==================== design 1
Design 1, zoomed window:
Scale bar: 10 um. Window x 44 to 69, y 34 to 59 um. Cells in gray, sequential cells in the stronger gray; small squares are vias.
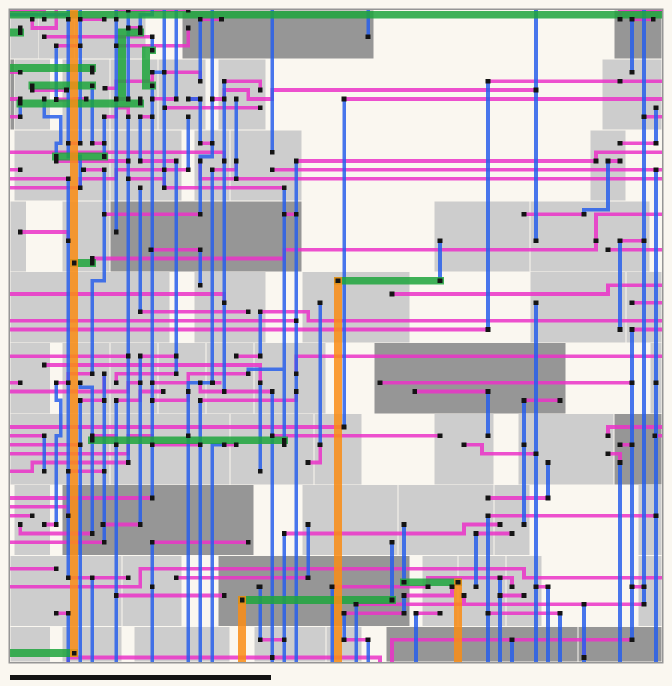

## config.mk

```make
export PLATFORM = sky130hd
export DESIGN_NAME = mem_arb
export DESIGN_NICKNAME = d
export VERILOG_FILES = /design/src/rtl/mem_arb_pkg.sv /design/src/rtl/mem_arb_port.sv /design/src/rtl/mem_arb.sv
export SDC_FILE = /design/constraint.sdc
export NUM_CORES = 1
export LEC_CHECK = 0
export CORE_ASPECT_RATIO = 1.4
export CORE_MARGIN = 4
export CORE_UTILIZATION = 48
export DETAILED_ROUTE_END_ITERATION = 16
export GPL_ROUTABILITY_DRIVEN = 0
export GPL_TIMING_DRIVEN = 0
export PLACE_DENSITY = 0.94
export SYNTH_ARGS = -nofsm -noshare
export SYNTH_HDL_FRONTEND = slang
export SYNTH_SLANG_ARGS = --single-unit
```

## constraint.sdc

```tcl
create_clock -name clk -period 3.3 [get_ports clk]
set_input_delay 0.66 -clock clk [delete_from_list [all_inputs] [get_ports clk]]
set_output_delay 0.66 -clock clk [all_outputs]
set_load 0.005 [all_outputs]
```

## src/rtl/mem_arb_pkg.sv

```systemverilog
// mem_arb_pkg: FSM state and port-id encodings shared by the memory arbiter
package mem_arb_pkg;
  typedef enum logic [1:0] {
    IDLE   = 2'd0,
    ACC_IF = 2'd1,
    ACC_DM = 2'd2,
    RESP   = 2'd3
  } state_t;
  localparam logic PORT_IF = 1'b0;
  localparam logic PORT_DM = 1'b1;
endpackage

```

## src/rtl/mem_arb_port.sv

```systemverilog
// mem_arb_port: per-port pending bit and request holding register; requests ignored while pending or in service
module mem_arb_port #(
  parameter int AW = 32,
  parameter int DW = 32
) (
  input  logic          clk,
  input  logic          clr,
  input  logic          req,
  input  logic          we,
  input  logic [AW-1:0] addr,
  input  logic [DW-1:0] wdata,
  input  logic          svc,
  input  logic          take,
  output logic          pend,
  output logic          lat_we,
  output logic [AW-1:0] lat_addr,
  output logic [DW-1:0] lat_wdata
);
  always_ff @(posedge clk) begin
    if (!clr) begin
      pend      <= 1'b0;
      lat_we    <= 1'b0;
      lat_addr  <= '0;
      lat_wdata <= '0;
    end else if (req && !pend && !svc) begin
      pend      <= 1'b1;
      lat_we    <= we;
      lat_addr  <= addr;
      lat_wdata <= wdata;
    end else if (take) begin
      pend      <= 1'b0;
    end
  end
endmodule

```

## src/rtl/mem_arb.sv

```systemverilog
// mem_arb: IF/DM arbiter for a shared single-port memory; define MEM_ARB_RR_EN for round-robin ties instead of DM priority with starvation guard
module mem_arb
  import mem_arb_pkg::*;
#(
  parameter int AW      = 32,
  parameter int DW      = 32,
  parameter int MEM_LAT = 2,
  parameter int ST_MAX  = 4
) (
  input  logic          clk,
  input  logic          clr,
  input  logic          if_req,
  input  logic [AW-1:0] if_addr,
  output logic          if_gnt,
  output logic          if_rdy,
  output logic [DW-1:0] if_rdata,
  input  logic          dm_req,
  input  logic          dm_we,
  input  logic [AW-1:0] dm_addr,
  input  logic [DW-1:0] dm_wdata,
  output logic          dm_gnt,
  output logic          dm_rdy,
  output logic [DW-1:0] dm_rdata,
  output logic          mem_en,
  output logic          mem_we,
  output logic [AW-1:0] mem_addr,
  output logic [DW-1:0] mem_wdata,
  input  logic [DW-1:0] mem_rdata,
  output logic          busy
);
  localparam int CW = $clog2(MEM_LAT + 1);
  state_t state, nxt;
  logic [CW-1:0] cnt;
  logic cur, sel, go, if_take, dm_take, acc, last_acc;
  logic if_pend, if_lat_we, dm_pend, dm_lat_we;
  logic [AW-1:0] if_lat_addr, dm_lat_addr;
  logic [DW-1:0] if_lat_wdata, dm_lat_wdata;
  mem_arb_port #(.AW(AW), .DW(DW)) u_if (
    .clk(clk), .clr(clr), .req(if_req), .we(1'b0), .addr(if_addr), .wdata('0),
    .svc(state == ACC_IF), .take(if_take),
    .pend(if_pend), .lat_we(if_lat_we), .lat_addr(if_lat_addr), .lat_wdata(if_lat_wdata)
  );
  mem_arb_port #(.AW(AW), .DW(DW)) u_dm (
    .clk(clk), .clr(clr), .req(dm_req), .we(dm_we), .addr(dm_addr), .wdata(dm_wdata),
    .svc(state == ACC_DM), .take(dm_take),
    .pend(dm_pend), .lat_we(dm_lat_we), .lat_addr(dm_lat_addr), .lat_wdata(dm_lat_wdata)
  );
`ifdef MEM_ARB_RR_EN
  // cur doubles as the last-grant flag; it resets to DM so IF wins the first tie
  assign sel = (if_pend && dm_pend) ? ~cur : dm_pend;
`else
  localparam int SW = $clog2(ST_MAX + 1);
  logic [SW-1:0] st_cnt;
  assign sel = dm_pend && !(if_pend && st_cnt == SW'(ST_MAX));
  always_ff @(posedge clk) begin
    if (!clr) st_cnt <= '0;
    else if (if_take) st_cnt <= '0;
    else if (dm_take && if_pend) st_cnt <= st_cnt + 1'b1;
  end
`endif
  assign go       = state == IDLE && (if_pend || dm_pend);
  assign if_take  = go && sel == PORT_IF;
  assign dm_take  = go && sel == PORT_DM;
  assign acc      = state == ACC_IF || state == ACC_DM;
  assign last_acc = cnt == CW'(MEM_LAT - 1);
  always_comb begin
    nxt = state;
    if (state == IDLE) nxt = !go ? IDLE : sel == PORT_DM ? ACC_DM : ACC_IF;
    else if (state == RESP) nxt = IDLE;
    else if (last_acc) nxt = RESP;
  end
  always_ff @(posedge clk) begin
    if (!clr) begin
      state    <= IDLE;
      cnt      <= '0;
      cur      <= PORT_DM;
      if_rdata <= '0;
      dm_rdata <= '0;
    end else begin
      state <= nxt;
      cnt   <= (acc && !last_acc) ? cnt + 1'b1 : '0;
      if (go) cur <= sel;
      if (state == ACC_IF && last_acc) if_rdata <= mem_rdata;
      if (state == ACC_DM && last_acc && !dm_lat_we) dm_rdata <= mem_rdata;
    end
  end
  assign mem_en    = acc && cnt == '0;
  assign if_gnt    = mem_en && state == ACC_IF;
  assign dm_gnt    = mem_en && state == ACC_DM;
  assign if_rdy    = state == RESP && cur == PORT_IF;
  assign dm_rdy    = state == RESP && cur == PORT_DM;
  assign mem_we    = mem_en && (state == ACC_DM ? dm_lat_we : if_lat_we);
  assign mem_addr  = state == ACC_DM ? dm_lat_addr : state == ACC_IF ? if_lat_addr : '0;
  assign mem_wdata = state == ACC_DM ? dm_lat_wdata : state == ACC_IF ? if_lat_wdata : '0;
  assign busy      = state != IDLE || if_pend || dm_pend;
endmodule

```

==================== design 2
File: src/rtl/mips_lsu_if.sv
`default_nettype none
// ============================================================================
//  Module      : mips_lsu_if
//  Description : Bundles the request/response and memory channels of the
//                MIPS load/store unit. "slave" is the LSU view; "master" is
//                the view of the core plus memory system driving it.
//  Revision    : 1.0 - initial release
// ============================================================================
interface mips_lsu_if #(
    parameter int ADDR_W = 32
) ();
    // core request channel
    logic              req_valid;
    logic              req_ready;
    logic [5:0]        req_op;
    logic [ADDR_W-1:0] req_addr;
    logic [31:0]       req_wdata;
    // core response channel
    logic              resp_valid;
    logic              resp_ready;
    logic [31:0]       resp_data;
    logic              resp_err;
    // memory request channel
    logic [ADDR_W-1:0] mem_addr;
    logic              mem_read;
    logic              mem_write;
    logic [31:0]       mem_wdata;
    logic [3:0]        mem_wstrb;
    logic              mem_req_ready;
    // memory read-response channel
    logic [31:0]       rd_data;
    logic              rd_valid;
    logic              rd_ready;

    modport slave (
        input  req_valid, req_op, req_addr, req_wdata,
        input  resp_ready,
        input  mem_req_ready,
        input  rd_data, rd_valid,
        output req_ready,
        output resp_valid, resp_data, resp_err,
        output mem_addr, mem_read, mem_write, mem_wdata, mem_wstrb,
        output rd_ready
    );

    modport master (
        output req_valid, req_op, req_addr, req_wdata,
        output resp_ready,
        output mem_req_ready,
        output rd_data, rd_valid,
        input  req_ready,
        input  resp_valid, resp_data, resp_err,
        input  mem_addr, mem_read, mem_write, mem_wdata, mem_wstrb,
        input  rd_ready
    );
endinterface
`default_nettype wire

File: src/rtl/mips_lsu.sv
`default_nettype none
// ============================================================================
//  Module      : mips_lsu
//  Description : Load/store unit for the multi-cycle MIPS core. Accepts one
//                memory instruction at a time, performs MIPS byte-lane
//                formatting for every load/store flavour, and counts the
//                cycles spent in load and store traffic.
//                Optional feature macro: LSU_ALIGN_CHECK_EN (reject
//                misaligned lh/lhu/sh/lw/sw instead of ignoring low bits).
//  Revision    : 1.0 - initial release
// ============================================================================
module mips_lsu #(
    parameter int ADDR_W = 32,
    parameter int CNT_W  = 32
) (
    input  logic             clk,
    input  logic             rst,
    mips_lsu_if.slave        bus,
    output logic [CNT_W-1:0] ld_cycles,
    output logic [CNT_W-1:0] st_cycles
);

    // state encoding
    localparam logic [2:0] c_ST_IDLE    = 3'd0;
    localparam logic [2:0] c_ST_LD_REQ  = 3'd1;
    localparam logic [2:0] c_ST_WAIT_RD = 3'd2;
    localparam logic [2:0] c_ST_ST_REQ  = 3'd3;
    localparam logic [2:0] c_ST_RESP    = 3'd4;

    // opcodes IR[31:26]
    localparam logic [5:0] c_OP_LB  = 6'b100000;
    localparam logic [5:0] c_OP_LH  = 6'b100001;
    localparam logic [5:0] c_OP_LWL = 6'b100010;
    localparam logic [5:0] c_OP_LW  = 6'b100011;
    localparam logic [5:0] c_OP_LBU = 6'b100100;
    localparam logic [5:0] c_OP_LHU = 6'b100101;
    localparam logic [5:0] c_OP_LWR = 6'b100110;
    localparam logic [5:0] c_OP_SB  = 6'b101000;
    localparam logic [5:0] c_OP_SH  = 6'b101001;
    localparam logic [5:0] c_OP_SWL = 6'b101010;
    localparam logic [5:0] c_OP_SW  = 6'b101011;
    localparam logic [5:0] c_OP_SWR = 6'b101110;

    logic [2:0]        r_state;
    logic [2:0]        w_state_nxt;
    logic [5:0]        r_op;
    logic [ADDR_W-1:0] r_addr;
    logic [31:0]       r_wdata;
    logic [31:0]       r_resp_data;
    logic              r_resp_err;
    logic [CNT_W-1:0]  r_ld_cycles;
    logic [CNT_W-1:0]  r_st_cycles;

    logic              w_req_load;
    logic              w_req_store;
    logic              w_misalign;
    logic              w_accept;
    logic [1:0]        w_lane;
    logic [4:0]        w_sh_lo;
    logic [4:0]        w_sh_hi;
    logic [31:0]       w_rd_shifted;
    logic [31:0]       w_ld_data;
    logic [31:0]       w_st_data;
    logic [3:0]        w_st_strb;

    // classify the incoming opcode as load, store or unsupported
    always_comb begin
        w_req_load  = 1'b0;
        w_req_store = 1'b0;
        case (bus.req_op)
            c_OP_LB, c_OP_LH, c_OP_LWL, c_OP_LW,
            c_OP_LBU, c_OP_LHU, c_OP_LWR:        w_req_load  = 1'b1;
            c_OP_SB, c_OP_SH, c_OP_SWL, c_OP_SW,
            c_OP_SWR:                            w_req_store = 1'b1;
            default: ;
        endcase
    end

`ifdef LSU_ALIGN_CHECK_EN
    // halfword/word accesses must be naturally aligned; lwl/lwr/swl/swr and
    // byte accesses can never be misaligned
    always_comb begin
        w_misalign = 1'b0;
        case (bus.req_op)
            c_OP_LH, c_OP_LHU, c_OP_SH: w_misalign = bus.req_addr[0];
            c_OP_LW, c_OP_SW:           w_misalign = |bus.req_addr[1:0];
            default: ;
        endcase
    end
`else
    assign w_misalign = 1'b0;
`endif

    assign w_accept = (r_state == c_ST_IDLE) && bus.req_valid;

    // state register
    always_ff @(posedge clk) begin
        if (rst) r_state <= c_ST_IDLE;
        else     r_state <= w_state_nxt;
    end

    // next-state decode
    always_comb begin
        w_state_nxt = r_state;
        case (r_state)
            c_ST_IDLE: begin
                if (bus.req_valid) begin
                    if (w_req_load && !w_misalign)       w_state_nxt = c_ST_LD_REQ;
                    else if (w_req_store && !w_misalign) w_state_nxt = c_ST_ST_REQ;
                    else                                 w_state_nxt = c_ST_RESP;
                end
            end
            c_ST_LD_REQ:  if (bus.mem_req_ready) w_state_nxt = c_ST_WAIT_RD;
            c_ST_WAIT_RD: if (bus.rd_valid)      w_state_nxt = c_ST_RESP;
            c_ST_ST_REQ:  if (bus.mem_req_ready) w_state_nxt = c_ST_RESP;
            c_ST_RESP:    if (bus.resp_ready)    w_state_nxt = c_ST_IDLE;
            default:                             w_state_nxt = c_ST_IDLE;
        endcase
    end

    // effective byte lane: low bits below the access size are ignored
    always_comb begin
        w_lane = r_addr[1:0];
        case (r_op)
            c_OP_LH, c_OP_LHU, c_OP_SH: w_lane = {r_addr[1], 1'b0};
            c_OP_LW, c_OP_SW:           w_lane = 2'b00;
            default: ;
        endcase
    end

    // 8*a and 8*(3-a); 3-a on two bits is simply ~a
    assign w_sh_lo      = {w_lane, 3'b000};
    assign w_sh_hi      = {~w_lane, 3'b000};
    assign w_rd_shifted = bus.rd_data >> w_sh_lo;

    // load result formatting, including the lwl/lwr merge with rt
    always_comb begin
        w_ld_data = bus.rd_data;
        case (r_op)
            c_OP_LB:  w_ld_data = {{24{w_rd_shifted[7]}}, w_rd_shifted[7:0]};
            c_OP_LBU: w_ld_data = {24'h0, w_rd_shifted[7:0]};
            c_OP_LH:  w_ld_data = {{16{w_rd_shifted[15]}}, w_rd_shifted[15:0]};
            c_OP_LHU: w_ld_data = {16'h0, w_rd_shifted[15:0]};
            c_OP_LWL: w_ld_data = (bus.rd_data << w_sh_hi)
                                | (r_wdata & ~(32'hFFFF_FFFF << w_sh_hi));
            c_OP_LWR: w_ld_data = w_rd_shifted
                                | (r_wdata & ~(32'hFFFF_FFFF >> w_sh_lo));
            default: ;
        endcase
    end

    // store lane shifting and strobes; held at zero outside the write request
    always_comb begin
        w_st_data = 32'h0;
        w_st_strb = 4'h0;
        if (r_state == c_ST_ST_REQ) begin
            case (r_op)
                c_OP_SB: begin
                    w_st_data = r_wdata << w_sh_lo;
                    w_st_strb = 4'b0001 << w_lane;
                end
                c_OP_SH: begin
                    w_st_data = r_wdata << w_sh_lo;
                    w_st_strb = 4'b0011 << w_lane;
                end
                c_OP_SW: begin
                    w_st_data = r_wdata;
                    w_st_strb = 4'b1111;
                end
                c_OP_SWL: begin
                    w_st_data = r_wdata >> w_sh_hi;
                    w_st_strb = ~(4'b1110 << w_lane);
                end
                c_OP_SWR: begin
                    w_st_data = r_wdata << w_sh_lo;
                    w_st_strb = 4'b1111 << w_lane;
                end
                default: ;
            endcase
        end
    end

    // request latch, response capture and performance counters
    always_ff @(posedge clk) begin
        if (rst) begin
            r_op        <= 6'h0;
            r_addr      <= '0;
            r_wdata     <= 32'h0;
            r_resp_data <= 32'h0;
            r_resp_err  <= 1'b0;
            r_ld_cycles <= '0;
            r_st_cycles <= '0;
        end else begin
            if (w_accept) begin
                r_op        <= bus.req_op;
                r_addr      <= bus.req_addr;
                r_wdata     <= bus.req_wdata;
                r_resp_data <= 32'h0;
                r_resp_err  <= !((w_req_load || w_req_store) && !w_misalign);
            end
            if ((r_state == c_ST_WAIT_RD) && bus.rd_valid) begin
                r_resp_data <= w_ld_data;
            end
            if ((r_state == c_ST_LD_REQ) || (r_state == c_ST_WAIT_RD)) begin
                r_ld_cycles <= r_ld_cycles + 1'b1;
            end
            if (r_state == c_ST_ST_REQ) begin
                r_st_cycles <= r_st_cycles + 1'b1;
            end
        end
    end

    // outputs are state decodes or registered values only
    assign bus.req_ready  = (r_state == c_ST_IDLE);
    assign bus.resp_valid = (r_state == c_ST_RESP);
    assign bus.resp_data  = r_resp_data;
    assign bus.resp_err   = r_resp_err;
    assign bus.mem_addr   = {r_addr[ADDR_W-1:2], 2'b00};
    assign bus.mem_read   = (r_state == c_ST_LD_REQ);
    assign bus.mem_write  = (r_state == c_ST_ST_REQ);
    assign bus.mem_wdata  = w_st_data;
    assign bus.mem_wstrb  = w_st_strb;
    // drain any stale read response while in reset
    assign bus.rd_ready   = (r_state == c_ST_WAIT_RD) || rst;
    assign ld_cycles      = r_ld_cycles;
    assign st_cycles      = r_st_cycles;

endmodule
`default_nettype wire

File: src/flat_wrapper.sv
// flat-port wrapper written by rule: the top's interface ports become plain ports
module mips_lsu_flat 
#(
    parameter int ADDR_W = 32,
    parameter int CNT_W  = 32
)
  (clk, rst, ld_cycles, st_cycles, bus_req_valid, bus_req_op, bus_req_addr, bus_req_wdata, bus_resp_ready, bus_mem_req_ready, bus_rd_data, bus_rd_valid, bus_req_ready, bus_resp_valid, bus_resp_data, bus_resp_err, bus_mem_addr, bus_mem_read, bus_mem_write, bus_mem_wdata, bus_mem_wstrb, bus_rd_ready);
  mips_lsu_if #(.ADDR_W(ADDR_W)) bus_i ();
  input  logic clk;
  input  logic rst;
  output logic [CNT_W-1:0] ld_cycles;
  output logic [CNT_W-1:0] st_cycles;
  input wire logic [$bits(bus_i.req_valid)-1:0] bus_req_valid;
  input wire logic [$bits(bus_i.req_op)-1:0] bus_req_op;
  input wire logic [$bits(bus_i.req_addr)-1:0] bus_req_addr;
  input wire logic [$bits(bus_i.req_wdata)-1:0] bus_req_wdata;
  input wire logic [$bits(bus_i.resp_ready)-1:0] bus_resp_ready;
  input wire logic [$bits(bus_i.mem_req_ready)-1:0] bus_mem_req_ready;
  input wire logic [$bits(bus_i.rd_data)-1:0] bus_rd_data;
  input wire logic [$bits(bus_i.rd_valid)-1:0] bus_rd_valid;
  output wire logic [$bits(bus_i.req_ready)-1:0] bus_req_ready;
  output wire logic [$bits(bus_i.resp_valid)-1:0] bus_resp_valid;
  output wire logic [$bits(bus_i.resp_data)-1:0] bus_resp_data;
  output wire logic [$bits(bus_i.resp_err)-1:0] bus_resp_err;
  output wire logic [$bits(bus_i.mem_addr)-1:0] bus_mem_addr;
  output wire logic [$bits(bus_i.mem_read)-1:0] bus_mem_read;
  output wire logic [$bits(bus_i.mem_write)-1:0] bus_mem_write;
  output wire logic [$bits(bus_i.mem_wdata)-1:0] bus_mem_wdata;
  output wire logic [$bits(bus_i.mem_wstrb)-1:0] bus_mem_wstrb;
  output wire logic [$bits(bus_i.rd_ready)-1:0] bus_rd_ready;
  assign bus_i.req_valid = bus_req_valid;
  assign bus_i.req_op = bus_req_op;
  assign bus_i.req_addr = bus_req_addr;
  assign bus_i.req_wdata = bus_req_wdata;
  assign bus_i.resp_ready = bus_resp_ready;
  assign bus_i.mem_req_ready = bus_mem_req_ready;
  assign bus_i.rd_data = bus_rd_data;
  assign bus_i.rd_valid = bus_rd_valid;
  assign bus_req_ready = bus_i.req_ready;
  assign bus_resp_valid = bus_i.resp_valid;
  assign bus_resp_data = bus_i.resp_data;
  assign bus_resp_err = bus_i.resp_err;
  assign bus_mem_addr = bus_i.mem_addr;
  assign bus_mem_read = bus_i.mem_read;
  assign bus_mem_write = bus_i.mem_write;
  assign bus_mem_wdata = bus_i.mem_wdata;
  assign bus_mem_wstrb = bus_i.mem_wstrb;
  assign bus_rd_ready = bus_i.rd_ready;
  mips_lsu #(.ADDR_W(ADDR_W), .CNT_W(CNT_W)) u_core (.clk(clk), .rst(rst), .bus(bus_i), .ld_cycles(ld_cycles), .st_cycles(st_cycles));
endmodule
File: config.mk
export PLATFORM = sky130hd
export DESIGN_NAME = mips_lsu_flat
export DESIGN_NICKNAME = d
export VERILOG_FILES = /design/src/rtl/mips_lsu_if.sv /design/src/rtl/mips_lsu.sv /design/src/flat_wrapper.sv
export SDC_FILE = /design/constraint.sdc
export NUM_CORES = 1
export LEC_CHECK = 0
export ABC_AREA = 0
export CORE_ASPECT_RATIO = 1.2
export CORE_UTILIZATION = 53
export DETAILED_ROUTE_END_ITERATION = 10
export PLACE_DENSITY = 0.95
export SETUP_SLACK_MARGIN = 0.2
export SLEW_MARGIN = 20
export SYNTH_ARGS = -nofsm -noshare
export SYNTH_HDL_FRONTEND = slang
export SYNTH_SLANG_ARGS = --single-unit
File: constraint.sdc
create_clock -name clk -period 4.5 [get_ports clk]
set_clock_uncertainty 0.1 [all_clocks]
set_input_delay 1.35 -clock clk [delete_from_list [all_inputs] [get_ports clk]]
set_output_delay 1.35 -clock clk [all_outputs]
set_load 0.005 [all_outputs]
==================== design 3
<file path="config.mk">
export PLATFORM = sky130hd
export DESIGN_NAME = board_scan_reader
export DESIGN_NICKNAME = d
export VERILOG_FILES = /design/src/rtl/board_scan_reader.sv
export SDC_FILE = /design/constraint.sdc
export NUM_CORES = 1
export LEC_CHECK = 0
export CORE_MARGIN = 2
export CORE_UTILIZATION = 51
export CTS_CLUSTER_SIZE = 10
export DETAILED_ROUTE_END_ITERATION = 12
export PLACE_DENSITY = 0.85
export SLEW_MARGIN = 20
export SYNTH_ARGS = -nofsm -noshare
export SYNTH_HDL_FRONTEND = slang
export SYNTH_SLANG_ARGS = --single-unit
</file>
<file path="constraint.sdc">
create_clock -name clk -period 3.4 [get_ports clk]
set_input_delay 0.34 -clock clk [delete_from_list [all_inputs] [get_ports clk]]
set_output_delay 0.34 -clock clk [all_outputs]
set_load 0.01 [all_outputs]
</file>
<file path="src/rtl/board_scan_reader.sv">
// -----------------------------------------------------------------------------
// board_scan_reader
//
// Read-side sequencer for the dual-port board memory. A start pulse latches
// base_addr and the block reads CELLS consecutive words through RAM port B
// (addresses wrap modulo 2^ADDR_W). It presents each word on a valid/ready
// stream for the display/compare logic. Port A belongs to the board-update
// FSM. This block never writes, so wen_b is tied low.
//
// Parameters:
//   CELLS   number of consecutive words read per scan (1..2^ADDR_W)
//   ADDR_W  RAM address width
//   DATA_W  RAM word width
//
// Ports:
//   clk         clock, rising edge
//   reset       synchronous, active-high
//   start       one-cycle scan request, sampled only in IDLE
//   base_addr   first cell address, latched on accepted start
//   busy        high from the cycle after accepted start through DONE
//   done        one-cycle pulse after the last word is accepted
//   addr_b      registered RAM port-B address
//   wen_b       RAM port-B write enable, constant 0
//   dout_b      RAM port-B read data, one cycle after addr_b is sampled
//   cell_data   registered word being presented
//   cell_index  offset of cell_data within the scan
//   cell_valid  cell_data/cell_index valid
//   cell_ready  consumer accepts when cell_valid && cell_ready
//   checksum    running modulo-2^DATA_W sum of accepted words
//
// Optional feature macro: BOARD_SCAN_CHECKSUM_EN
//   defined     -> checksum accumulates the accepted words of the current scan
//   undefined   -> checksum is constant 0 and no accumulator is built
// -----------------------------------------------------------------------------
module board_scan_reader #(
    parameter int CELLS  = 11,
    parameter int ADDR_W = 10,
    parameter int DATA_W = 16
) (
    input  logic              clk,
    input  logic              reset,
    input  logic              start,
    input  logic [ADDR_W-1:0] base_addr,
    output logic              busy,
    output logic              done,
    output logic [ADDR_W-1:0] addr_b,
    output logic              wen_b,
    input  logic [DATA_W-1:0] dout_b,
    output logic [DATA_W-1:0] cell_data,
    output logic [ADDR_W-1:0] cell_index,
    output logic              cell_valid,
    input  logic              cell_ready,
    output logic [DATA_W-1:0] checksum
);

    typedef enum logic [2:0] {
        S_IDLE = 3'd0,
        S_ADDR = 3'd1,
        S_WAIT = 3'd2,
        S_OUT  = 3'd3,
        S_DONE = 3'd4
    } state_t;

    localparam logic [ADDR_W-1:0] LAST_IDX = ADDR_W'(CELLS - 1);
    localparam logic [ADDR_W-1:0] ONE_ADDR = ADDR_W'(1);

    state_t            state_r;
    logic [ADDR_W-1:0] base_r;
    logic [ADDR_W-1:0] idx_r;

    // The RAM is read-only from this side.
    assign wen_b = 1'b0;

    // Scan sequencer: state, address generation and all registered outputs.
    always_ff @(posedge clk) begin
        if (reset) begin
            state_r    <= S_IDLE;
            base_r     <= {ADDR_W{1'b0}};
            idx_r      <= {ADDR_W{1'b0}};
            busy       <= 1'b0;
            done       <= 1'b0;
            addr_b     <= {ADDR_W{1'b0}};
            cell_data  <= {DATA_W{1'b0}};
            cell_index <= {ADDR_W{1'b0}};
            cell_valid <= 1'b0;
        end else begin
            // done is a single-cycle pulse; only the OUT->DONE transition raises it.
            done <= 1'b0;
            case (state_r)
                S_IDLE: begin
                    if (start) begin
                        base_r  <= base_addr;
                        idx_r   <= {ADDR_W{1'b0}};
                        addr_b  <= base_addr;
                        busy    <= 1'b1;
                        state_r <= S_ADDR;
                    end
                end
                // The RAM samples addr_b at the end of this cycle.
                S_ADDR: begin
                    state_r <= S_WAIT;
                end
                // dout_b now holds the addressed word; capture it for the stream.
                S_WAIT: begin
                    cell_data  <= dout_b;
                    cell_index <= idx_r;
                    cell_valid <= 1'b1;
                    state_r    <= S_OUT;
                end
                // Hold the word until the consumer takes it.
                S_OUT: begin
                    if (cell_ready) begin
                        cell_valid <= 1'b0;
                        if (idx_r == LAST_IDX) begin
                            done    <= 1'b1;
                            state_r <= S_DONE;
                        end else begin
                            idx_r   <= idx_r + ONE_ADDR;
                            // Wraps naturally at 2^ADDR_W.
                            addr_b  <= base_r + idx_r + ONE_ADDR;
                            state_r <= S_ADDR;
                        end
                    end
                end
                // start is deliberately not looked at here.
                S_DONE: begin
                    busy    <= 1'b0;
                    state_r <= S_IDLE;
                end
                default: begin
                    busy       <= 1'b0;
                    cell_valid <= 1'b0;
                    state_r    <= S_IDLE;
                end
            endcase
        end
    end

`ifdef BOARD_SCAN_CHECKSUM_EN
    logic [DATA_W-1:0] checksum_r;

    // Accumulator: clears on accepted start, adds each accepted word, then
    // holds its final value until the next accepted start or reset.
    always_ff @(posedge clk) begin
        if (reset) begin
            checksum_r <= {DATA_W{1'b0}};
        end else if ((state_r == S_IDLE) && start) begin
            checksum_r <= {DATA_W{1'b0}};
        end else if ((state_r == S_OUT) && cell_ready) begin
            checksum_r <= checksum_r + cell_data;
        end
    end

    assign checksum = checksum_r;
`else
    assign checksum = {DATA_W{1'b0}};
`endif

endmodule

</file>
Design 3, routed clock nets over the placement:
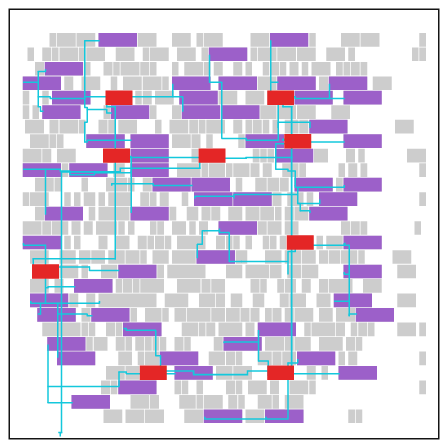
[clock-net drivers] red | count: 9
[clock wires] cyan | length: 785 um
[flip-flops] purple | count: 62
flops lie: all over the die
Layout Skew: 0.00463 ns
clk pwr: 0.626 mW
fraction of power consumed by the clock network: 37.0%

==> results.cfg, design 3 <==
; implementation run metrics
[pwr]
comb_power_mw = 0.274
pwr-share-seq_pct = 46.8
switching_share_pct = 27.3
power_leader = sequential cells
p_per_area_mw_per_mm2 = 444

[floorplanning]
chipWidth_um = 80.4
coreArea_sq_mm = 0.00557
fp-row-count = 27
die_area_sq_mm = 0.00646

[cells_and_area]
clockNetworkAreaShare_pct = 5.00
seq_share_pct = 32.6
layout_top_cells = nand2_1, clkdlybuf4s50_1, dfxtp_1
area_growth_pct = 27.8
flop-count = 62
comb_share_pct = 40.9

[route]
avgViaCountPerCell = 5.36

[sta]
min_period_ns = 2.52
max_slew_margin_pct = 54.7
holdWs_ns = 0.423
slew_viol_final = 0
fmax_mhz = 396

[critical_path]
critPathTopFamily = AND-OR/OR-AND gates
slowest_stage = fa_1

[min_path]
hold_class = in -> reg

[run]
warnings = 27

[yosys]
largest_area_cell = dfxtp_1
ys_cells = 373

[outcome]
outcome = finished, final reports clean

[clocking]
cts_tree = built
-- design 3: final timing paths --
check,endpoint,slack (ns),cells past startpoint
worst max register to register,addr_b[8]$_SDFFE_PP0P_,0.88,9
worst max-delay path,addr_b[8]$_SDFFE_PP0P_,0.88,9
worst min-delay path,base_r[8]$_SDFFE_PP0P_,0.42,2
worst min register to register,cell_data[7]$_SDFFE_PP0P_,0.45,2
-- design 3: sequential cells by signal (all words and copies together) (netlist names) --
signal      count
done            1
addr_b         10
cell_valid      1
cell_index     10
busy            1
state_r         3
idx_r          10
base_r         10
cell_data      16
-- design 3: per-layer routing --
layer  track usage (%)  up-vias  wire length (um)  share of wire (%)
li1                  -     1378                 -                  -
met1              29.4     1270              3020                 43
met2              37.5       91              3360                 48
met3              5.17       12               469                6.7
met4              11.0        0               145                2.1
met5                 0        -                 0                  0
-- design 3: metrics by stage --
| stage | std cells | util [%] | power (mW) |
|---|---|---|---|
| floorplan | 389 | - | 0.976 |
| global placement | 497 | 64.8 | 1.07 |
| detailed placement | 497 | 64.8 | 1.08 |
| CTS | 513 | 68.3 | 1.70 |
| global route | 513 | 68.3 | 1.77 |
| finish | 513 | 68.3 | 1.69 |
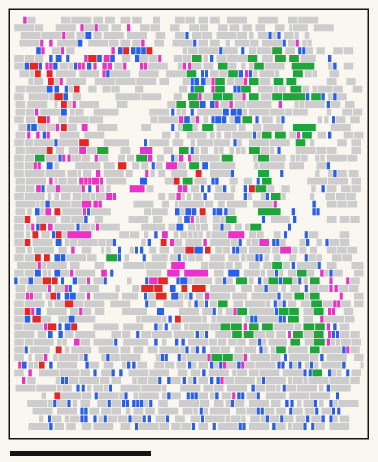
Design 2: gate-type map
Scale bar: 50 um.
[nand cells] blue | cells: 320 | where: all over the die
[and/or cells] red | cells: 48
[mux cells] green | cells: 85
[nor cells] magenta | cells: 142 | where: all over the die
Top cell excl fill/tap: clkdlybuf4s50_1
fin cells: 1,740
Comb area share: 44.0%

==> results.cfg, design 2 <==
; implementation run metrics
[outcome]
outcome = finished, final reports clean

[clocking]
clock_latency_ns = 0.43

[yosys]
top_area_share_pct = 34.3
synth_top_cell_by_count = nand2_1
avgSynthCellArea_sq_um = 7.86
top_cells_by_count = nand2_1, dfxtp_1, a21oi_1, nor2_1

[pwr]
p_per_area_mw_per_mm2 = 284

[sta]
setup-tns-final_ns = 0

[route]
drt-initial-drc-count = 1266
avgViaCountPerCell = 6.24

[cells_and_area]
clkbuf_count = 18
seq_share_pct = 25.0
nFillCells = 1344

[placed_design]
io_buffers = 275
post_dp_cell_area_sq_mm = 0.0126

[floorplanning]
initCoreUtil_pct = 54.3
die_area_sq_mm = 0.0193
## design 2: where the power goes
| part | leakage, nW | total (mW) | internal, mW | switching (mW) |
|---|---|---|---|---|
| Clock | 0.298 | 1.51 | 0.770 | 0.742 |
| Combinational | 3.04 | 0.706 | 0.325 | 0.381 |
| Sequential | 1.38 | 1.65 | 1.56 | 0.0873 |
| Total | 4.72 | 3.87 | 2.66 | 1.21 |
## design 2: metrics by stage
step	utilization, %	hold WS, ns	power (mW)	setup slack (ns)
6_report	74.7	0.353	3.87	0.242
5_1_grt	74.7	0.368	3.99	0.128
4_1_cts	73.3	0.352	3.83	0.188
3_5_place_dp	69.2	0.342	2.32	0.286
3_3_place_gp	69.2	0.335	2.31	0.296
2_1_floorplan	-	0.335	2.04	1.01
## design 2: registers in the layout, indices dropped and copies added, names as in the netlist
name                  count
u_core.bus.resp_data     32
u_core.bus.resp_err       1
u_core.ld_cycles         32
u_core.r_addr            32
u_core.r_op               6
u_core.r_state            3
u_core.r_wdata           32
u_core.st_cycles         32
## design 2: per-layer routing
metal | vias up | global-route usage [%]
met2 | 673 | 62.1
met5 | - | 0
met4 | 0 | 19.4
li1 | 4948 | -
met3 | 168 | 8.66
met1 | 5069 | 43.2
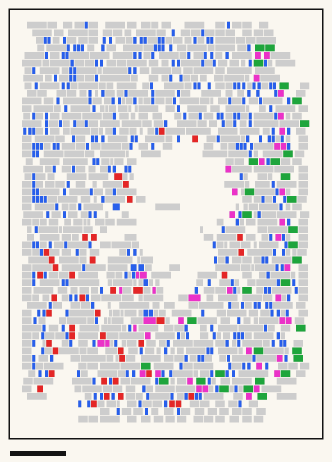
Design 1: gate-type map
Scale bar: 20 um.
[nor cells] magenta | cells: 42
[nand cells] blue | cells: 336 | where: all over the die
[and/or cells] red | cells: 42
[mux cells] green | cells: 32
Top cell excl fill/tap: nand2_1
fin cells: 1,368

About 'zoomed window' of design 1:
[M4] orange
[M3] green
[M1] magenta
[M2] blue
cells with their middle in the window: 50
netlist names of flops here include: u_dm.lat_addr (2)
most frequent: nand2_1 (6), dfxtp_1 (6), clkdlybuf4s50_1 (5)
sequential cells in the window: 6

==> results.cfg, design 1 <==
; implementation run metrics
[outcome]
outcome = finished, final reports clean

[critical_path]
critPathBufInv = 4
startpoint = state[0]$_SDFFE_PN0P_

[min_path]
whs_endpoint = u_dm.lat_wdata[15]$_SDFFE_PN0P_
hold-path-cell-count = 2
hold_class = reg -> reg

[run]
warnings = 32

[clocking]
clock_latency_ns = 0.43
postCtsResizedCells = 0
cts_hold_buf = 0

[cells_and_area]
layout_top_cells = nand2_1, clkdlybuf4s50_1, dfxtp_1
inverters = 6

[route]
dr.pass1.iters = 5
avgViaCountPerCell = 5.13
vias = 7019

[yosys]
xor_area_share_pct = 0
ff_type = dfxtp_1

[global_route]
grt_max_degree = 20
grt_first_pass_wirelength_um = 36400
## design 1: sequential cells by signal (all words and copies together), names as in the netlist
name,count
u_dm.lat_addr,32
u_dm.pend,1
state,2
st_cnt,3
u_if.pend,1
u_if.lat_addr,32
cnt,2
dm_rdata,32
u_dm.lat_we,1
cur,1
if_rdata,32
u_dm.lat_wdata,32
## design 1: power breakdown
group,switching [mW],internal [mW]
combinational,0.313,0.364
clock,0.877,1.31
sequential,0.0527,2.16
total,1.24,3.84
## design 1: cell usage after synthesis, types with 2 or more instances
library cell | instances | area (sq um)
buf_8 | 2 | 30.0
nand3_1 | 3 | 15.0
nor3b_1 | 2 | 15.0
buf_4 | 7 | 52.6
nor2b_1 | 33 | 206
nand4_1 | 2 | 12.5
a21boi_0 | 73 | 548
clkbuf_1 | 29 | 109
mux2i_1 | 32 | 320
and2_1 | 37 | 231
nor3b_2 | 2 | 25.0
and3_1 | 2 | 12.5
o21ai_0 | 36 | 180
nand2_1 | 330 | 1240
buf_6 | 8 | 90.1
ha_1 | 8 | 100
a21boi_1 | 62 | 465
dfxtp_1 | 171 | 3420
buf_1 | 5 | 18.8
nor2_1 | 4 | 15.0
inv_1 | 6 | 22.5
buf_2 | 17 | 85.1

==================== design 4
Design 4, gate-type map:
Scale bar: 20 um.
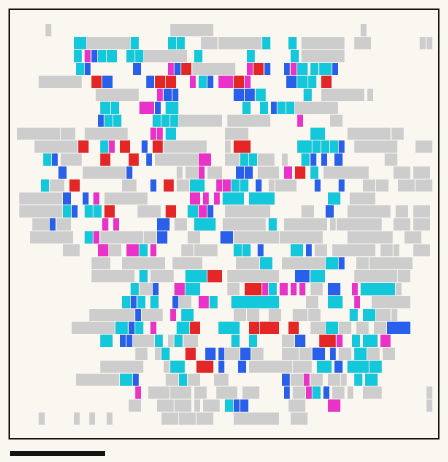

==> config.mk <==
export PLATFORM = sky130hd
export DESIGN_NAME = flappy_bird_physics
export DESIGN_NICKNAME = d
export VERILOG_FILES = /design/src/rtl/flappy_bird_physics.sv
export SDC_FILE = /design/constraint.sdc
export NUM_CORES = 1
export LEC_CHECK = 0
export CORE_UTILIZATION = 40
export CTS_CLUSTER_SIZE = 28
export DETAILED_ROUTE_END_ITERATION = 16
export GPL_ROUTABILITY_DRIVEN = 0
export SLEW_MARGIN = 20
export SYNTH_ARGS = -nofsm -noshare
export SYNTH_HDL_FRONTEND = slang
export SYNTH_SLANG_ARGS = --single-unit
==> constraint.sdc <==
create_clock -name Clk -period 3.2 [get_ports Clk]
set_clock_uncertainty 0.15 [all_clocks]
set_input_delay 0.32 -clock Clk [delete_from_list [all_inputs] [get_ports Clk]]
set_output_delay 0.32 -clock Clk [all_outputs]
set_load 0.02 [all_outputs]
==> src/rtl/flappy_bird_physics.sv <==
// flappy_bird_physics: single-bird flight physics with signed velocity,
// gravity, edge-detected flaps, terminal-velocity clamp, ceiling clamp and
// floor-collision death. Optional flap lockout is enabled with the
// FLAP_COOLDOWN_EN macro.
`timescale 1ns/1ps
module flappy_bird_physics #(
  parameter int YW             = 10,
  parameter int XW             = 10,
  parameter int VW             = 6,
  parameter int X_START        = 500,
  parameter int Y_START        = 100,
  parameter int Y_MIN          = 0,
  parameter int Y_MAX          = 460,
  parameter int TICK_DIV       = 2000000,
  parameter int GRAV           = 1,
  parameter int FLAP_V         = 15,
  parameter int V_MAX          = 15,
  parameter int COOLDOWN_TICKS = 4
) (
  input  logic                 Clk,
  input  logic                 Reset,
  input  logic                 Start,
  input  logic                 Flap_Button,
  output logic [YW-1:0]        YBird,
  output logic [XW-1:0]        XBird,
  output logic signed [VW-1:0] Vel,
  output logic                 Alive,
  output logic                 Dead,
  output logic                 Tick
);

  localparam int                     CW       = (TICK_DIV > 1) ? $clog2(TICK_DIV) : 1;
  localparam logic [CW-1:0]          CNT_LAST = CW'(TICK_DIV - 1);
  localparam logic signed [YW+1:0]   Y_LO     = (YW+2)'(Y_MIN);
  localparam logic signed [YW+1:0]   Y_HI     = (YW+2)'(Y_MAX);
  localparam logic signed [VW:0]     V_TOP    = (VW+1)'(V_MAX);
  localparam logic signed [VW:0]     V_GRAV   = (VW+1)'(GRAV);
  localparam logic signed [VW-1:0]   V_FLAP   = VW'(-FLAP_V);

  typedef enum logic [1:0] {IDLE, FLY, DEAD} state_t;

  state_t                state;
  logic [CW-1:0]         cnt;
  logic                  flap_prev;
  logic                  flap_ok;
  logic signed [YW+1:0]  y_next;
  logic signed [VW:0]    v_inc;
  logic signed [VW-1:0]  v_fall;

`ifdef FLAP_COOLDOWN_EN
  localparam int LW = (COOLDOWN_TICKS > 0) ? $clog2(COOLDOWN_TICKS + 1) : 1;
  logic [LW-1:0] lock;
`endif

  assign XBird = XW'(X_START);

  // Tick decode, candidate position, gravity with terminal clamp, flap acceptance
  always_comb begin
    Tick    = (state == FLY) && (cnt == CNT_LAST);
    y_next  = $signed({2'b00, YBird}) + (YW+2)'(Vel);
    v_inc   = (VW+1)'(Vel) + V_GRAV;
    v_fall  = (v_inc > V_TOP) ? V_TOP[VW-1:0] : v_inc[VW-1:0];
    flap_ok = Flap_Button && !flap_prev && (state == FLY);
`ifdef FLAP_COOLDOWN_EN
    flap_ok = flap_ok && (lock == '0);
`endif
  end

  // State machine and physics registers
  always_ff @(posedge Clk or posedge Reset) begin
    if (Reset) begin
      state     <= IDLE;
      YBird     <= YW'(Y_START);
      Vel       <= '0;
      cnt       <= '0;
      flap_prev <= 1'b0;
      Alive     <= 1'b0;
      Dead      <= 1'b0;
    end else begin
      flap_prev <= Flap_Button;
      if (!Start) begin
        state <= IDLE;
        YBird <= YW'(Y_START);
        Vel   <= '0;
        cnt   <= '0;
        Alive <= 1'b0;
        Dead  <= 1'b0;
      end else begin
        unique case (state)
          IDLE: begin
            state <= FLY;
            Alive <= 1'b1;
            Dead  <= 1'b0;
          end
          FLY: begin
            cnt <= Tick ? '0 : cnt + 1'b1;
            if (Tick) begin
              if (y_next >= Y_HI) begin
                YBird <= Y_HI[YW-1:0];
                Vel   <= '0;
                state <= DEAD;
                Alive <= 1'b0;
                Dead  <= 1'b1;
              // Clamp only while moving upward; a bird resting at the
              // ceiling with zero velocity must still pick up gravity.
              end else if ((y_next <= Y_LO) && Vel[VW-1]) begin
                YBird <= Y_LO[YW-1:0];
                Vel   <= flap_ok ? V_FLAP : '0;
              end else begin
                YBird <= y_next[YW-1:0];
                Vel   <= flap_ok ? V_FLAP : v_fall;
              end
            end else if (flap_ok) begin
              Vel <= V_FLAP;
            end
          end
          DEAD: ;
          default: state <= IDLE;
        endcase
      end
    end
  end

`ifdef FLAP_COOLDOWN_EN
  // Flap lockout: reload on accepted flap, count down on ticks
  always_ff @(posedge Clk or posedge Reset) begin
    if (Reset) begin
      lock <= '0;
    end else if (!Start || (state == IDLE)) begin
      lock <= '0;
    end else if (flap_ok) begin
      lock <= LW'(COOLDOWN_TICKS);
    end else if (Tick && (lock != '0)) begin
      lock <= lock - 1'b1;
    end
  end
`endif

endmodule

==================== design 5
===== config.mk =====
export PLATFORM = sky130hd
export DESIGN_NAME = fifo_uart_tx
export DESIGN_NICKNAME = d
export VERILOG_FILES = /design/src/rtl/uart_pkg.sv /design/src/rtl/uart_baud_tick.sv /design/src/rtl/fifo_uart_tx.sv
export SDC_FILE = /design/constraint.sdc
export NUM_CORES = 1
export LEC_CHECK = 0
export ABC_AREA = 1
export CORE_MARGIN = 4
export CORE_UTILIZATION = 46
export CTS_BUF_LIST = sky130_fd_sc_hd__clkbuf_8
export CTS_CLUSTER_SIZE = 10
export DETAILED_ROUTE_END_ITERATION = 7
export PLACE_DENSITY = 0.72
export SYNTH_ARGS = -nofsm -noshare
export SYNTH_HDL_FRONTEND = slang
export SYNTH_SLANG_ARGS = --single-unit

===== constraint.sdc =====
create_clock -name clk -period 2.03 [get_ports clk]
set_input_delay 0.406 -clock clk [delete_from_list [all_inputs] [get_ports clk]]
set_output_delay 0.406 -clock clk [all_outputs]
set_load 0.01 [all_outputs]

===== src/rtl/uart_pkg.sv =====
// rtl/uart_pkg.sv - shared UART transmitter state encoding and frame constants
package uart_pkg;

  typedef enum logic [2:0] {
    ST_IDLE,
    ST_WAIT,
    ST_START,
    ST_DATA,
    ST_STOP
  } uart_state_e;

  localparam int UART_DATA_BITS = 8;
  localparam int UART_STOP_BITS = 1;

  // Index width for a counter over n items, never narrower than one bit.
  function automatic int idx_width(input int n);
    return (n > 1) ? $clog2(n) : 1;
  endfunction

endpackage


===== src/rtl/uart_baud_tick.sv =====
// rtl/uart_baud_tick.sv - bit-period counter producing a one-cycle tick on the last cycle of each bit
module uart_baud_tick #(
  parameter int CLKS_PER_BIT = 4
) (
  input  logic clk,
  input  logic rst,
  input  logic clear,
  output logic tick
);

  localparam int CNT_W = (CLKS_PER_BIT > 1) ? $clog2(CLKS_PER_BIT) : 1;
  localparam logic [CNT_W-1:0] CNT_LAST = CNT_W'(CLKS_PER_BIT - 1);

  logic [CNT_W-1:0] cnt_q;

  // clear only affects the next count, so tick never depends on it combinationally.
  always_ff @(posedge clk or posedge rst) begin
    if (rst) begin
      cnt_q <= '0;
    end else if (clear || (cnt_q == CNT_LAST)) begin
      cnt_q <= '0;
    end else begin
      cnt_q <= cnt_q + CNT_W'(1);
    end
  end

  assign tick = (cnt_q == CNT_LAST);

endmodule


===== src/rtl/fifo_uart_tx.sv =====
// rtl/fifo_uart_tx.sv - pops FIFO words and sends them as back-to-back 8N1 frames, LSB byte first
module fifo_uart_tx
  import uart_pkg::*;
#(
  parameter int DATA_WIDTH   = 32,
  parameter int CLKS_PER_BIT = 4
) (
  input  logic                  clk,
  input  logic                  rst,
  input  logic                  fifo_empty_i,
  output logic                  fifo_rd_en_o,
  input  logic                  fifo_rd_data_vaild_i,
  input  logic [DATA_WIDTH-1:0] fifo_rd_data_i,
  output logic                  tx_o,
  output logic                  busy_o
);

  localparam int NUM_BYTES = DATA_WIDTH / 8;
  localparam int BYTE_W    = idx_width(NUM_BYTES);
  localparam logic [BYTE_W-1:0] LAST_BYTE = BYTE_W'(NUM_BYTES - 1);
  localparam logic [2:0]        LAST_BIT  = 3'(UART_DATA_BITS - 1);

  uart_state_e           state_q, state_d;
  logic [DATA_WIDTH-1:0] shift_q, shift_d;
  logic [2:0]            bit_q, bit_d;
  logic [BYTE_W-1:0]     byte_q, byte_d;
  logic                  tx_q, tx_d;
  logic                  pop;
  logic                  tick;

  uart_baud_tick #(
    .CLKS_PER_BIT(CLKS_PER_BIT)
  ) u_baud (
    .clk  (clk),
    .rst  (rst),
    .clear(state_d != state_q),
    .tick (tick)
  );

  always_ff @(posedge clk or posedge rst) begin
    if (rst) begin
      state_q <= ST_IDLE;
      shift_q <= '0;
      bit_q   <= '0;
      byte_q  <= '0;
      tx_q    <= 1'b1;
    end else begin
      state_q <= state_d;
      shift_q <= shift_d;
      bit_q   <= bit_d;
      byte_q  <= byte_d;
      tx_q    <= tx_d;
    end
  end

  always_comb begin
    state_d = state_q;
    shift_d = shift_q;
    bit_d   = bit_q;
    byte_d  = byte_q;
    pop     = 1'b0;
    tx_d    = 1'b1;

    case (state_q)
      ST_IDLE: begin
        if (!fifo_empty_i) begin
          pop     = 1'b1;
          state_d = ST_WAIT;
        end
      end
      ST_WAIT: begin
        if (fifo_rd_data_vaild_i) begin
          shift_d = fifo_rd_data_i;
          byte_d  = '0;
          bit_d   = '0;
          state_d = ST_START;
        end else begin
          state_d = ST_IDLE;
        end
      end
      ST_START: begin
        if (tick) begin
          bit_d   = '0;
          state_d = ST_DATA;
        end
      end
      ST_DATA: begin
        // Shifting on every data bit leaves the next byte's LSB at bit 0.
        if (tick) begin
          shift_d = shift_q >> 1;
          if (bit_q == LAST_BIT) begin
            bit_d   = '0;
            state_d = ST_STOP;
          end else begin
            bit_d = bit_q + 3'd1;
          end
        end
      end
      ST_STOP: begin
        if (tick) begin
          if (byte_q < LAST_BYTE) begin
            byte_d  = byte_q + BYTE_W'(1);
            state_d = ST_START;
          end else begin
            state_d = ST_IDLE;
          end
        end
      end
      default: state_d = ST_IDLE;
    endcase

    // Line level is registered from the next state so tx_o tracks state_q exactly.
    case (state_d)
      ST_START: tx_d = 1'b0;
      ST_DATA:  tx_d = shift_d[0];
      default:  tx_d = 1'b1;
    endcase
  end

  assign fifo_rd_en_o = pop & ~rst;
  assign tx_o         = tx_q;
  assign busy_o       = (state_q != ST_IDLE);

endmodule


Design 4, zoomed window:
Scale bar: 10 um. Window x 32 to 57, y 14 to 39 um. Cells in gray, sequential cells in the stronger gray; small squares are vias.
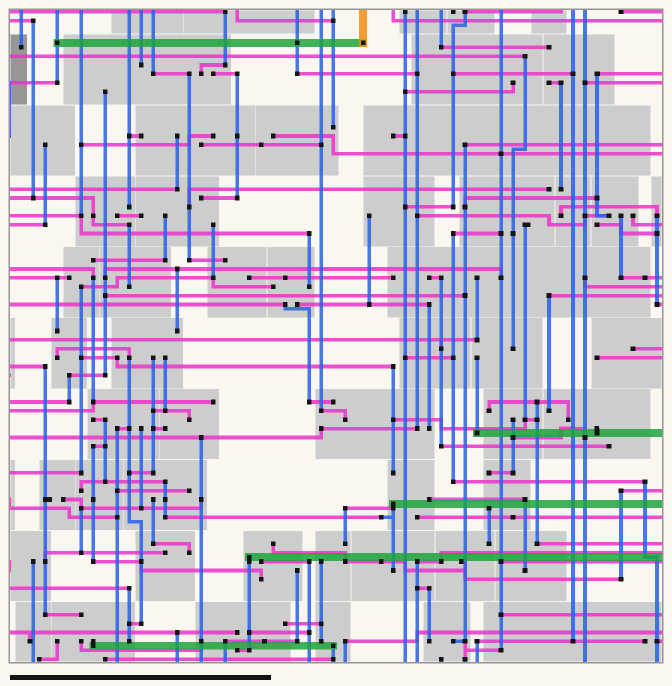
[M3] green
[M4] orange
[M2] blue
[M1] magenta
most frequent: buf_4 (6), a21oi_1 (4), nand2_1 (3)
cells with their middle in the window: 45
sequential cells in the window: 0

About 'gate-type map' of design 4:
[and/or cells] red | cells: 27
[nand cells] blue | cells: 70
[aoi and oai cells] cyan | cells: 107
[nor cells] magenta | cells: 45

==> results.cfg, design 4 <==
; implementation run metrics
[outcome]
outcome = finished, final reports clean

[run]
drv_cap = 0

[route]
antenna_left = 0
dr_wl_met3_um = 298

[yosys]
avgSynthCellArea_sq_um = 8.22
ys.flops = 42
ys_top_logic_family = AND-OR/OR-AND gates

[pwr]
switching_share_pct = 26.4
p_int_mw = 0.835
netSwitchingPower_mw = 0.300

[global_route]
grt_overflow = 0

[clocking]
cts_buffers = 5

[critical_path]
path_cells = ha_1 > mux2_2 > a41o_1 > or4_4 > a2111oi_4 > nor2_2 > a22o_4 > a32oi_1 > o21ai_1

[sta]
setup_viol = 0
finalCritPeriodShare_pct = 97.9
worst_pin_slew_ns = 0.625
design 4: critical path: cells and delay by family (launching register included):
family / cells / cell delay [ns]
compound gates: 5 / 1.00
simple gates: 2 / 0.58
flops: 1 / 0.48
fa+ha+maj: 1 / 0.45
mux: 1 / 0.37
design 4: sequential cells by signal, summed over array words and instances, names as in the netlist:
signal	count
flap_prev	1
cnt	21
Alive	1
state	2
Dead	1
Vel	6
YBird	10
design 4: worst paths after layout:
check,startpoint,end,cells past startpoint
worst max-delay path,Vel[5]$_DFFE_PP0P_,Vel[2]$_DFFE_PP0P_,9
worst min-delay path,Reset,Vel[2]$_DFFE_PP0P_,2
worst max register to register,Vel[5]$_DFFE_PP0P_,Vel[2]$_DFFE_PP0P_,9
worst min register to register,cnt[19]$_DFFE_PP0N_,cnt[19]$_DFFE_PP0N_,1
max in group asynchronous,Reset,YBird[6]$_DFFE_PP1P_,3
min in group Clk,cnt[19]$_DFFE_PP0N_,cnt[19]$_DFFE_PP0N_,1
design 4: layout make-up:
type / instances / area, sq um
clock buffer: 6 / 72.6
clock inverter: 2 / 37.5
fill: 718 / 3540
inverter: 14 / 52.6
multi-input combinational: 301 / 1980
sequential: 42 / 1060
tap: 99 / 124
timing repair buffer: 59 / 498
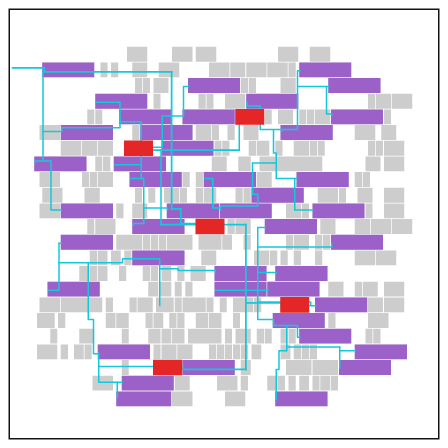
Design 5: routed clock nets over the placement
[clock-net drivers] red | count: 5
[flip-flops] purple | count: 43
[clock wires] cyan | length: 542 um
flops lie: all over the die
routed clock nets: 6

==> results.cfg, design 5 <==
; implementation run metrics
[route]
drt-initial-drc-count = 156
dr_wl_met3_um = 270

[clocking]
cts_tree = built

[cells_and_area]
flop_area_sq_mm = 0.00108
seq_share_pct = 42.0
final_core_util_pct = 62.3

[yosys]
simple_gate_share_pct = 22.9
synth.area.mux_share_pct = 0
synthArstFlopShare_pct = 100
compound_area_share_pct = 14.1

[critical_path]
crit_fanout = 17

[pwr]
power.total_mw = 1.68

[global_route]
antenna_found_initial = 0

[outcome]
outcome = finished, final reports clean

[floorplanning]
io_pins = 39
==> design 5: placed cells by master (no fill, tap or decap), drive strengths merged, types with 2 or more instances in the layout <==
cell and instances:
ha 4, nand3 6, buf 7, nand2 87, a22oi 30, clkbuf 5
clkdlybuf4s50 37, nor2 15, nand4 2, dfrtp 42, clkinv 3, inv 13
nor3 2, o21ai 8
==> design 5: where the power goes <==
part	leakage [nW]	internal [mW]	switching, mW	total [mW]
Combinational	0.689	0.0759	0.0436	0.120
Clock	0.0581	0.366	0.304	0.670
Sequential	0.549	0.880	0.0116	0.891
Total	1.30	1.32	0.359	1.68
==> design 5: flip-flops by register name, indices dropped and copies added, names as in the netlist <==
signal,count
bit_q,3
byte_q,2
shift_q,32
state_q,3
tx_o,1
u_baud.cnt_q,2
==> design 5: worst max-delay path, cell delays in order (launching register included) <==
cell and delay, ns:
dfrtp_1 0.39, ha_1 0.29, inv_1 0.22, nor2_4 0.15
nor2_2 0.57, nand2_1 0.12, nand2_1 0.10
==> design 5: what timing repair did <==
| action | in CTS | in global routing |
|---|---|---|
| buffers inserted | 2 | 0 |
| pin swaps | 1 | 2 |
| gates resized | 2 | 0 |
| cloned | 0 | 2 |
| setup endpoints to repair | 3 | 31 |

==================== design 6
Design 6, routed clock nets over the placement:
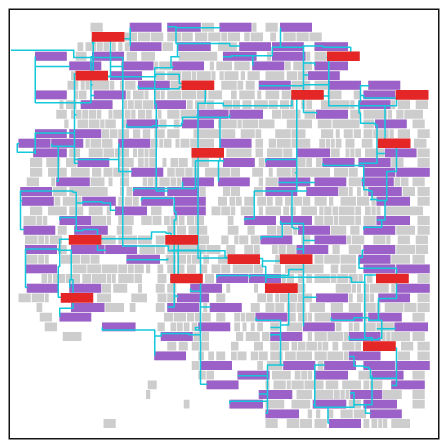

## src/rtl/apb_timer_pkg.sv

```systemverilog
// rtl/apb_timer_pkg.sv - register map, CR/SR bit indices and bus FSM states for apb_timer
package apb_timer_pkg;

  localparam logic [2:0] REG_CR  = 3'd0;
  localparam logic [2:0] REG_PSC = 3'd1;
  localparam logic [2:0] REG_ARR = 3'd2;
  localparam logic [2:0] REG_CNT = 3'd3;
  localparam logic [2:0] REG_SR  = 3'd4;

  localparam int CR_EN  = 0;
  localparam int CR_CLR = 1;
  localparam int CR_IE  = 2;
  localparam int SR_UIF = 0;

  typedef enum logic [1:0] {
    IDLE = 2'd0,
    WAIT = 2'd1,
    RESP = 2'd2
  } bus_state_t;

endpackage

```

## src/rtl/apb_timer_core.sv

```systemverilog
// rtl/apb_timer_core.sv - prescaler, auto-reload up-counter, update flag and registered interrupt
module apb_timer_core #(
  parameter int PSC_W = 16
) (
  input  logic             clk,
  input  logic             rst,
  input  logic             en,
  input  logic             clr,
  input  logic             ie,
  input  logic             uif_clr,
  input  logic [PSC_W-1:0] psc,
  input  logic [31:0]      arr,
  output logic [31:0]      cnt,
  output logic             uif,
  output logic             irq
);

  logic [PSC_W-1:0] psc_cnt;
  logic             tick;
  logic             wrap;

  // A clear on the same edge swallows the tick, so no stray update event either.
  assign tick = en && !clr && (psc_cnt == psc);
  assign wrap = tick && (cnt >= arr);

  always_ff @(posedge clk or posedge rst) begin
    if (rst) begin
      psc_cnt <= '0;
      cnt     <= '0;
      uif     <= 1'b0;
      irq     <= 1'b0;
    end else begin
      if (clr) begin
        psc_cnt <= '0;
        cnt     <= '0;
      end else if (en) begin
        if (tick) begin
          psc_cnt <= '0;
          cnt     <= wrap ? 32'd0 : cnt + 32'd1;
        end else begin
          psc_cnt <= psc_cnt + PSC_W'(1);
        end
      end

      // Hardware set beats a software clear on the same edge.
      if (wrap) begin
        uif <= 1'b1;
      end else if (uif_clr) begin
        uif <= 1'b0;
      end

      irq <= uif && ie;
    end
  end

endmodule

```

## src/rtl/apb_timer.sv

```systemverilog
// rtl/apb_timer.sv - APB completer wrapping the timer core: bus FSM, register file and read mux
module apb_timer
  import apb_timer_pkg::*;
#(
  parameter int          PSC_W   = 16,
  parameter logic [31:0] ARR_RST = 32'hFFFF_FFFF
) (
  input  logic        PCLK,
  input  logic        PRESET,
  input  logic [31:0] PADDR,
  input  logic        PWRITE,
  input  logic        PENABLE,
  input  logic [31:0] PWDATA,
  input  logic        PSEL,
  output logic [31:0] PRDATA,
  output logic        PREADY,
  output logic        tim_irq
);

  bus_state_t       state;
  logic [2:0]       reg_sel;
  logic             wr_commit;
  logic             cr_en;
  logic             cr_ie;
  logic [PSC_W-1:0] psc;
  logic [31:0]      arr;
  logic [31:0]      cnt;
  logic             uif;
  logic             clr;
  logic             uif_clr;
  logic [31:0]      rdata;
  logic             unused_paddr;

  assign reg_sel      = PADDR[4:2];
  assign unused_paddr = ^{PADDR[31:5], PADDR[1:0]};

  // Writes land on the WAIT->RESP edge, and only if the master still holds the access phase.
  assign wr_commit = (state == WAIT) && PSEL && PENABLE && PWRITE;
  assign clr       = wr_commit && (reg_sel == REG_CR) && PWDATA[CR_CLR];
  assign uif_clr   = wr_commit && (reg_sel == REG_SR) && PWDATA[SR_UIF];

  always_comb begin
    rdata = '0;
    case (reg_sel)
      REG_CR: begin
        rdata[CR_EN] = cr_en;
        rdata[CR_IE] = cr_ie;
      end
      REG_PSC: rdata[PSC_W-1:0] = psc;
      REG_ARR: rdata = arr;
      REG_CNT: rdata = cnt;
      REG_SR:  rdata[SR_UIF] = uif;
      default: rdata = '0;
    endcase
  end

  always_ff @(posedge PCLK or posedge PRESET) begin
    if (PRESET) begin
      state  <= IDLE;
      PREADY <= 1'b0;
      PRDATA <= '0;
      cr_en  <= 1'b0;
      cr_ie  <= 1'b0;
      psc    <= '0;
      arr    <= ARR_RST;
    end else begin
      case (state)
        IDLE: begin
          if (PSEL && PENABLE) begin
            state <= WAIT;
          end
        end
        WAIT: begin
          state  <= RESP;
          PREADY <= 1'b1;
          PRDATA <= rdata;
          if (wr_commit) begin
            case (reg_sel)
              REG_CR: begin
                cr_en <= PWDATA[CR_EN];
                cr_ie <= PWDATA[CR_IE];
              end
              REG_PSC: psc <= PWDATA[PSC_W-1:0];
              REG_ARR: arr <= PWDATA;
              default: ;
            endcase
          end
        end
        RESP: begin
          state  <= IDLE;
          PREADY <= 1'b0;
          PRDATA <= '0;
        end
        default: begin
          state  <= IDLE;
          PREADY <= 1'b0;
          PRDATA <= '0;
        end
      endcase
    end
  end

  apb_timer_core #(
    .PSC_W(PSC_W)
  ) u_core (
    .clk     (PCLK),
    .rst     (PRESET),
    .en      (cr_en),
    .clr     (clr),
    .ie      (cr_ie),
    .uif_clr (uif_clr),
    .psc     (psc),
    .arr     (arr),
    .cnt     (cnt),
    .uif     (uif),
    .irq     (tim_irq)
  );

endmodule

```

## config.mk

```make
export PLATFORM = sky130hd
export DESIGN_NAME = apb_timer
export DESIGN_NICKNAME = d
export VERILOG_FILES = /design/src/rtl/apb_timer_pkg.sv /design/src/rtl/apb_timer_core.sv /design/src/rtl/apb_timer.sv
export SDC_FILE = /design/constraint.sdc
export NUM_CORES = 1
export LEC_CHECK = 0
export CAP_MARGIN = 20
export CORE_MARGIN = 2
export CORE_UTILIZATION = 56
export CTS_BUF_LIST = sky130_fd_sc_hd__clkbuf_8 sky130_fd_sc_hd__clkbuf_16
export CTS_CLUSTER_DIAMETER = 50
export DETAILED_ROUTE_END_ITERATION = 7
export PLACE_DENSITY = 0.88
export SLEW_MARGIN = 25
export SYNTH_ARGS = -nofsm -noshare
export SYNTH_HDL_FRONTEND = slang
export SYNTH_HIERARCHICAL = 1
export SYNTH_SLANG_ARGS = --single-unit
```

## constraint.sdc

```tcl
create_clock -name PCLK -period 3.1 [get_ports PCLK]
set_input_delay 0.62 -clock PCLK [delete_from_list [all_inputs] [get_ports PCLK]]
set_output_delay 0.62 -clock PCLK [all_outputs]
set_load 0.02 [all_outputs]
```

==================== design 7
$ cat config.mk
export PLATFORM = sky130hd
export DESIGN_NAME = lsu_mem_ctrl
export DESIGN_NICKNAME = d
export VERILOG_FILES = /design/src/rtl/lsu_pkg.sv /design/src/rtl/lsu_mem_ctrl_lane_align.sv /design/src/rtl/lsu_mem_ctrl.sv
export SDC_FILE = /design/constraint.sdc
export NUM_CORES = 1
export LEC_CHECK = 0
export CAP_MARGIN = 15
export CORE_ASPECT_RATIO = 1.1
export CORE_MARGIN = 2
export CORE_UTILIZATION = 44
export DETAILED_ROUTE_END_ITERATION = 6
export GPL_ROUTABILITY_DRIVEN = 0
export PLACE_DENSITY = 0.78
export SYNTH_ARGS = -nofsm -noshare
export SYNTH_HDL_FRONTEND = slang
export SYNTH_SLANG_ARGS = --single-unit
$ cat constraint.sdc
create_clock -name clk -period 4.4 [get_ports clk]
set_input_delay 0.66 -clock clk [delete_from_list [all_inputs] [get_ports clk]]
set_output_delay 0.66 -clock clk [all_outputs]
set_load 0.02 [all_outputs]
$ cat src/rtl/lsu_pkg.sv
`default_nettype none
// ============================================================================
//  Module      : lsu_pkg
//  Description : Shared definitions for the load/store unit: RV32I width
//                codes, FSM state encoding and the access-fault check.
//  Revision    : 1.0 - initial release
// ============================================================================
package lsu_pkg;

  // RV32I load/store width codes (funct3)
  localparam logic [2:0] F3_B  = 3'b000;
  localparam logic [2:0] F3_H  = 3'b001;
  localparam logic [2:0] F3_W  = 3'b010;
  localparam logic [2:0] F3_BU = 3'b100;
  localparam logic [2:0] F3_HU = 3'b101;

  // Controller states
  typedef enum logic [1:0] {
    IDLE  = 2'd0,
    READ  = 2'd1,
    WRITE = 2'd2,
    RESP  = 2'd3
  } lsu_state_t;

  // Returns 1 when the request must be rejected without touching memory:
  // misaligned half/word, out-of-range address, or an illegal width code.
  function automatic logic access_fault(input logic [2:0]  funct3,
                                        input logic        store,
                                        input logic [31:0] addr,
                                        input logic [31:0] limit);
    logic fault;
    fault = 1'b0;
    case (funct3)
      F3_B:         fault = 1'b0;
      F3_H:         fault = addr[0];
      F3_W:         fault = |addr[1:0];
      F3_BU, F3_HU: fault = store;     // unsigned widths exist for loads only
      default:      fault = 1'b1;
    endcase
    if (addr >= limit) begin
      fault = 1'b1;
    end
    return fault;
  endfunction

endpackage
`default_nettype wire

$ cat src/rtl/lsu_mem_ctrl_lane_align.sv
`default_nettype none
// ============================================================================
//  Module      : lsu_lane_align
//  Description : Combinational byte-lane logic. Extracts and extends the
//                addressed byte/half of a loaded word, and merges right-aligned
//                store data into the addressed lanes of an existing word.
//  Revision    : 1.0 - initial release
// ============================================================================
module lsu_lane_align
  import lsu_pkg::*;
(
  input  logic [2:0]  funct3,
  input  logic [1:0]  byte_off,
  input  logic [31:0] load_word,
  output logic [31:0] load_data,
  input  logic [31:0] old_word,
  input  logic [31:0] store_data,
  output logic [31:0] merged_word
);

  logic [7:0]  w_byte;
  logic [15:0] w_half;

  // Select the addressed byte and halfword of the loaded word
  always_comb begin
    case (byte_off)
      2'd0:    w_byte = load_word[7:0];
      2'd1:    w_byte = load_word[15:8];
      2'd2:    w_byte = load_word[23:16];
      default: w_byte = load_word[31:24];
    endcase
    w_half = byte_off[1] ? load_word[31:16] : load_word[15:0];
  end

  // Sign- or zero-extend the selected lane according to the width code
  always_comb begin
    load_data = load_word;
    case (funct3)
      F3_B:    load_data = {{24{w_byte[7]}}, w_byte};
      F3_H:    load_data = {{16{w_half[15]}}, w_half};
      F3_BU:   load_data = {24'd0, w_byte};
      F3_HU:   load_data = {16'd0, w_half};
      default: load_data = load_word;
    endcase
  end

  // Replace only the addressed lanes of the old word for sub-word stores
  always_comb begin
    merged_word = old_word;
    case (funct3)
      F3_B:    merged_word[{byte_off, 3'b000} +: 8]     = store_data[7:0];
      F3_H:    merged_word[{byte_off[1], 4'b0000} +: 16] = store_data[15:0];
      default: merged_word = store_data;
    endcase
  end

endmodule
`default_nettype wire

$ cat src/rtl/lsu_mem_ctrl.sv
`default_nettype none
// ============================================================================
//  Module      : lsu_mem_ctrl
//  Description : Load/store initiator for a word-addressed data memory.
//                One request at a time; sub-word stores are performed as
//                read-modify-write; faulting requests never reach memory.
//  Revision    : 1.0 - initial release
// ============================================================================
module lsu_mem_ctrl
  import lsu_pkg::*;
#(
  parameter int MEM_WORDS = 64
) (
  input  logic        clk,
  input  logic        reset,
  input  logic        req,
  input  logic        store,
  input  logic [2:0]  funct3,
  input  logic [31:0] addr,
  input  logic [31:0] wdata,
  output logic        ready,
  output logic        done,
  output logic        err,
  output logic [31:0] rdata,
  output logic        mem_en,
  output logic        mem_we,
  output logic [31:0] mem_a,
  output logic [31:0] mem_wd,
  input  logic [31:0] mem_rd
);

  // First byte address beyond the memory
  localparam logic [31:0] c_addr_limit = 32'(4 * MEM_WORDS);

  lsu_state_t  r_state;
  lsu_state_t  w_next_state;

  logic [31:0] r_addr;
  logic [31:0] r_wdata;
  logic [2:0]  r_funct3;
  logic        r_store;
  logic [31:0] r_word;
  logic        r_err;
  logic [31:0] r_rdata;

  logic        w_fault;
  logic [31:0] w_load_data;
  logic [31:0] w_merged;

  // Fault check on the live request so a bad access goes straight to RESP
  assign w_fault = access_fault(funct3, store, addr, c_addr_limit);

  // One lane aligner serves both paths: loads extract from the memory bus
  // during READ, stores merge into the word latched at the end of READ.
  lsu_lane_align u_lane_align (
    .funct3      (r_funct3),
    .byte_off    (r_addr[1:0]),
    .load_word   (mem_rd),
    .load_data   (w_load_data),
    .old_word    (r_word),
    .store_data  (r_wdata),
    .merged_word (w_merged)
  );

  // State register; reset aborts any access and drops the memory strobes
  always_ff @(posedge clk or posedge reset) begin
    if (reset) begin
      r_state <= IDLE;
    end else begin
      r_state <= w_next_state;
    end
  end

  // Next-state and output decode from registered state only
  always_comb begin
    w_next_state = r_state;
    ready        = 1'b0;
    done         = 1'b0;
    mem_en       = 1'b0;
    mem_we       = 1'b0;
    mem_wd       = 32'd0;
    case (r_state)
      IDLE: begin
        ready = 1'b1;
        if (req) begin
          if (w_fault) begin
            w_next_state = RESP;
          end else if (store && (funct3 == F3_W)) begin
            w_next_state = WRITE;
          end else begin
            w_next_state = READ;  // loads and the read half of sub-word stores
          end
        end
      end
      READ: begin
        mem_en       = 1'b1;
        w_next_state = r_store ? WRITE : RESP;
      end
      WRITE: begin
        mem_en       = 1'b1;
        mem_we       = 1'b1;
        mem_wd       = (r_funct3 == F3_W) ? r_wdata : w_merged;
        w_next_state = RESP;
      end
      RESP: begin
        done         = 1'b1;
        w_next_state = IDLE;
      end
      default: w_next_state = IDLE;
    endcase
  end

  assign mem_a = {r_addr[31:2], 2'b00};
  assign err   = r_err;
  assign rdata = r_rdata;

  // Request capture, read-word latch and response registers
  always_ff @(posedge clk or posedge reset) begin
    if (reset) begin
      r_addr   <= 32'd0;
      r_wdata  <= 32'd0;
      r_funct3 <= 3'd0;
      r_store  <= 1'b0;
      r_word   <= 32'd0;
      r_err    <= 1'b0;
      r_rdata  <= 32'd0;
    end else begin
      case (r_state)
        IDLE: begin
          if (req) begin
            r_addr   <= addr;
            r_wdata  <= wdata;
            r_funct3 <= funct3;
            r_store  <= store;
            if (w_fault) begin
              r_err   <= 1'b1;
              r_rdata <= 32'd0;
            end
          end
        end
        READ: begin
          r_word <= mem_rd;
          if (!r_store) begin
            r_err   <= 1'b0;
            r_rdata <= w_load_data;
          end
        end
        WRITE: begin
          r_err   <= 1'b0;
          r_rdata <= 32'd0;
        end
        default: ;
      endcase
    end
  end

endmodule
`default_nettype wire

==================== design 8
--- src/rtl/imem_write_sched_if.sv ---
// imem_write_sched_if: core / loader / instruction-memory signal bundle (IMEM_LOAD_CHKSUM_EN adds ldr_chksum)
interface imem_write_sched_if #(
    parameter int PC_WIDTH = 8,
    parameter int DATA_W   = 16
);
    logic                core_we;
    logic [PC_WIDTH-1:0] core_addr;
    logic [DATA_W-1:0]   core_wdata;
    logic                ldr_start;
    logic                ldr_valid;
    logic                ldr_ready;
    logic [DATA_W-1:0]   ldr_data;
    logic                ldr_last;
    logic [PC_WIDTH-1:0] ldr_base;
    logic                imem_we;
    logic [PC_WIDTH-1:0] imem_addr;
    logic [DATA_W-1:0]   imem_wdata;
    logic                core_stall;
    logic                load_done;
    logic                load_err;
`ifdef IMEM_LOAD_CHKSUM_EN
    logic [DATA_W-1:0]   ldr_chksum;

    modport master (
        output core_we, core_addr, core_wdata, ldr_start, ldr_valid, ldr_data, ldr_last, ldr_base,
        input  ldr_ready, imem_we, imem_addr, imem_wdata, core_stall, load_done, load_err, ldr_chksum
    );

    modport slave (
        input  core_we, core_addr, core_wdata, ldr_start, ldr_valid, ldr_data, ldr_last, ldr_base,
        output ldr_ready, imem_we, imem_addr, imem_wdata, core_stall, load_done, load_err, ldr_chksum
    );
`else
    modport master (
        output core_we, core_addr, core_wdata, ldr_start, ldr_valid, ldr_data, ldr_last, ldr_base,
        input  ldr_ready, imem_we, imem_addr, imem_wdata, core_stall, load_done, load_err
    );

    modport slave (
        input  core_we, core_addr, core_wdata, ldr_start, ldr_valid, ldr_data, ldr_last, ldr_base,
        output ldr_ready, imem_we, imem_addr, imem_wdata, core_stall, load_done, load_err
    );
`endif
endinterface

--- src/rtl/imem_write_sched.sv ---
// imem_write_sched: arbitrates the imem write port between core self-modify writes and a loader burst (IMEM_LOAD_CHKSUM_EN adds a burst XOR checksum)
module imem_write_sched #(
    parameter int PC_WIDTH  = 8,
    parameter int DATA_W    = 16,
    parameter int MAX_WORDS = 256
) (
    input  logic               clk,
    input  logic               irst_done_reg,
    imem_write_sched_if.slave  bus
);
    localparam logic [1:0] S_IDLE  = 2'd0;
    localparam logic [1:0] S_RUN   = 2'd1;
    localparam logic [1:0] S_LOAD  = 2'd2;
    localparam logic [1:0] S_FLUSH = 2'd3;
    localparam int CW = $clog2(MAX_WORDS + 1);
    localparam logic [CW-1:0] LAST_CNT = CW'(MAX_WORDS - 1);

    logic [1:0]          r_state;
    logic [PC_WIDTH-1:0] r_ptr;
    logic [CW-1:0]       r_cnt;
    logic                r_pend_v;
    logic [PC_WIDTH-1:0] r_pend_addr;
    logic [DATA_W-1:0]   r_pend_data;
    logic                r_imem_we;
    logic [PC_WIDTH-1:0] r_imem_addr;
    logic [DATA_W-1:0]   r_imem_wdata;
    logic                r_ldr_ready;
    logic                r_core_stall;
    logic                r_load_done;
    logic                r_load_err;
    logic                w_hs;
    logic                w_cap;
    logic                w_final;
    logic                w_ovf;

    assign w_hs    = r_ldr_ready & bus.ldr_valid;
    assign w_cap   = r_cnt == LAST_CNT;
    assign w_final = w_hs & (bus.ldr_last | w_cap);
    assign w_ovf   = w_hs & ~bus.ldr_last & w_cap;

    assign bus.imem_we    = r_imem_we;
    assign bus.imem_addr  = r_imem_addr;
    assign bus.imem_wdata = r_imem_wdata;
    assign bus.ldr_ready  = r_ldr_ready;
    assign bus.core_stall = r_core_stall;
    assign bus.load_done  = r_load_done;
    assign bus.load_err   = r_load_err;

    // Scheduler FSM: core writes pass through in RUN, loader owns the port in LOAD, a parked core write drains in FLUSH
    always_ff @(posedge clk or posedge irst_done_reg) begin
        if (irst_done_reg) begin
            r_state      <= S_IDLE;
            r_ptr        <= '0;
            r_cnt        <= '0;
            r_pend_v     <= 1'b0;
            r_pend_addr  <= '0;
            r_pend_data  <= '0;
            r_imem_we    <= 1'b0;
            r_imem_addr  <= '0;
            r_imem_wdata <= '0;
            r_ldr_ready  <= 1'b0;
            r_core_stall <= 1'b0;
            r_load_done  <= 1'b0;
            r_load_err   <= 1'b0;
        end else begin
            r_imem_we   <= 1'b0;
            r_load_done <= 1'b0;
            case (r_state)
                S_IDLE: r_state <= S_RUN;
                S_RUN: begin
                    if (bus.ldr_start) begin
                        r_state      <= S_LOAD;
                        r_ptr        <= bus.ldr_base;
                        r_cnt        <= '0;
                        r_core_stall <= 1'b1;
                        r_ldr_ready  <= 1'b1;
                        if (bus.core_we) begin
                            r_pend_v    <= 1'b1;
                            r_pend_addr <= bus.core_addr;
                            r_pend_data <= bus.core_wdata;
                        end
                    end else if (bus.core_we) begin
                        r_imem_we    <= 1'b1;
                        r_imem_addr  <= bus.core_addr;
                        r_imem_wdata <= bus.core_wdata;
                    end
                end
                S_LOAD: begin
                    if (w_hs) begin
                        r_imem_we    <= 1'b1;
                        r_imem_addr  <= r_ptr;
                        r_imem_wdata <= bus.ldr_data;
                        r_ptr        <= r_ptr + 1'b1;
                        r_cnt        <= r_cnt + 1'b1;
                    end
                    if (w_final) begin
                        r_ldr_ready <= 1'b0;
                        r_load_done <= 1'b1;
                        r_state     <= S_FLUSH;
                    end
                    if (w_ovf)
                        r_load_err <= 1'b1;
                    if (bus.core_we && !r_pend_v) begin
                        r_pend_v    <= 1'b1;
                        r_pend_addr <= bus.core_addr;
                        r_pend_data <= bus.core_wdata;
                    end else if (bus.core_we)
                        r_load_err <= 1'b1;
                end
                S_FLUSH: begin
                    if (r_pend_v) begin
                        r_imem_we    <= 1'b1;
                        r_imem_addr  <= r_pend_addr;
                        r_imem_wdata <= r_pend_data;
                        r_pend_v     <= 1'b0;
                    end else begin
                        r_core_stall <= 1'b0;
                        r_state      <= S_RUN;
                    end
                end
            endcase
        end
    end

`ifdef IMEM_LOAD_CHKSUM_EN
    logic [DATA_W-1:0] r_chksum;

    assign bus.ldr_chksum = r_chksum;

    // Running XOR of accepted loader words, restarted by each accepted ldr_start
    always_ff @(posedge clk or posedge irst_done_reg) begin
        if (irst_done_reg)
            r_chksum <= '0;
        else if (r_state == S_RUN && bus.ldr_start)
            r_chksum <= '0;
        else if (r_state == S_LOAD && w_hs)
            r_chksum <= r_chksum ^ bus.ldr_data;
    end
`else
    // Checksum port and logic are absent in this build
`endif
endmodule

--- src/flat_wrapper.sv ---
// flat-port wrapper written by rule: the top's interface ports become plain ports
module imem_write_sched_flat 
#(
    parameter int PC_WIDTH  = 8,
    parameter int DATA_W    = 16,
    parameter int MAX_WORDS = 256
)
  (clk, irst_done_reg, bus_core_we, bus_core_addr, bus_core_wdata, bus_ldr_start, bus_ldr_valid, bus_ldr_data, bus_ldr_last, bus_ldr_base, bus_ldr_ready, bus_imem_we, bus_imem_addr, bus_imem_wdata, bus_core_stall, bus_load_done, bus_load_err);
  imem_write_sched_if #(.PC_WIDTH(PC_WIDTH), .DATA_W(DATA_W)) bus_i ();
  input  logic clk;
  input  logic irst_done_reg;
  input wire logic [$bits(bus_i.core_we)-1:0] bus_core_we;
  input wire logic [$bits(bus_i.core_addr)-1:0] bus_core_addr;
  input wire logic [$bits(bus_i.core_wdata)-1:0] bus_core_wdata;
  input wire logic [$bits(bus_i.ldr_start)-1:0] bus_ldr_start;
  input wire logic [$bits(bus_i.ldr_valid)-1:0] bus_ldr_valid;
  input wire logic [$bits(bus_i.ldr_data)-1:0] bus_ldr_data;
  input wire logic [$bits(bus_i.ldr_last)-1:0] bus_ldr_last;
  input wire logic [$bits(bus_i.ldr_base)-1:0] bus_ldr_base;
  output wire logic [$bits(bus_i.ldr_ready)-1:0] bus_ldr_ready;
  output wire logic [$bits(bus_i.imem_we)-1:0] bus_imem_we;
  output wire logic [$bits(bus_i.imem_addr)-1:0] bus_imem_addr;
  output wire logic [$bits(bus_i.imem_wdata)-1:0] bus_imem_wdata;
  output wire logic [$bits(bus_i.core_stall)-1:0] bus_core_stall;
  output wire logic [$bits(bus_i.load_done)-1:0] bus_load_done;
  output wire logic [$bits(bus_i.load_err)-1:0] bus_load_err;
  assign bus_i.core_we = bus_core_we;
  assign bus_i.core_addr = bus_core_addr;
  assign bus_i.core_wdata = bus_core_wdata;
  assign bus_i.ldr_start = bus_ldr_start;
  assign bus_i.ldr_valid = bus_ldr_valid;
  assign bus_i.ldr_data = bus_ldr_data;
  assign bus_i.ldr_last = bus_ldr_last;
  assign bus_i.ldr_base = bus_ldr_base;
  assign bus_ldr_ready = bus_i.ldr_ready;
  assign bus_imem_we = bus_i.imem_we;
  assign bus_imem_addr = bus_i.imem_addr;
  assign bus_imem_wdata = bus_i.imem_wdata;
  assign bus_core_stall = bus_i.core_stall;
  assign bus_load_done = bus_i.load_done;
  assign bus_load_err = bus_i.load_err;
  imem_write_sched #(.PC_WIDTH(PC_WIDTH), .DATA_W(DATA_W), .MAX_WORDS(MAX_WORDS)) u_core (.clk(clk), .irst_done_reg(irst_done_reg), .bus(bus_i));
endmodule
--- config.mk ---
export PLATFORM = sky130hd
export DESIGN_NAME = imem_write_sched_flat
export DESIGN_NICKNAME = d
export VERILOG_FILES = /design/src/rtl/imem_write_sched_if.sv /design/src/rtl/imem_write_sched.sv /design/src/flat_wrapper.sv
export SDC_FILE = /design/constraint.sdc
export NUM_CORES = 1
export LEC_CHECK = 0
export CAP_MARGIN = 20
export CORE_ASPECT_RATIO = 1.2
export CORE_MARGIN = 1.5
export CORE_UTILIZATION = 46
export CTS_CLUSTER_SIZE = 8
export DETAILED_ROUTE_END_ITERATION = 10
export PLACE_DENSITY = 0.82
export SLEW_MARGIN = 15
export SYNTH_ARGS = -nofsm -noshare
export SYNTH_HDL_FRONTEND = slang
export SYNTH_SLANG_ARGS = --single-unit
export TNS_END_PERCENT = 100
--- constraint.sdc ---
create_clock -name clk -period 2.4 [get_ports clk]
set_clock_uncertainty 0.05 [all_clocks]
set_input_delay 0.6 -clock clk [delete_from_list [all_inputs] [get_ports clk]]
set_output_delay 0.6 -clock clk [all_outputs]
set_load 0.01 [all_outputs]
Design 7, gate-type map:
Scale bar: 50 um.
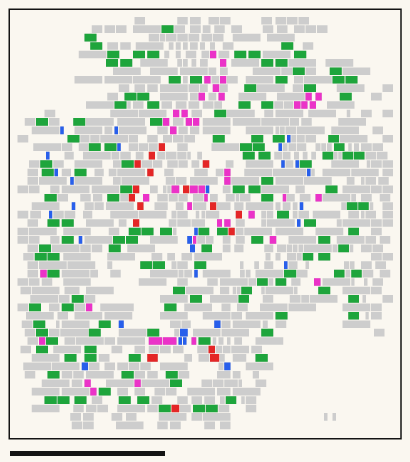
[nor cells] magenta | cells: 43
[nand cells] blue | cells: 29
[and/or cells] red | cells: 17
[mux cells] green | cells: 136 | where: all over the die
Comb area share: 33.9%
fin cells: 1,009
Top cell excl fill/tap: clkdlybuf4s50_1

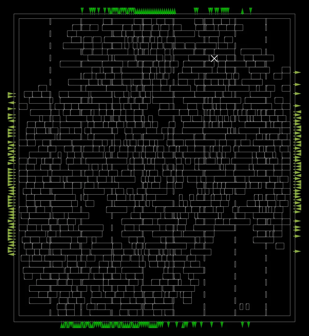
Design 7: placement view
fill count: 1,281
Seq/total area: 34.7%
flop count: 135
# rows: 49
Tapcells: 204

==> results.cfg, design 7 <==
; implementation run metrics
[yosys]
ff_type = dfrtp_1
yosys.stat.seqShare_pct = 47.0
edf_count = 0
simple_gate_share_pct = 7.06
top_cells_by_count = dfrtp_1, mux2_2, o21ai_0, buf_4, inv_1

[global_route]
grtUsageTotal_pct = 24.8

[outcome]
outcome = complete, but fails checks
violations = design-rule violations

[critical_path]
max_stage_delay_ns = 0.63
slowest_stage = clkdlybuf4s50_1
critPathTopFamily = buffers and inverters

[placed_design]
hpwl_um = 16000

[route]
drcViolationCount = 5

[clocking]
cts_num_sinks = 135
clk_pin_slew_ns = 0.06

[floorplanning]
io_pins = 204

[sta]
max_slew_margin_pct = 35.1
clock_skew_ns = 0.00931
-- design 7: sequential cells by signal (all words and copies together) (netlist names) --
| signal | flops |
|---|---|
| err | 1 |
| r_addr | 32 |
| r_funct3 | 3 |
| r_state | 2 |
| rdata | 32 |
| r_wdata | 32 |
| r_word | 32 |
| r_store | 1 |
-- design 7: metal layers --
| metal | share of wire, % | wire length (um) |
|---|---|---|
| met1 | 39 | 8440 |
| met2 | 48 | 10500 |
| met3 | 9.7 | 2110 |
| met4 | 3.3 | 709 |
| met5 | 0 | 0 |
-- design 7: layout make-up --
cell class	count	area, sq um	area share [%]
Timing Repair Buffer	214	2110	21.7
Inverter	31	119	1.22
Clock inverter	10	120	1.23
Clock buffer	22	454	4.67
Tap cell	204	255	2.62
Multi-Input combinational cell	393	3300	33.9
Sequential cell	135	3380	34.7
-- design 7: report_power, final --
| group | leakage, nW | total [mW] | switching (mW) | internal [mW] |
|---|---|---|---|---|
| Clock | 0.275 | 1.40 | 0.544 | 0.852 |
| Combinational | 2.06 | 4.28 | 2.18 | 2.09 |
| Sequential | 1.65 | 2.39 | 0.543 | 1.85 |
| Total | 3.98 | 8.06 | 3.27 | 4.79 |
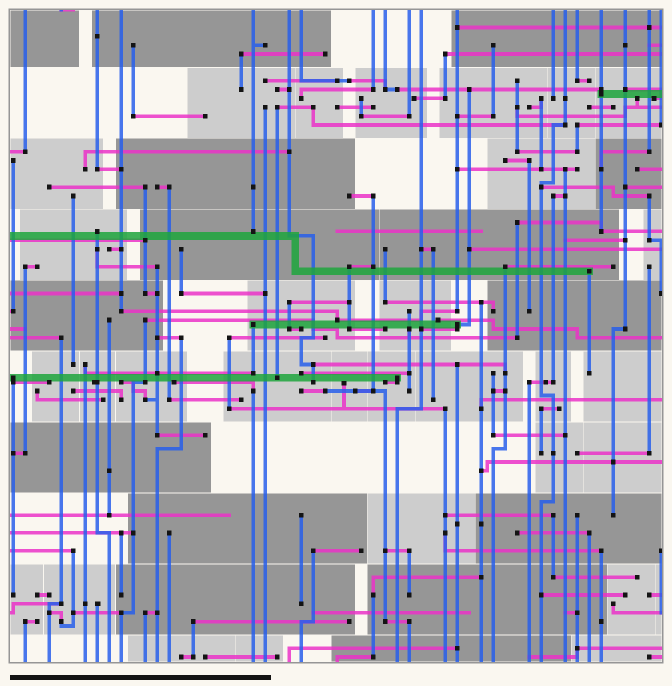
Design 8: zoomed window
Scale bar: 10 um. Window x 30 to 55, y 18 to 43 um. Cells in gray, sequential cells in the stronger gray; small squares are vias.
[M1] magenta
[M2] blue
[M3] green
cells with their middle in the window: 37
sequential cells in the window: 12
netlist names of flops here include: u_core.bus.imem_addr (4), u_core.r_pend_addr (4), u_core.bus.imem_wdata (2)
most frequent: dfrtp_1 (12), mux2_2 (9), o21ai_0 (7)

==> results.cfg, design 8 <==
; implementation run metrics
[cells_and_area]
area_growth_pct = 32.0
fin_area_sq_mm = 0.00499

[global_route]
grt_max_degree = 42

[min_path]
whs_endpoint = u_core.bus.load_err$_DFFE_PP0P_

[sta]
setup-tns-final_ns = 0
hold_viol = 0

[critical_path]
path_cells = inv_1 > ha_1 > mux2i_1 > buf_4 > or2_2 > a221oi_1
crit_fanout = 11

[pwr]
p_per_area_mw_per_mm2 = 1370
power.total_mw = 6.85

[floorplanning]
chipWidth_um = 85.7
io_pins = 83

[outcome]
outcome = finished, final reports clean

[route]
wl_um = 8710
vias = 3029
wl_met1_um = 3790
wl_met2_um = 4420
dr.pass1.iters = 5

[yosys]
top_area_share_pct = 48.4
-- design 8: area by class of cell --
class	count	area (sq um)
timing repair buffer	99	973
fill	633	3080
tap	95	119
multi-input combinational	213	1700
clock inverter	6	91.3
clock buffer	10	138
inverter	37	143
sequential	73	1830
-- design 8: layout by cell type (no fill, tap or decap), types with 4 or more instances in the layout --
cell type and n:
buf_4 15, mux2_2 48, inv_1 36, a21oi_1 4, mux2i_1 7, o21ai_0 36
clkbuf_8 10, nor4_1 4, dfrtp_1 73, o31ai_1 5, ha_1 6, nor2_1 5
a22oi_1 22, nand2b_1 6, a221oi_1 5, nand3_1 8, clkinvlp_4 4, nand4_1 4
nand2_1 10, o211ai_1 6, clkdlybuf4s50_1 82
-- design 8: report_power, final --
group / switching [mW] / internal, mW
clock: 0.467 / 0.615
sequential: 0.407 / 1.81
combinational: 1.58 / 1.97
total: 2.45 / 4.40
-- design 8: kinds of logic after synthesis --
logic type                 after synthesis  synth area share (%)
AOI/OAI and AO/OA                       99                  18.7
muxes                                   55                  16.2
buffers and inverters                   60                  6.79
adders and majority gates                7                  2.32
DFF                                     73                  48.4
and+or+nand+nor                         52                  7.62
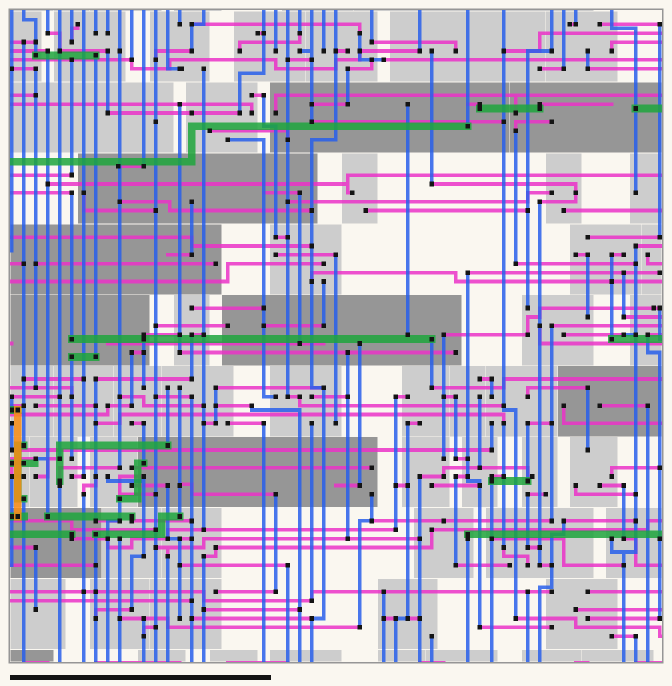
Design 6: zoomed window
Scale bar: 10 um. Window x 48 to 73, y 24 to 49 um. Cells in gray, sequential cells in the stronger gray; small squares are vias.
[M1] magenta
[M4] orange
[M3] green
[M2] blue
netlist names of flops here include: u_core/cnt (7)
sequential cells in the window: 7
cells with their middle in the window: 45
most frequent: dfrtp_1 (7), nand4_1 (6)

## Picture notes: 'routed clock nets over the placement' of design 6
[flip-flops] purple | count: 135
[clock wires] cyan | length: 1,780 um
[clock-net drivers] red | count: 17
flops lie: all over the die
routed clock nets: 18
Layout Skew: 0.0101 ns
clk pwr: 2.34 mW
fraction of power consumed by the clock network: 49.0%
Latency at later pin: 0.43 ns

==> results.cfg, design 6 <==
; implementation run metrics
[outcome]
outcome = finished, final reports clean

[yosys]
edf_count = 0
synth.area.mux_share_pct = 13.8
yosysWarnings = 6

[floorplanning]
tap_cells = 176
coreArea_sq_mm = 0.0132

[route]
wire_per_inst_um = 20.8
wl_met1_um = 8580
drt-initial-drc-count = 776
dr.pass1.iters = 6

[cells_and_area]
antennaDiodeCount = 0
area_growth_pct = 20.9
drive_above_1_share_pct = 21.1

[placed_design]
io_buffers = 73

[global_route]
grtUsageMet1_pct = 37.8

[sta]
hold_viol = 0

[clocking]
cts_hold_buf = 0
h-tree-depth = 4

[critical_path]
cp.required_ns = 3.40
start_kind = register

[pwr]
comb_power_mw = 0.480
p_int_mw = 3.64

[run]
drv_cap = 0

[min_path]
whs_endpoint = PRDATA[8]$_DFFE_PP0P_
==> design 6: Yosys cell counts, types with 14 or more instances <==
master      n  area (sq um)
inv_1      42           158
ha_1       34           425
mux2_4     30           450
mux2i_1    18           180
mux2_2     35           394
or4_1      15           113
o21ai_0    47           235
dfstp_2    32           841
o31ai_1    15           113
clkbuf_1   23          86.3
a22oi_1    14           105
nand3_1    29           145
nor2_1     26          97.6
xnor2_1    19           166
or3_1      15          93.8
nand4_1    23           144
dfrtp_1   103          2580
a211oi_1   31           233
nand2_1    56           210
==> design 6: state kept, by name (all words and copies together) (netlist names), 2 cells and up <==
register,count
u_core/psc_cnt,16
PRDATA,32
state,2
psc,16
arr,32
u_core/cnt,32
==> design 6: through the flow <==
stage                     power (mW)  hold slack [ns]
after global routing            4.90            0.515
after detailed placement        2.44            0.474
after floorplan                 2.26            0.462
after global placement          2.42            0.465
final                           4.77            0.486
after CTS                       4.77            0.487
==> design 6: worst max-delay path: stages (launching register included) <==
cell and delay (ns):
dfrtp_1 0.45, inv_1 0.09, ha_1 0.26, nand2b_1 0.15, a2111o_1 0.45, a311o_1 0.32, o311ai_1 0.41, a21oi_2 0.12
buf_4 0.23, a211oi_1 0.29

==================== design 9
==> config.mk <==
export PLATFORM = sky130hd
export DESIGN_NAME = video_scan_gen
export DESIGN_NICKNAME = d
export VERILOG_FILES = /design/src/rtl/video_pkg.sv /design/src/rtl/pix_ce_div.sv /design/src/rtl/video_scan_gen.sv
export SDC_FILE = /design/constraint.sdc
export NUM_CORES = 1
export LEC_CHECK = 0
export CAP_MARGIN = 40
export CORE_MARGIN = 2
export CORE_UTILIZATION = 45
export CTS_BUF_LIST = sky130_fd_sc_hd__clkbuf_4 sky130_fd_sc_hd__clkbuf_8
export CTS_CLUSTER_SIZE = 20
export DETAILED_ROUTE_END_ITERATION = 8
export PLACE_DENSITY = 0.71
export SLEW_MARGIN = 20
export SYNTH_ARGS = -nofsm -noshare
export SYNTH_HDL_FRONTEND = slang
export SYNTH_SLANG_ARGS = --single-unit
==> constraint.sdc <==
create_clock -name clk_100mhz -period 4.4 [get_ports clk_100mhz]
set_input_delay 0.88 -clock clk_100mhz [delete_from_list [all_inputs] [get_ports clk_100mhz]]
set_output_delay 0.88 -clock clk_100mhz [all_outputs]
set_load 0.1 [all_outputs]
==> src/rtl/video_pkg.sv <==
// Shared video timing presets and helpers for the raster scan generator.
package video_pkg;

    // 640x480@60 with a 25 MHz pixel rate
    localparam int VGA640_H_ACTIVE = 640;
    localparam int VGA640_H_FP     = 16;
    localparam int VGA640_H_SYNC   = 96;
    localparam int VGA640_H_BP     = 48;
    localparam int VGA640_V_ACTIVE = 480;
    localparam int VGA640_V_FP     = 10;
    localparam int VGA640_V_SYNC   = 2;
    localparam int VGA640_V_BP     = 33;

    // 800x600@60 with a 40 MHz pixel rate
    localparam int SVGA800_H_ACTIVE = 800;
    localparam int SVGA800_H_FP     = 40;
    localparam int SVGA800_H_SYNC   = 128;
    localparam int SVGA800_H_BP     = 88;
    localparam int SVGA800_V_ACTIVE = 600;
    localparam int SVGA800_V_FP     = 1;
    localparam int SVGA800_V_SYNC   = 4;
    localparam int SVGA800_V_BP     = 23;

    typedef logic [15:0] frame_cnt_t;

    function automatic int calc_total(input int active, input int fp, input int sync, input int bp);
        return active + fp + sync + bp;
    endfunction

endpackage

==> src/rtl/pix_ce_div.sv <==
// Divides clk_100mhz into a one-cycle-wide pixel clock-enable.
module pix_ce_div #(
    parameter int CLK_DIV = 4
) (
    input  logic clk_100mhz,
    input  logic rstn_i,
    output logic o_pix_ce
);

    localparam int DW = (CLK_DIV > 1) ? $clog2(CLK_DIV) : 1;

    logic [DW-1:0] r_div;
    logic [DW-1:0] w_div_nxt;
    logic          r_ce;

    always_comb begin
        w_div_nxt = (r_div == DW'(CLK_DIV - 1)) ? '0 : r_div + DW'(1);
    end

    // ce is registered so it is low throughout reset even when CLK_DIV is 1
    always_ff @(posedge clk_100mhz or negedge rstn_i) begin
        if (!rstn_i) begin
            r_div <= '0;
            r_ce  <= 1'b0;
        end else begin
            r_div <= w_div_nxt;
            r_ce  <= (w_div_nxt == DW'(CLK_DIV - 1));
        end
    end

    assign o_pix_ce = r_ce;

endmodule

==> src/rtl/video_scan_gen.sv <==
// Parametrised raster timing generator: sync, data-enable, character-cell
// coordinates and frame/line/vblank strobes, advanced by a pixel clock-enable.
module video_scan_gen
    import video_pkg::*;
#(
    parameter int   CLK_DIV   = 4,
    parameter int   H_ACTIVE  = VGA640_H_ACTIVE,
    parameter int   H_FP      = VGA640_H_FP,
    parameter int   H_SYNC    = VGA640_H_SYNC,
    parameter int   H_BP      = VGA640_H_BP,
    parameter int   V_ACTIVE  = VGA640_V_ACTIVE,
    parameter int   V_FP      = VGA640_V_FP,
    parameter int   V_SYNC    = VGA640_V_SYNC,
    parameter int   V_BP      = VGA640_V_BP,
    parameter logic HSYNC_POL = 1'b0,
    parameter logic VSYNC_POL = 1'b0,
    parameter int   GLYPH_W   = 8,
    parameter int   GLYPH_H   = 8,
    parameter int   HSZ       = 10,
    parameter int   VSZ       = 10
) (
    input  logic                       clk_100mhz,
    input  logic                       rstn_i,
    input  logic                       i_double,
    output logic                       o_pix_ce,
    output logic [HSZ-1:0]             o_hcount,
    output logic [VSZ-1:0]             o_vcount,
    output logic                       o_de,
    output logic                       o_hsync,
    output logic                       o_vsync,
    output logic                       o_double,
    output logic [$clog2(GLYPH_W)-1:0] o_cell_col,
    output logic [$clog2(GLYPH_H)-1:0] o_glyph_row,
    output logic [HSZ-1:0]             o_text_col,
    output logic [VSZ-1:0]             o_text_row,
    output logic                       o_line_start,
    output logic                       o_frame_start,
    output logic                       o_vblank_irq,
    output logic [15:0]                o_frame_cnt
);

    localparam int H_TOTAL = calc_total(H_ACTIVE, H_FP, H_SYNC, H_BP);
    localparam int V_TOTAL = calc_total(V_ACTIVE, V_FP, V_SYNC, V_BP);
    localparam int CW      = $clog2(GLYPH_W);
    localparam int GW      = $clog2(GLYPH_H);

    if (H_TOTAL > (1 << HSZ)) begin : g_bad_h
        $error("H_TOTAL does not fit in HSZ bits");
    end
    if (V_TOTAL > (1 << VSZ)) begin : g_bad_v
        $error("V_TOTAL does not fit in VSZ bits");
    end
    if ((GLYPH_W < 1) || ((GLYPH_W & (GLYPH_W - 1)) != 0)) begin : g_bad_gw
        $error("GLYPH_W must be a power of 2");
    end
    if ((GLYPH_H < 1) || ((GLYPH_H & (GLYPH_H - 1)) != 0)) begin : g_bad_gh
        $error("GLYPH_H must be a power of 2");
    end
    if (CLK_DIV < 1) begin : g_bad_div
        $error("CLK_DIV must be at least 1");
    end

    logic             w_pix_ce;
    logic             w_h_wrap;
    logic             w_v_wrap;
    logic [HSZ-1:0]   w_hcount_nxt;
    logic [VSZ-1:0]   w_vcount_nxt;
    logic             w_at_line;
    logic             w_at_origin;
    logic             w_double_nxt;
    logic [HSZ-1:0]   w_lx;
    logic [VSZ-1:0]   w_ly;

    logic [HSZ-1:0]   r_hcount;
    logic [VSZ-1:0]   r_vcount;
    logic             r_de;
    logic             r_hsync;
    logic             r_vsync;
    logic             r_double;
    logic [CW-1:0]    r_cell_col;
    logic [GW-1:0]    r_glyph_row;
    logic [HSZ-1:0]   r_text_col;
    logic [VSZ-1:0]   r_text_row;
    logic             r_line_start;
    logic             r_frame_start;
    logic             r_vblank_irq;
    frame_cnt_t       r_frame_cnt;
    logic             r_frame_seen;

    pix_ce_div #(.CLK_DIV(CLK_DIV)) u_ce (
        .clk_100mhz (clk_100mhz),
        .rstn_i     (rstn_i),
        .o_pix_ce   (w_pix_ce)
    );

    // Everything is decoded from the next pixel so all outputs register together
    always_comb begin
        w_h_wrap     = (r_hcount == HSZ'(H_TOTAL - 1));
        w_v_wrap     = (r_vcount == VSZ'(V_TOTAL - 1));
        w_hcount_nxt = w_h_wrap ? '0 : r_hcount + HSZ'(1);
        w_vcount_nxt = r_vcount;
        if (w_h_wrap) begin
            w_vcount_nxt = w_v_wrap ? '0 : r_vcount + VSZ'(1);
        end
        w_at_line    = (w_hcount_nxt == '0);
        w_at_origin  = w_at_line && (w_vcount_nxt == '0);
        w_double_nxt = w_at_origin ? i_double : r_double;
        w_lx         = w_double_nxt ? (w_hcount_nxt >> 1) : w_hcount_nxt;
        w_ly         = w_double_nxt ? (w_vcount_nxt >> 1) : w_vcount_nxt;
    end

    always_ff @(posedge clk_100mhz or negedge rstn_i) begin
        if (!rstn_i) begin
            r_hcount      <= HSZ'(H_TOTAL - 1);
            r_vcount      <= VSZ'(V_TOTAL - 1);
            r_de          <= 1'b0;
            r_hsync       <= ~HSYNC_POL;
            r_vsync       <= ~VSYNC_POL;
            r_double      <= 1'b0;
            r_cell_col    <= '0;
            r_glyph_row   <= '0;
            r_text_col    <= '0;
            r_text_row    <= '0;
            r_line_start  <= 1'b0;
            r_frame_start <= 1'b0;
            r_vblank_irq  <= 1'b0;
            r_frame_cnt   <= '0;
            r_frame_seen  <= 1'b0;
        end else begin
            r_line_start  <= 1'b0;
            r_frame_start <= 1'b0;
            r_vblank_irq  <= 1'b0;
            if (w_pix_ce) begin
                r_hcount      <= w_hcount_nxt;
                r_vcount      <= w_vcount_nxt;
                r_de          <= (w_hcount_nxt < HSZ'(H_ACTIVE)) && (w_vcount_nxt < VSZ'(V_ACTIVE));
                r_hsync       <= ((w_hcount_nxt >= HSZ'(H_ACTIVE + H_FP)) &&
                                  (w_hcount_nxt <  HSZ'(H_ACTIVE + H_FP + H_SYNC))) ? HSYNC_POL : ~HSYNC_POL;
                r_vsync       <= ((w_vcount_nxt >= VSZ'(V_ACTIVE + V_FP)) &&
                                  (w_vcount_nxt <  VSZ'(V_ACTIVE + V_FP + V_SYNC))) ? VSYNC_POL : ~VSYNC_POL;
                r_double      <= w_double_nxt;
                r_cell_col    <= w_lx[CW-1:0];
                r_glyph_row   <= w_ly[GW-1:0];
                r_text_col    <= w_lx >> CW;
                r_text_row    <= w_ly >> GW;
                r_line_start  <= w_at_line;
                r_frame_start <= w_at_origin;
                r_vblank_irq  <= w_at_line && (w_vcount_nxt == VSZ'(V_ACTIVE));
                // The first frame after reset reads zero; later frames count up
                if (w_at_origin) begin
                    if (r_frame_seen) begin
                        r_frame_cnt <= r_frame_cnt + frame_cnt_t'(1);
                    end
                    r_frame_seen <= 1'b1;
                end
            end
        end
    end

    assign o_pix_ce      = w_pix_ce;
    assign o_hcount      = r_hcount;
    assign o_vcount      = r_vcount;
    assign o_de          = r_de;
    assign o_hsync       = r_hsync;
    assign o_vsync       = r_vsync;
    assign o_double      = r_double;
    assign o_cell_col    = r_cell_col;
    assign o_glyph_row   = r_glyph_row;
    assign o_text_col    = r_text_col;
    assign o_text_row    = r_text_row;
    assign o_line_start  = r_line_start;
    assign o_frame_start = r_frame_start;
    assign o_vblank_irq  = r_vblank_irq;
    assign o_frame_cnt   = r_frame_cnt;

endmodule

==================== design 10
`src/rtl/barrel_pkg.sv`:
```
// Shared thread-id sizing for the barrel core: thread count, tid type and
// the width of the per-thread block countdown.
package barrel_pkg;

  localparam int BITS_THREADS   = 3;
  localparam int NUM_THREADS    = 2 ** BITS_THREADS;
  localparam int WAIT_CNT_WIDTH = 4;

  typedef logic [BITS_THREADS-1:0] tid_t;

endpackage

```
`src/rtl/barrel_rr_pick.sv`:
```
// Combinational round-robin picker: the first ready thread after the
// last-issued one, wrapping from NUM_THREADS-1 back to 0.
module barrel_rr_pick
  import barrel_pkg::*;
(
  input  logic [NUM_THREADS-1:0] ready,
  input  tid_t                   last,
  output tid_t                   pick,
  output logic                   any_ready
);

  tid_t cand;

  // Offsets 1..NUM_THREADS; the last offset wraps onto 'last' itself.
  always_comb begin
    pick      = last;
    any_ready = 1'b0;
    cand      = last;
    for (int i = 1; i <= NUM_THREADS; i++) begin
      cand = last + tid_t'(i);
      if (!any_ready && ready[cand]) begin
        pick      = cand;
        any_ready = 1'b1;
      end
    end
  end

endmodule

```
`src/rtl/barrel_thread_sched.sv`:
```
// Per-cycle fetch-thread scheduler: round-robin over enabled, unblocked
// threads, with block countdowns, F/D bubble/freeze controls and an idle counter.
module barrel_thread_sched
  import barrel_pkg::*;
#(
  parameter int PERF_WIDTH = 32
) (
  input  logic                      clk,
  input  logic                      rst_n,
  input  logic [NUM_THREADS-1:0]    thread_en_i,
  input  logic                      stall_i,
  input  logic                      block_req_i,
  input  tid_t                      block_tid_i,
  input  logic [WAIT_CNT_WIDTH-1:0] block_cycles_i,
  output tid_t                      tid_f_o,
  output logic                      issue_valid_o,
  output logic                      stall_o,
  output logic                      clr_fd_o,
  output logic [PERF_WIDTH-1:0]     idle_cycles_o
);

  logic [WAIT_CNT_WIDTH-1:0] wait_cnt [NUM_THREADS];
  logic [NUM_THREADS-1:0]    ready;
  tid_t                      last;
  tid_t                      pick;
  logic                      any_ready;

  // A same-cycle block request removes its thread before selection.
  always_comb begin
    ready = '0;
    for (int t = 0; t < NUM_THREADS; t++) begin
      ready[t] = thread_en_i[t] && (wait_cnt[t] == '0) &&
                 !(block_req_i && (block_tid_i == tid_t'(t)));
    end
  end

  barrel_rr_pick u_pick (
    .ready     (ready),
    .last      (last),
    .pick      (pick),
    .any_ready (any_ready)
  );

  // Freeze reaches the pipe registers in the same cycle.
  assign stall_o = stall_i;

  // Countdowns track real cycles, so they keep running through stalls.
  always_ff @(posedge clk or negedge rst_n) begin
    if (!rst_n) begin
      for (int t = 0; t < NUM_THREADS; t++) wait_cnt[t] <= '0;
    end else begin
      for (int t = 0; t < NUM_THREADS; t++) begin
        if (block_req_i && (block_tid_i == tid_t'(t)) && (block_cycles_i != '0))
          wait_cnt[t] <= block_cycles_i;
        else if (wait_cnt[t] != '0)
          wait_cnt[t] <= wait_cnt[t] - 1'b1;
      end
    end
  end

  always_ff @(posedge clk or negedge rst_n) begin
    if (!rst_n) begin
      tid_f_o       <= '0;
      last          <= tid_t'(NUM_THREADS - 1);
      issue_valid_o <= 1'b0;
      clr_fd_o      <= 1'b0;
      idle_cycles_o <= '0;
    end else if (!stall_i) begin
      if (any_ready) begin
        tid_f_o       <= pick;
        last          <= pick;
        issue_valid_o <= 1'b1;
        clr_fd_o      <= 1'b0;
      end else begin
        issue_valid_o <= 1'b0;
        clr_fd_o      <= 1'b1;
        if (idle_cycles_o != '1)
          idle_cycles_o <= idle_cycles_o + PERF_WIDTH'(1);
      end
    end
  end

endmodule

```
`config.mk`:
```
export PLATFORM = sky130hd
export DESIGN_NAME = barrel_thread_sched
export DESIGN_NICKNAME = d
export VERILOG_FILES = /design/src/rtl/barrel_pkg.sv /design/src/rtl/barrel_rr_pick.sv /design/src/rtl/barrel_thread_sched.sv
export SDC_FILE = /design/constraint.sdc
export NUM_CORES = 1
export LEC_CHECK = 0
export ABC_AREA = 1
export CAP_MARGIN = 20
export CORE_ASPECT_RATIO = 0.5
export CORE_MARGIN = 10
export CORE_UTILIZATION = 35
export DETAILED_ROUTE_END_ITERATION = 6
export PLACE_DENSITY = 0.63
export SETUP_SLACK_MARGIN = 0.4
export SLEW_MARGIN = 20
export SYNTH_ARGS = -nofsm -noshare
export SYNTH_HDL_FRONTEND = slang
export SYNTH_SLANG_ARGS = --single-unit
```
`constraint.sdc`:
```
create_clock -name clk -period 3.1 [get_ports clk]
set_input_delay 0.465 -clock clk [delete_from_list [all_inputs] [get_ports clk]]
set_output_delay 0.465 -clock clk [all_outputs]
set_load 0.01 [all_outputs]
```
==================== design 11
==> src/rtl/fx2_cmd_decoder.sv <==
`default_nettype none
// ============================================================================
// Module   : fx2_cmd_decoder
// Brief    : Parses 16-bit host command words from a FIFO into bus writes/CTRL.
// Revision : 1.0 - initial release
// ============================================================================
module fx2_cmd_decoder #(
   parameter int unsigned ADDR_INC = 4,
   parameter int unsigned ERR_W    = 8
) (
   input  logic             clk,
   input  logic             reset,
   input  logic [15:0]      fifo_q,
   input  logic             fifo_empty,
   output logic             fifo_rdreq,
   output logic             mem_valid,
   input  logic             mem_ready,
   output logic [31:0]      mem_addr,
   output logic [31:0]      mem_wdata,
   output logic [3:0]       mem_wstrb,
   output logic             cpu_reset,
   output logic             busy,
   output logic [15:0]      cmd_count,
   output logic [ERR_W-1:0] err_count
);

   localparam logic [7:0]  c_OP_WRITE = 8'h01;
   localparam logic [7:0]  c_OP_CTRL  = 8'h02;
   localparam logic [31:0] c_ADDR_INC = 32'(ADDR_INC);

   typedef enum logic [2:0] {
      S_IDLE    = 3'd0,
      S_HDR     = 3'd1,
      S_ADDR_HI = 3'd2,
      S_ADDR_LO = 3'd3,
      S_DATA_LO = 3'd4,
      S_DATA_HI = 3'd5,
      S_BUS     = 3'd6
   } state_t;

   state_t           state_q, state_d;
   logic             rd_pend_q, rd_pend_d;
   logic [7:0]       len_q, len_d;
   logic [31:0]      addr_q, addr_d;
   logic [31:0]      wdata_q, wdata_d;
   logic             valid_q, valid_d;
   logic             cpu_rst_q, cpu_rst_d;
   logic [15:0]      cmd_q, cmd_d;
   logic [ERR_W-1:0] err_q, err_d;

   always_ff @(posedge clk or posedge reset) begin
      if (reset) begin
         state_q   <= S_IDLE;
         rd_pend_q <= 1'b0;
         len_q     <= 8'd0;
         addr_q    <= 32'd0;
         wdata_q   <= 32'd0;
         valid_q   <= 1'b0;
         cpu_rst_q <= 1'b1;
         cmd_q     <= 16'd0;
         err_q     <= '0;
      end else begin
         state_q   <= state_d;
         rd_pend_q <= rd_pend_d;
         len_q     <= len_d;
         addr_q    <= addr_d;
         wdata_q   <= wdata_d;
         valid_q   <= valid_d;
         cpu_rst_q <= cpu_rst_d;
         cmd_q     <= cmd_d;
         err_q     <= err_d;
      end
   end

   always_comb begin
      state_d    = state_q;
      rd_pend_d  = rd_pend_q;
      len_d      = len_q;
      addr_d     = addr_q;
      wdata_d    = wdata_q;
      valid_d    = valid_q;
      cpu_rst_d  = cpu_rst_q;
      cmd_d      = cmd_q;
      err_d      = err_q;
      fifo_rdreq = 1'b0;
      case (state_q)
         S_IDLE: begin
            if (!fifo_empty) state_d = S_HDR;
         end
         S_BUS: begin
            if (mem_ready) begin
               valid_d = 1'b0;
               addr_d  = addr_q + c_ADDR_INC;
               len_d   = len_q - 8'd1;
               if (len_q == 8'd1) begin
                  cmd_d   = cmd_q + 16'd1;
                  state_d = S_IDLE;
               end else begin
                  state_d = S_DATA_LO;
               end
            end
         end
         default: begin
            // Word-consuming states: fifo_q is valid the cycle after the pop.
            if (rd_pend_q) begin
               rd_pend_d = 1'b0;
               case (state_q)
                  S_HDR: begin
                     if (fifo_q[15:8] == c_OP_WRITE) begin
                        len_d   = fifo_q[7:0];
                        state_d = S_ADDR_HI;
                     end else if (fifo_q[15:8] == c_OP_CTRL) begin
                        cpu_rst_d = fifo_q[0];
                        cmd_d     = cmd_q + 16'd1;
                        state_d   = S_IDLE;
                     end else begin
                        if (err_q != {ERR_W{1'b1}}) err_d = err_q + 1'b1;
                        state_d = S_IDLE;
                     end
                  end
                  S_ADDR_HI: begin
                     addr_d[31:16] = fifo_q;
                     state_d       = S_ADDR_LO;
                  end
                  S_ADDR_LO: begin
                     addr_d[15:0] = fifo_q;
                     if (len_q == 8'd0) begin
                        cmd_d   = cmd_q + 16'd1;
                        state_d = S_IDLE;
                     end else begin
                        state_d = S_DATA_LO;
                     end
                  end
                  S_DATA_LO: begin
                     wdata_d[15:0] = fifo_q;
                     state_d       = S_DATA_HI;
                  end
                  S_DATA_HI: begin
                     wdata_d[31:16] = fifo_q;
                     valid_d        = 1'b1;
                     state_d        = S_BUS;
                  end
                  default: state_d = S_IDLE;
               endcase
            end else if (!fifo_empty) begin
               fifo_rdreq = 1'b1;
               rd_pend_d  = 1'b1;
            end
         end
      endcase
   end

   assign mem_valid = valid_q;
   assign mem_addr  = addr_q;
   assign mem_wdata = wdata_q;
   assign mem_wstrb = valid_q ? 4'hF : 4'h0;
   assign cpu_reset = cpu_rst_q;
   assign busy      = (state_q != S_IDLE);
   assign cmd_count = cmd_q;
   assign err_count = err_q;

endmodule
`default_nettype wire

==> config.mk <==
export PLATFORM = sky130hd
export DESIGN_NAME = fx2_cmd_decoder
export DESIGN_NICKNAME = d
export VERILOG_FILES = /design/src/rtl/fx2_cmd_decoder.sv
export SDC_FILE = /design/constraint.sdc
export NUM_CORES = 1
export LEC_CHECK = 0
export CAP_MARGIN = 20
export CORE_UTILIZATION = 51
export DETAILED_ROUTE_END_ITERATION = 7
export PLACE_DENSITY = 0.81
export SETUP_SLACK_MARGIN = 0.5
export SYNTH_ARGS = -nofsm -noshare
export SYNTH_HDL_FRONTEND = slang
export SYNTH_SLANG_ARGS = --single-unit
==> constraint.sdc <==
create_clock -name clk -period 3.7 [get_ports clk]
set_input_delay 0.74 -clock clk [delete_from_list [all_inputs] [get_ports clk]]
set_output_delay 0.74 -clock clk [all_outputs]
set_load 0.1 [all_outputs]

==> notes/layouts.md <==
Pictures saved along the way, in no particular order.

Gate-type map.
image #1
Scale bar: 50 um.
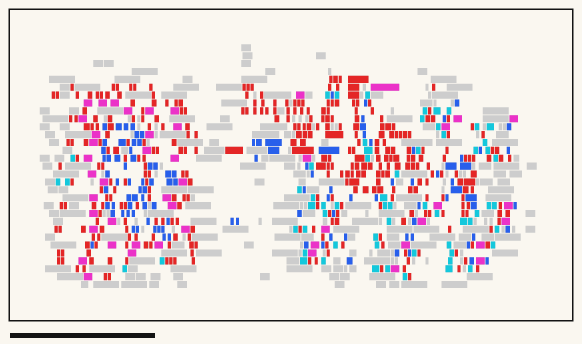
image #2
Scale bar: 20 um.
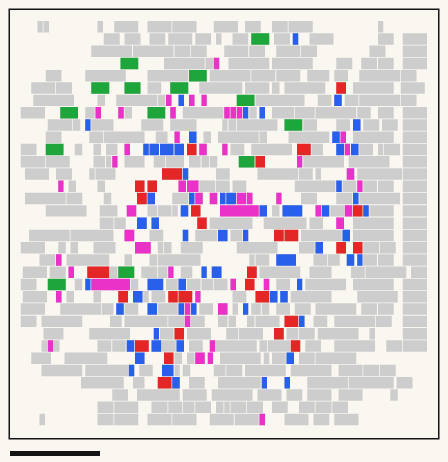
image #3
Scale bar: 20 um.
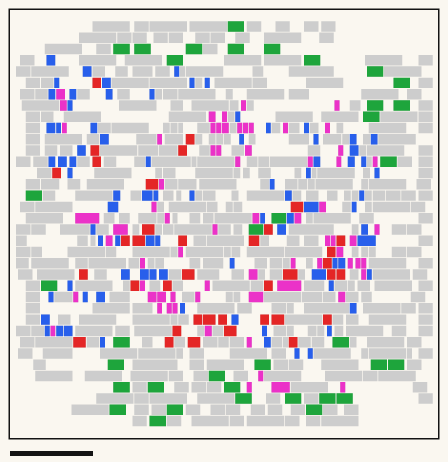
For design 11, see image #3.
For design 10, see image #1.
For design 9, see image #2.
The one with the largest die is image #1.

Key to image #1:
[aoi and oai cells] cyan | cells: 62
[nand cells] red | cells: 339
[xor and xnor cells] magenta | cells: 47
[nor cells] blue | cells: 110

Design 10, signal metal coverage by tile:
39 x 21 tiles, from black (low) to pale yellow (high), scaled to the fullest tile. Values are wire area over tile area, all layers added.
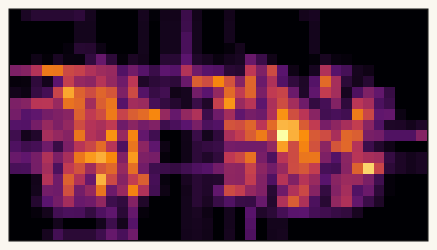
nearly empty tiles: 30%
emptiest ninth of the die: north-east
tiles over half the peak: 14%
densest ninth of the die: west
fullest tile: 0.50
wire per inst: 13.8 um
final WL: 14,100 um
Tot GR Track Use: 13.9%
via count: 4,943

==> results.cfg, design 10 <==
; implementation run metrics
[outcome]
outcome = finished, final reports clean

[global_route]
grt_overflow = 0
first_global_vias = 4875

[yosys]
synthArstFlopShare_pct = 100
yosys-stat-area_sq_mm = 0.00528
synth-adder-area-share_pct = 4.50
syn_nets = 788
ff_type = dfrtp_1
synth_area_sq_mm = 0.00528
ys_cells = 750

[route]
dr_wl_met3_um = 640
antenna_left = 0

[critical_path]
r2r_cells = 13
slowest_stage = dfstp_2
r2r_start = last[0]$_DFFE_PN1P_
start_kind = register
cp-end-kind = register
critPathTopFamily = simple AND/OR/NAND/NOR gates

[floorplanning]
io_pins = 57

[sta]
holdWs_ns = 0.269

[cells_and_area]
fin_cells = 1019
comb_area_sq_mm = 0.00308
area_growth_pct = 21.8

[pwr]
ir_drop_mv = 0.444

[run]
drv_cap = 0
design 10: per-stage QoR:
stage,total power [mW],utilization (%)
after global routing,6.31,44.0
after floorplan,3.90,-
final,5.74,44.0
after CTS,5.70,43.8
after detailed placement,4.64,41.8
after global placement,4.58,41.8
design 10: cells in the mapped netlist (3+ instances only):
library cell / number / area share (%)
a21oi_1: 25 / 2.4
a22oi_1: 8 / 1.1
buf_2: 8 / 0.76
clkbuf_1: 3 / 0.21
dfrtp_1: 69 / 33
dfstp_2: 3 / 1.5
ha_1: 19 / 4.5
inv_1: 78 / 5.5
inv_2: 6 / 0.43
nand2_1: 234 / 17
nand2_2: 12 / 1.4
nand2_4: 3 / 0.64
nand3_1: 77 / 7.3
nand3_2: 3 / 0.57
nand4_1: 6 / 0.71
nor2_1: 61 / 4.3
nor2_4: 5 / 1.1
nor3_1: 32 / 3.0
nor4_1: 7 / 0.83
o21ai_0: 20 / 1.9
o21ai_1: 9 / 0.85
xnor2_1: 8 / 1.3
xor2_1: 38 / 6.3
design 10: what timing repair did:
action                                  CTS  global route
resized                                   0             9
pin swaps                                 0             2
setup buffers                             1             2
cloned                                    0             0
endpoints found under the setup margin   33            31
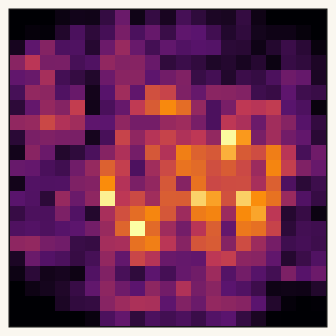
Design 11: signal metal coverage by tile
21 x 21 tiles, from black (low) to pale yellow (high), scaled to the fullest tile. Values are wire area over tile area, all layers added.
mean over tiles: 0.20
emptiest ninth of the die: north-east
nearly empty tiles: 6.3%
fullest tile: 0.68
tiles over half the peak: 16%
densest ninth of the die: center

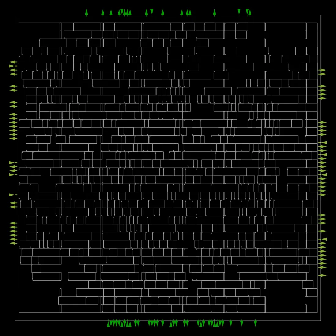
Design 11: placement view
core area: 0.00986 sq mm
Finished Core Util: 68.8%
Seq/total area: 37.6%
fin cells: 765

==> results.cfg, design 11 <==
; implementation run metrics
[cells_and_area]
nNonClkBuffers = 127
comb_area_sq_mm = 0.00249

[sta]
setup_ws_ns = 0.888

[min_path]
whs_endpoint = cpu_reset$_DFFE_PP1P_

[critical_path]
path_cells = clkdlybuf4s50_1
cp.required_ns = 2.96
critPathTopFamily = buffers and inverters

[pwr]
p_int_mw = 2.20
p_clk_mw = 0.929
switching_share_pct = 45.9

[global_route]
first_global_vias = 4231

[placed_design]
io_buffers = 115

[clocking]
root_buffer = clkbuf_8

[outcome]
outcome = finished, final reports clean

[yosys]
ys.flops = 102

[run]
drv_cap = 0
## design 11: layer usage
metal / global-route usage [%] / wire length, um / part of all wire (%)
met1: 37.4 / 5840 / 44
met2: 41.7 / 6300 / 47
met3: 4.64 / 959 / 7.2
met4: 8.13 / 240 / 1.8
met5: 0 / 0 / 0
## design 11: flip-flops by register name, summed over array words and instances (netlist names)
name       cells
cmd_count     16
cpu_reset      1
err_count      8
len_q          8
mem_addr      32
mem_valid      1
mem_wdata     32
rd_pend_q      1
state_q        3
## design 11: kinds of logic after synthesis
family / after synthesis / synth area share, %
compound gates: 125 / 15.9
xor+xnor: 22 / 3.68
fa+ha+maj: 6 / 1.44
buf+inv: 43 / 3.73
flops: 102 / 48.8
mux: 36 / 7.70
simple gates: 187 / 18.7
## design 11: cell usage in the layout (no fill, tap or decap), types with 7 or more instances in the layout
master,netlist,layout
clkdlybuf4s50_1,0,112
dfrtp_1,101,101
nor2_1,47,47
nand2_1,41,41
mux2_2,34,34
a21oi_1,29,29
o21ai_0,28,28
nand3_1,20,20
xnor2_1,19,19
nand4_1,13,13
nor3_1,13,12
buf_4,5,12
and3_1,11,11
inv_1,11,10
clkbuf_8,0,10
a31oi_1,8,8
and4_1,7,7
o22ai_1,7,7
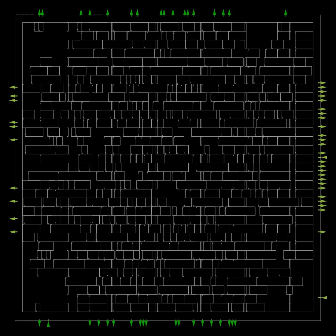
Design 9: placement view
flop count: 67
Tapcells: 105
fin cells: 609
core area: 0.00809 sq mm
# rows: 33

==> results.cfg, design 9 <==
; implementation run metrics
[cells_and_area]
final_core_util_pct = 68.7
fin_area_sq_mm = 0.00556

[pwr]
pwr-share-seq_pct = 52.5
p_seq_mw = 0.616
combPwrFrac_pct = 3.3

[clocking]
cts_buffers = 9
root_buffer = clkbuf_8

[run]
drv_cap = 0

[route]
maxUsedRoutingLayer = met4
dr_wl_met3_um = 399

[yosys]
synth_area_sq_mm = 0.00371
ys_cells = 381
simple_gate_share_pct = 21.5
yosys.stat.seqShare_pct = 45.6
ff_type = dfrtp_1

[placed_design]
post_dp_cell_area_sq_mm = 0.00536

[sta]
setup-tns-final_ns = 0

[outcome]
outcome = finished, final reports clean

[critical_path]
r2r_cells = 9

[global_route]
first_global_vias = 3204
met3_usage_pct = 3.67
[design 9: area by class of cell]
class                           count  area, sq um
Fill cell                         642         2540
Multi-Input combinational cell    272         1820
Sequential cell                    67         1690
Timing Repair Buffer              133         1660
Clock buffer                       10          131
Tap cell                          105          131
Clock inverter                      6         65.1
Inverter                           16         60.1
[design 9: cells in the mapped netlist (all sizes together), types with 5 or more instances]
library cell	count
a21oi	18
a221o	5
and2	5
and3	10
and4	5
buf	15
clkbuf	16
dfrtp	55
dfstp	12
ha	6
inv	16
mux2	11
nand2	26
nand3	23
nand4	10
nor2	35
nor3	8
o21ai	16
xnor2	21
xor2	10
[design 9: worst max path at each step]
stage               cells after the start                          end  slack [ns]
CTS                                     9    o_cell_col[1]$_DFFE_PN0P_        0.67
detailed placement                      9    o_cell_col[1]$_DFFE_PN0P_        0.68
finish                                  9    o_cell_col[1]$_DFFE_PN0P_        0.65
floorplan                              12    o_cell_col[0]$_DFFE_PN0P_        0.79
global placement                        9    o_cell_col[1]$_DFFE_PN0P_        0.80
global route                            9  o_frame_cnt[10]$_DFFE_PN0P_        0.42


==> screenshots <==
Placement view.
Plate I
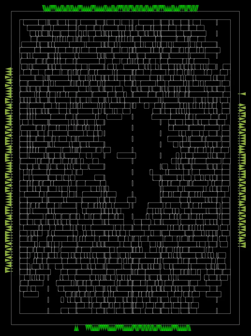
Plate II
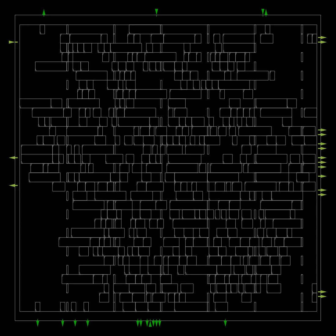
Plate III
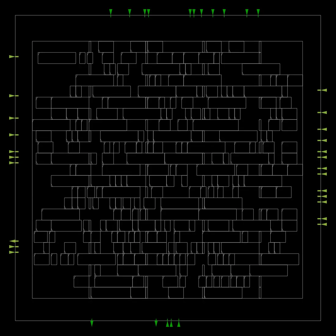
Plate IV
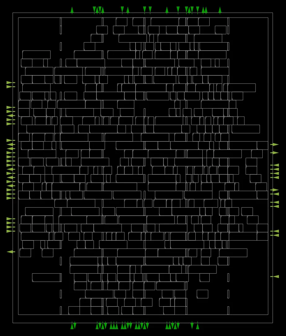
Plate V
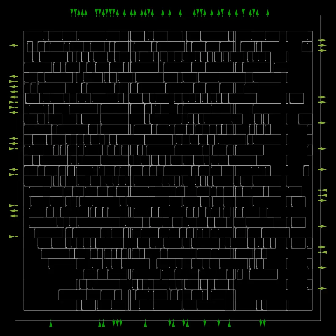
Plate VI
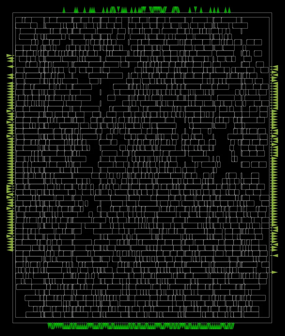
| picture | from |
|---|---|
| Plate V | design 3 |
| Plate IV | design 8 |
| Plate VI | design 2 |
| Plate I | design 1 |
| Plate II | design 4 |
| Plate III | design 5 |
The one with the lowest utilization is Plate II.
The one with the fewest cells is Plate III.


==> notes/layouts.md <==
Pictures saved along the way, in no particular order.

Routed clock nets over the placement.
picture 1
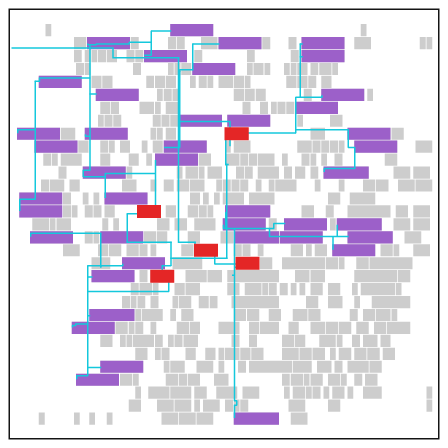
picture 2
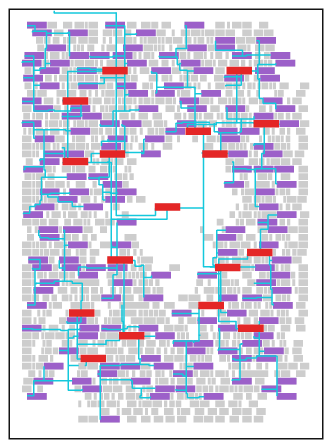
picture 3
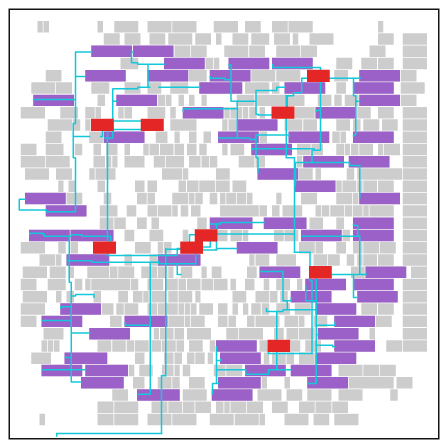
picture 4
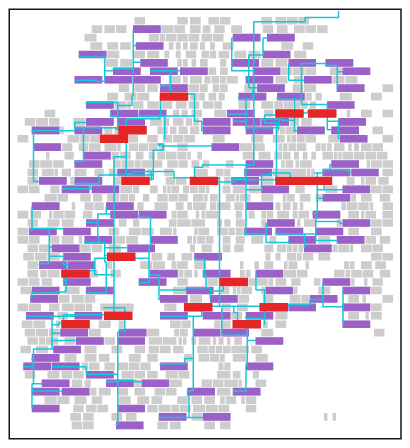
picture 5
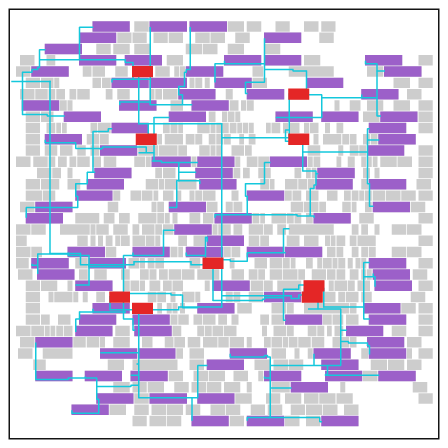
picture 6
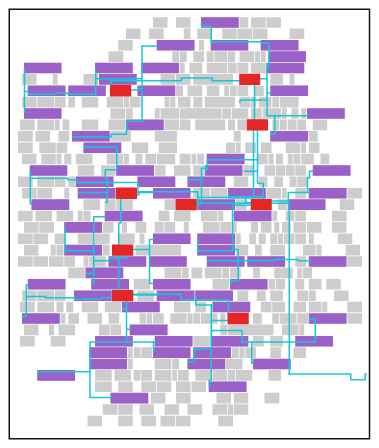
picture 4 -> design 7
picture 2 -> design 1
picture 3 -> design 9
picture 6 -> design 8
picture 1 -> design 4
picture 5 -> design 11
- fewest sequential cells: picture 1
- most sequential cells: picture 2

Power and IR drop assume default switching activity.
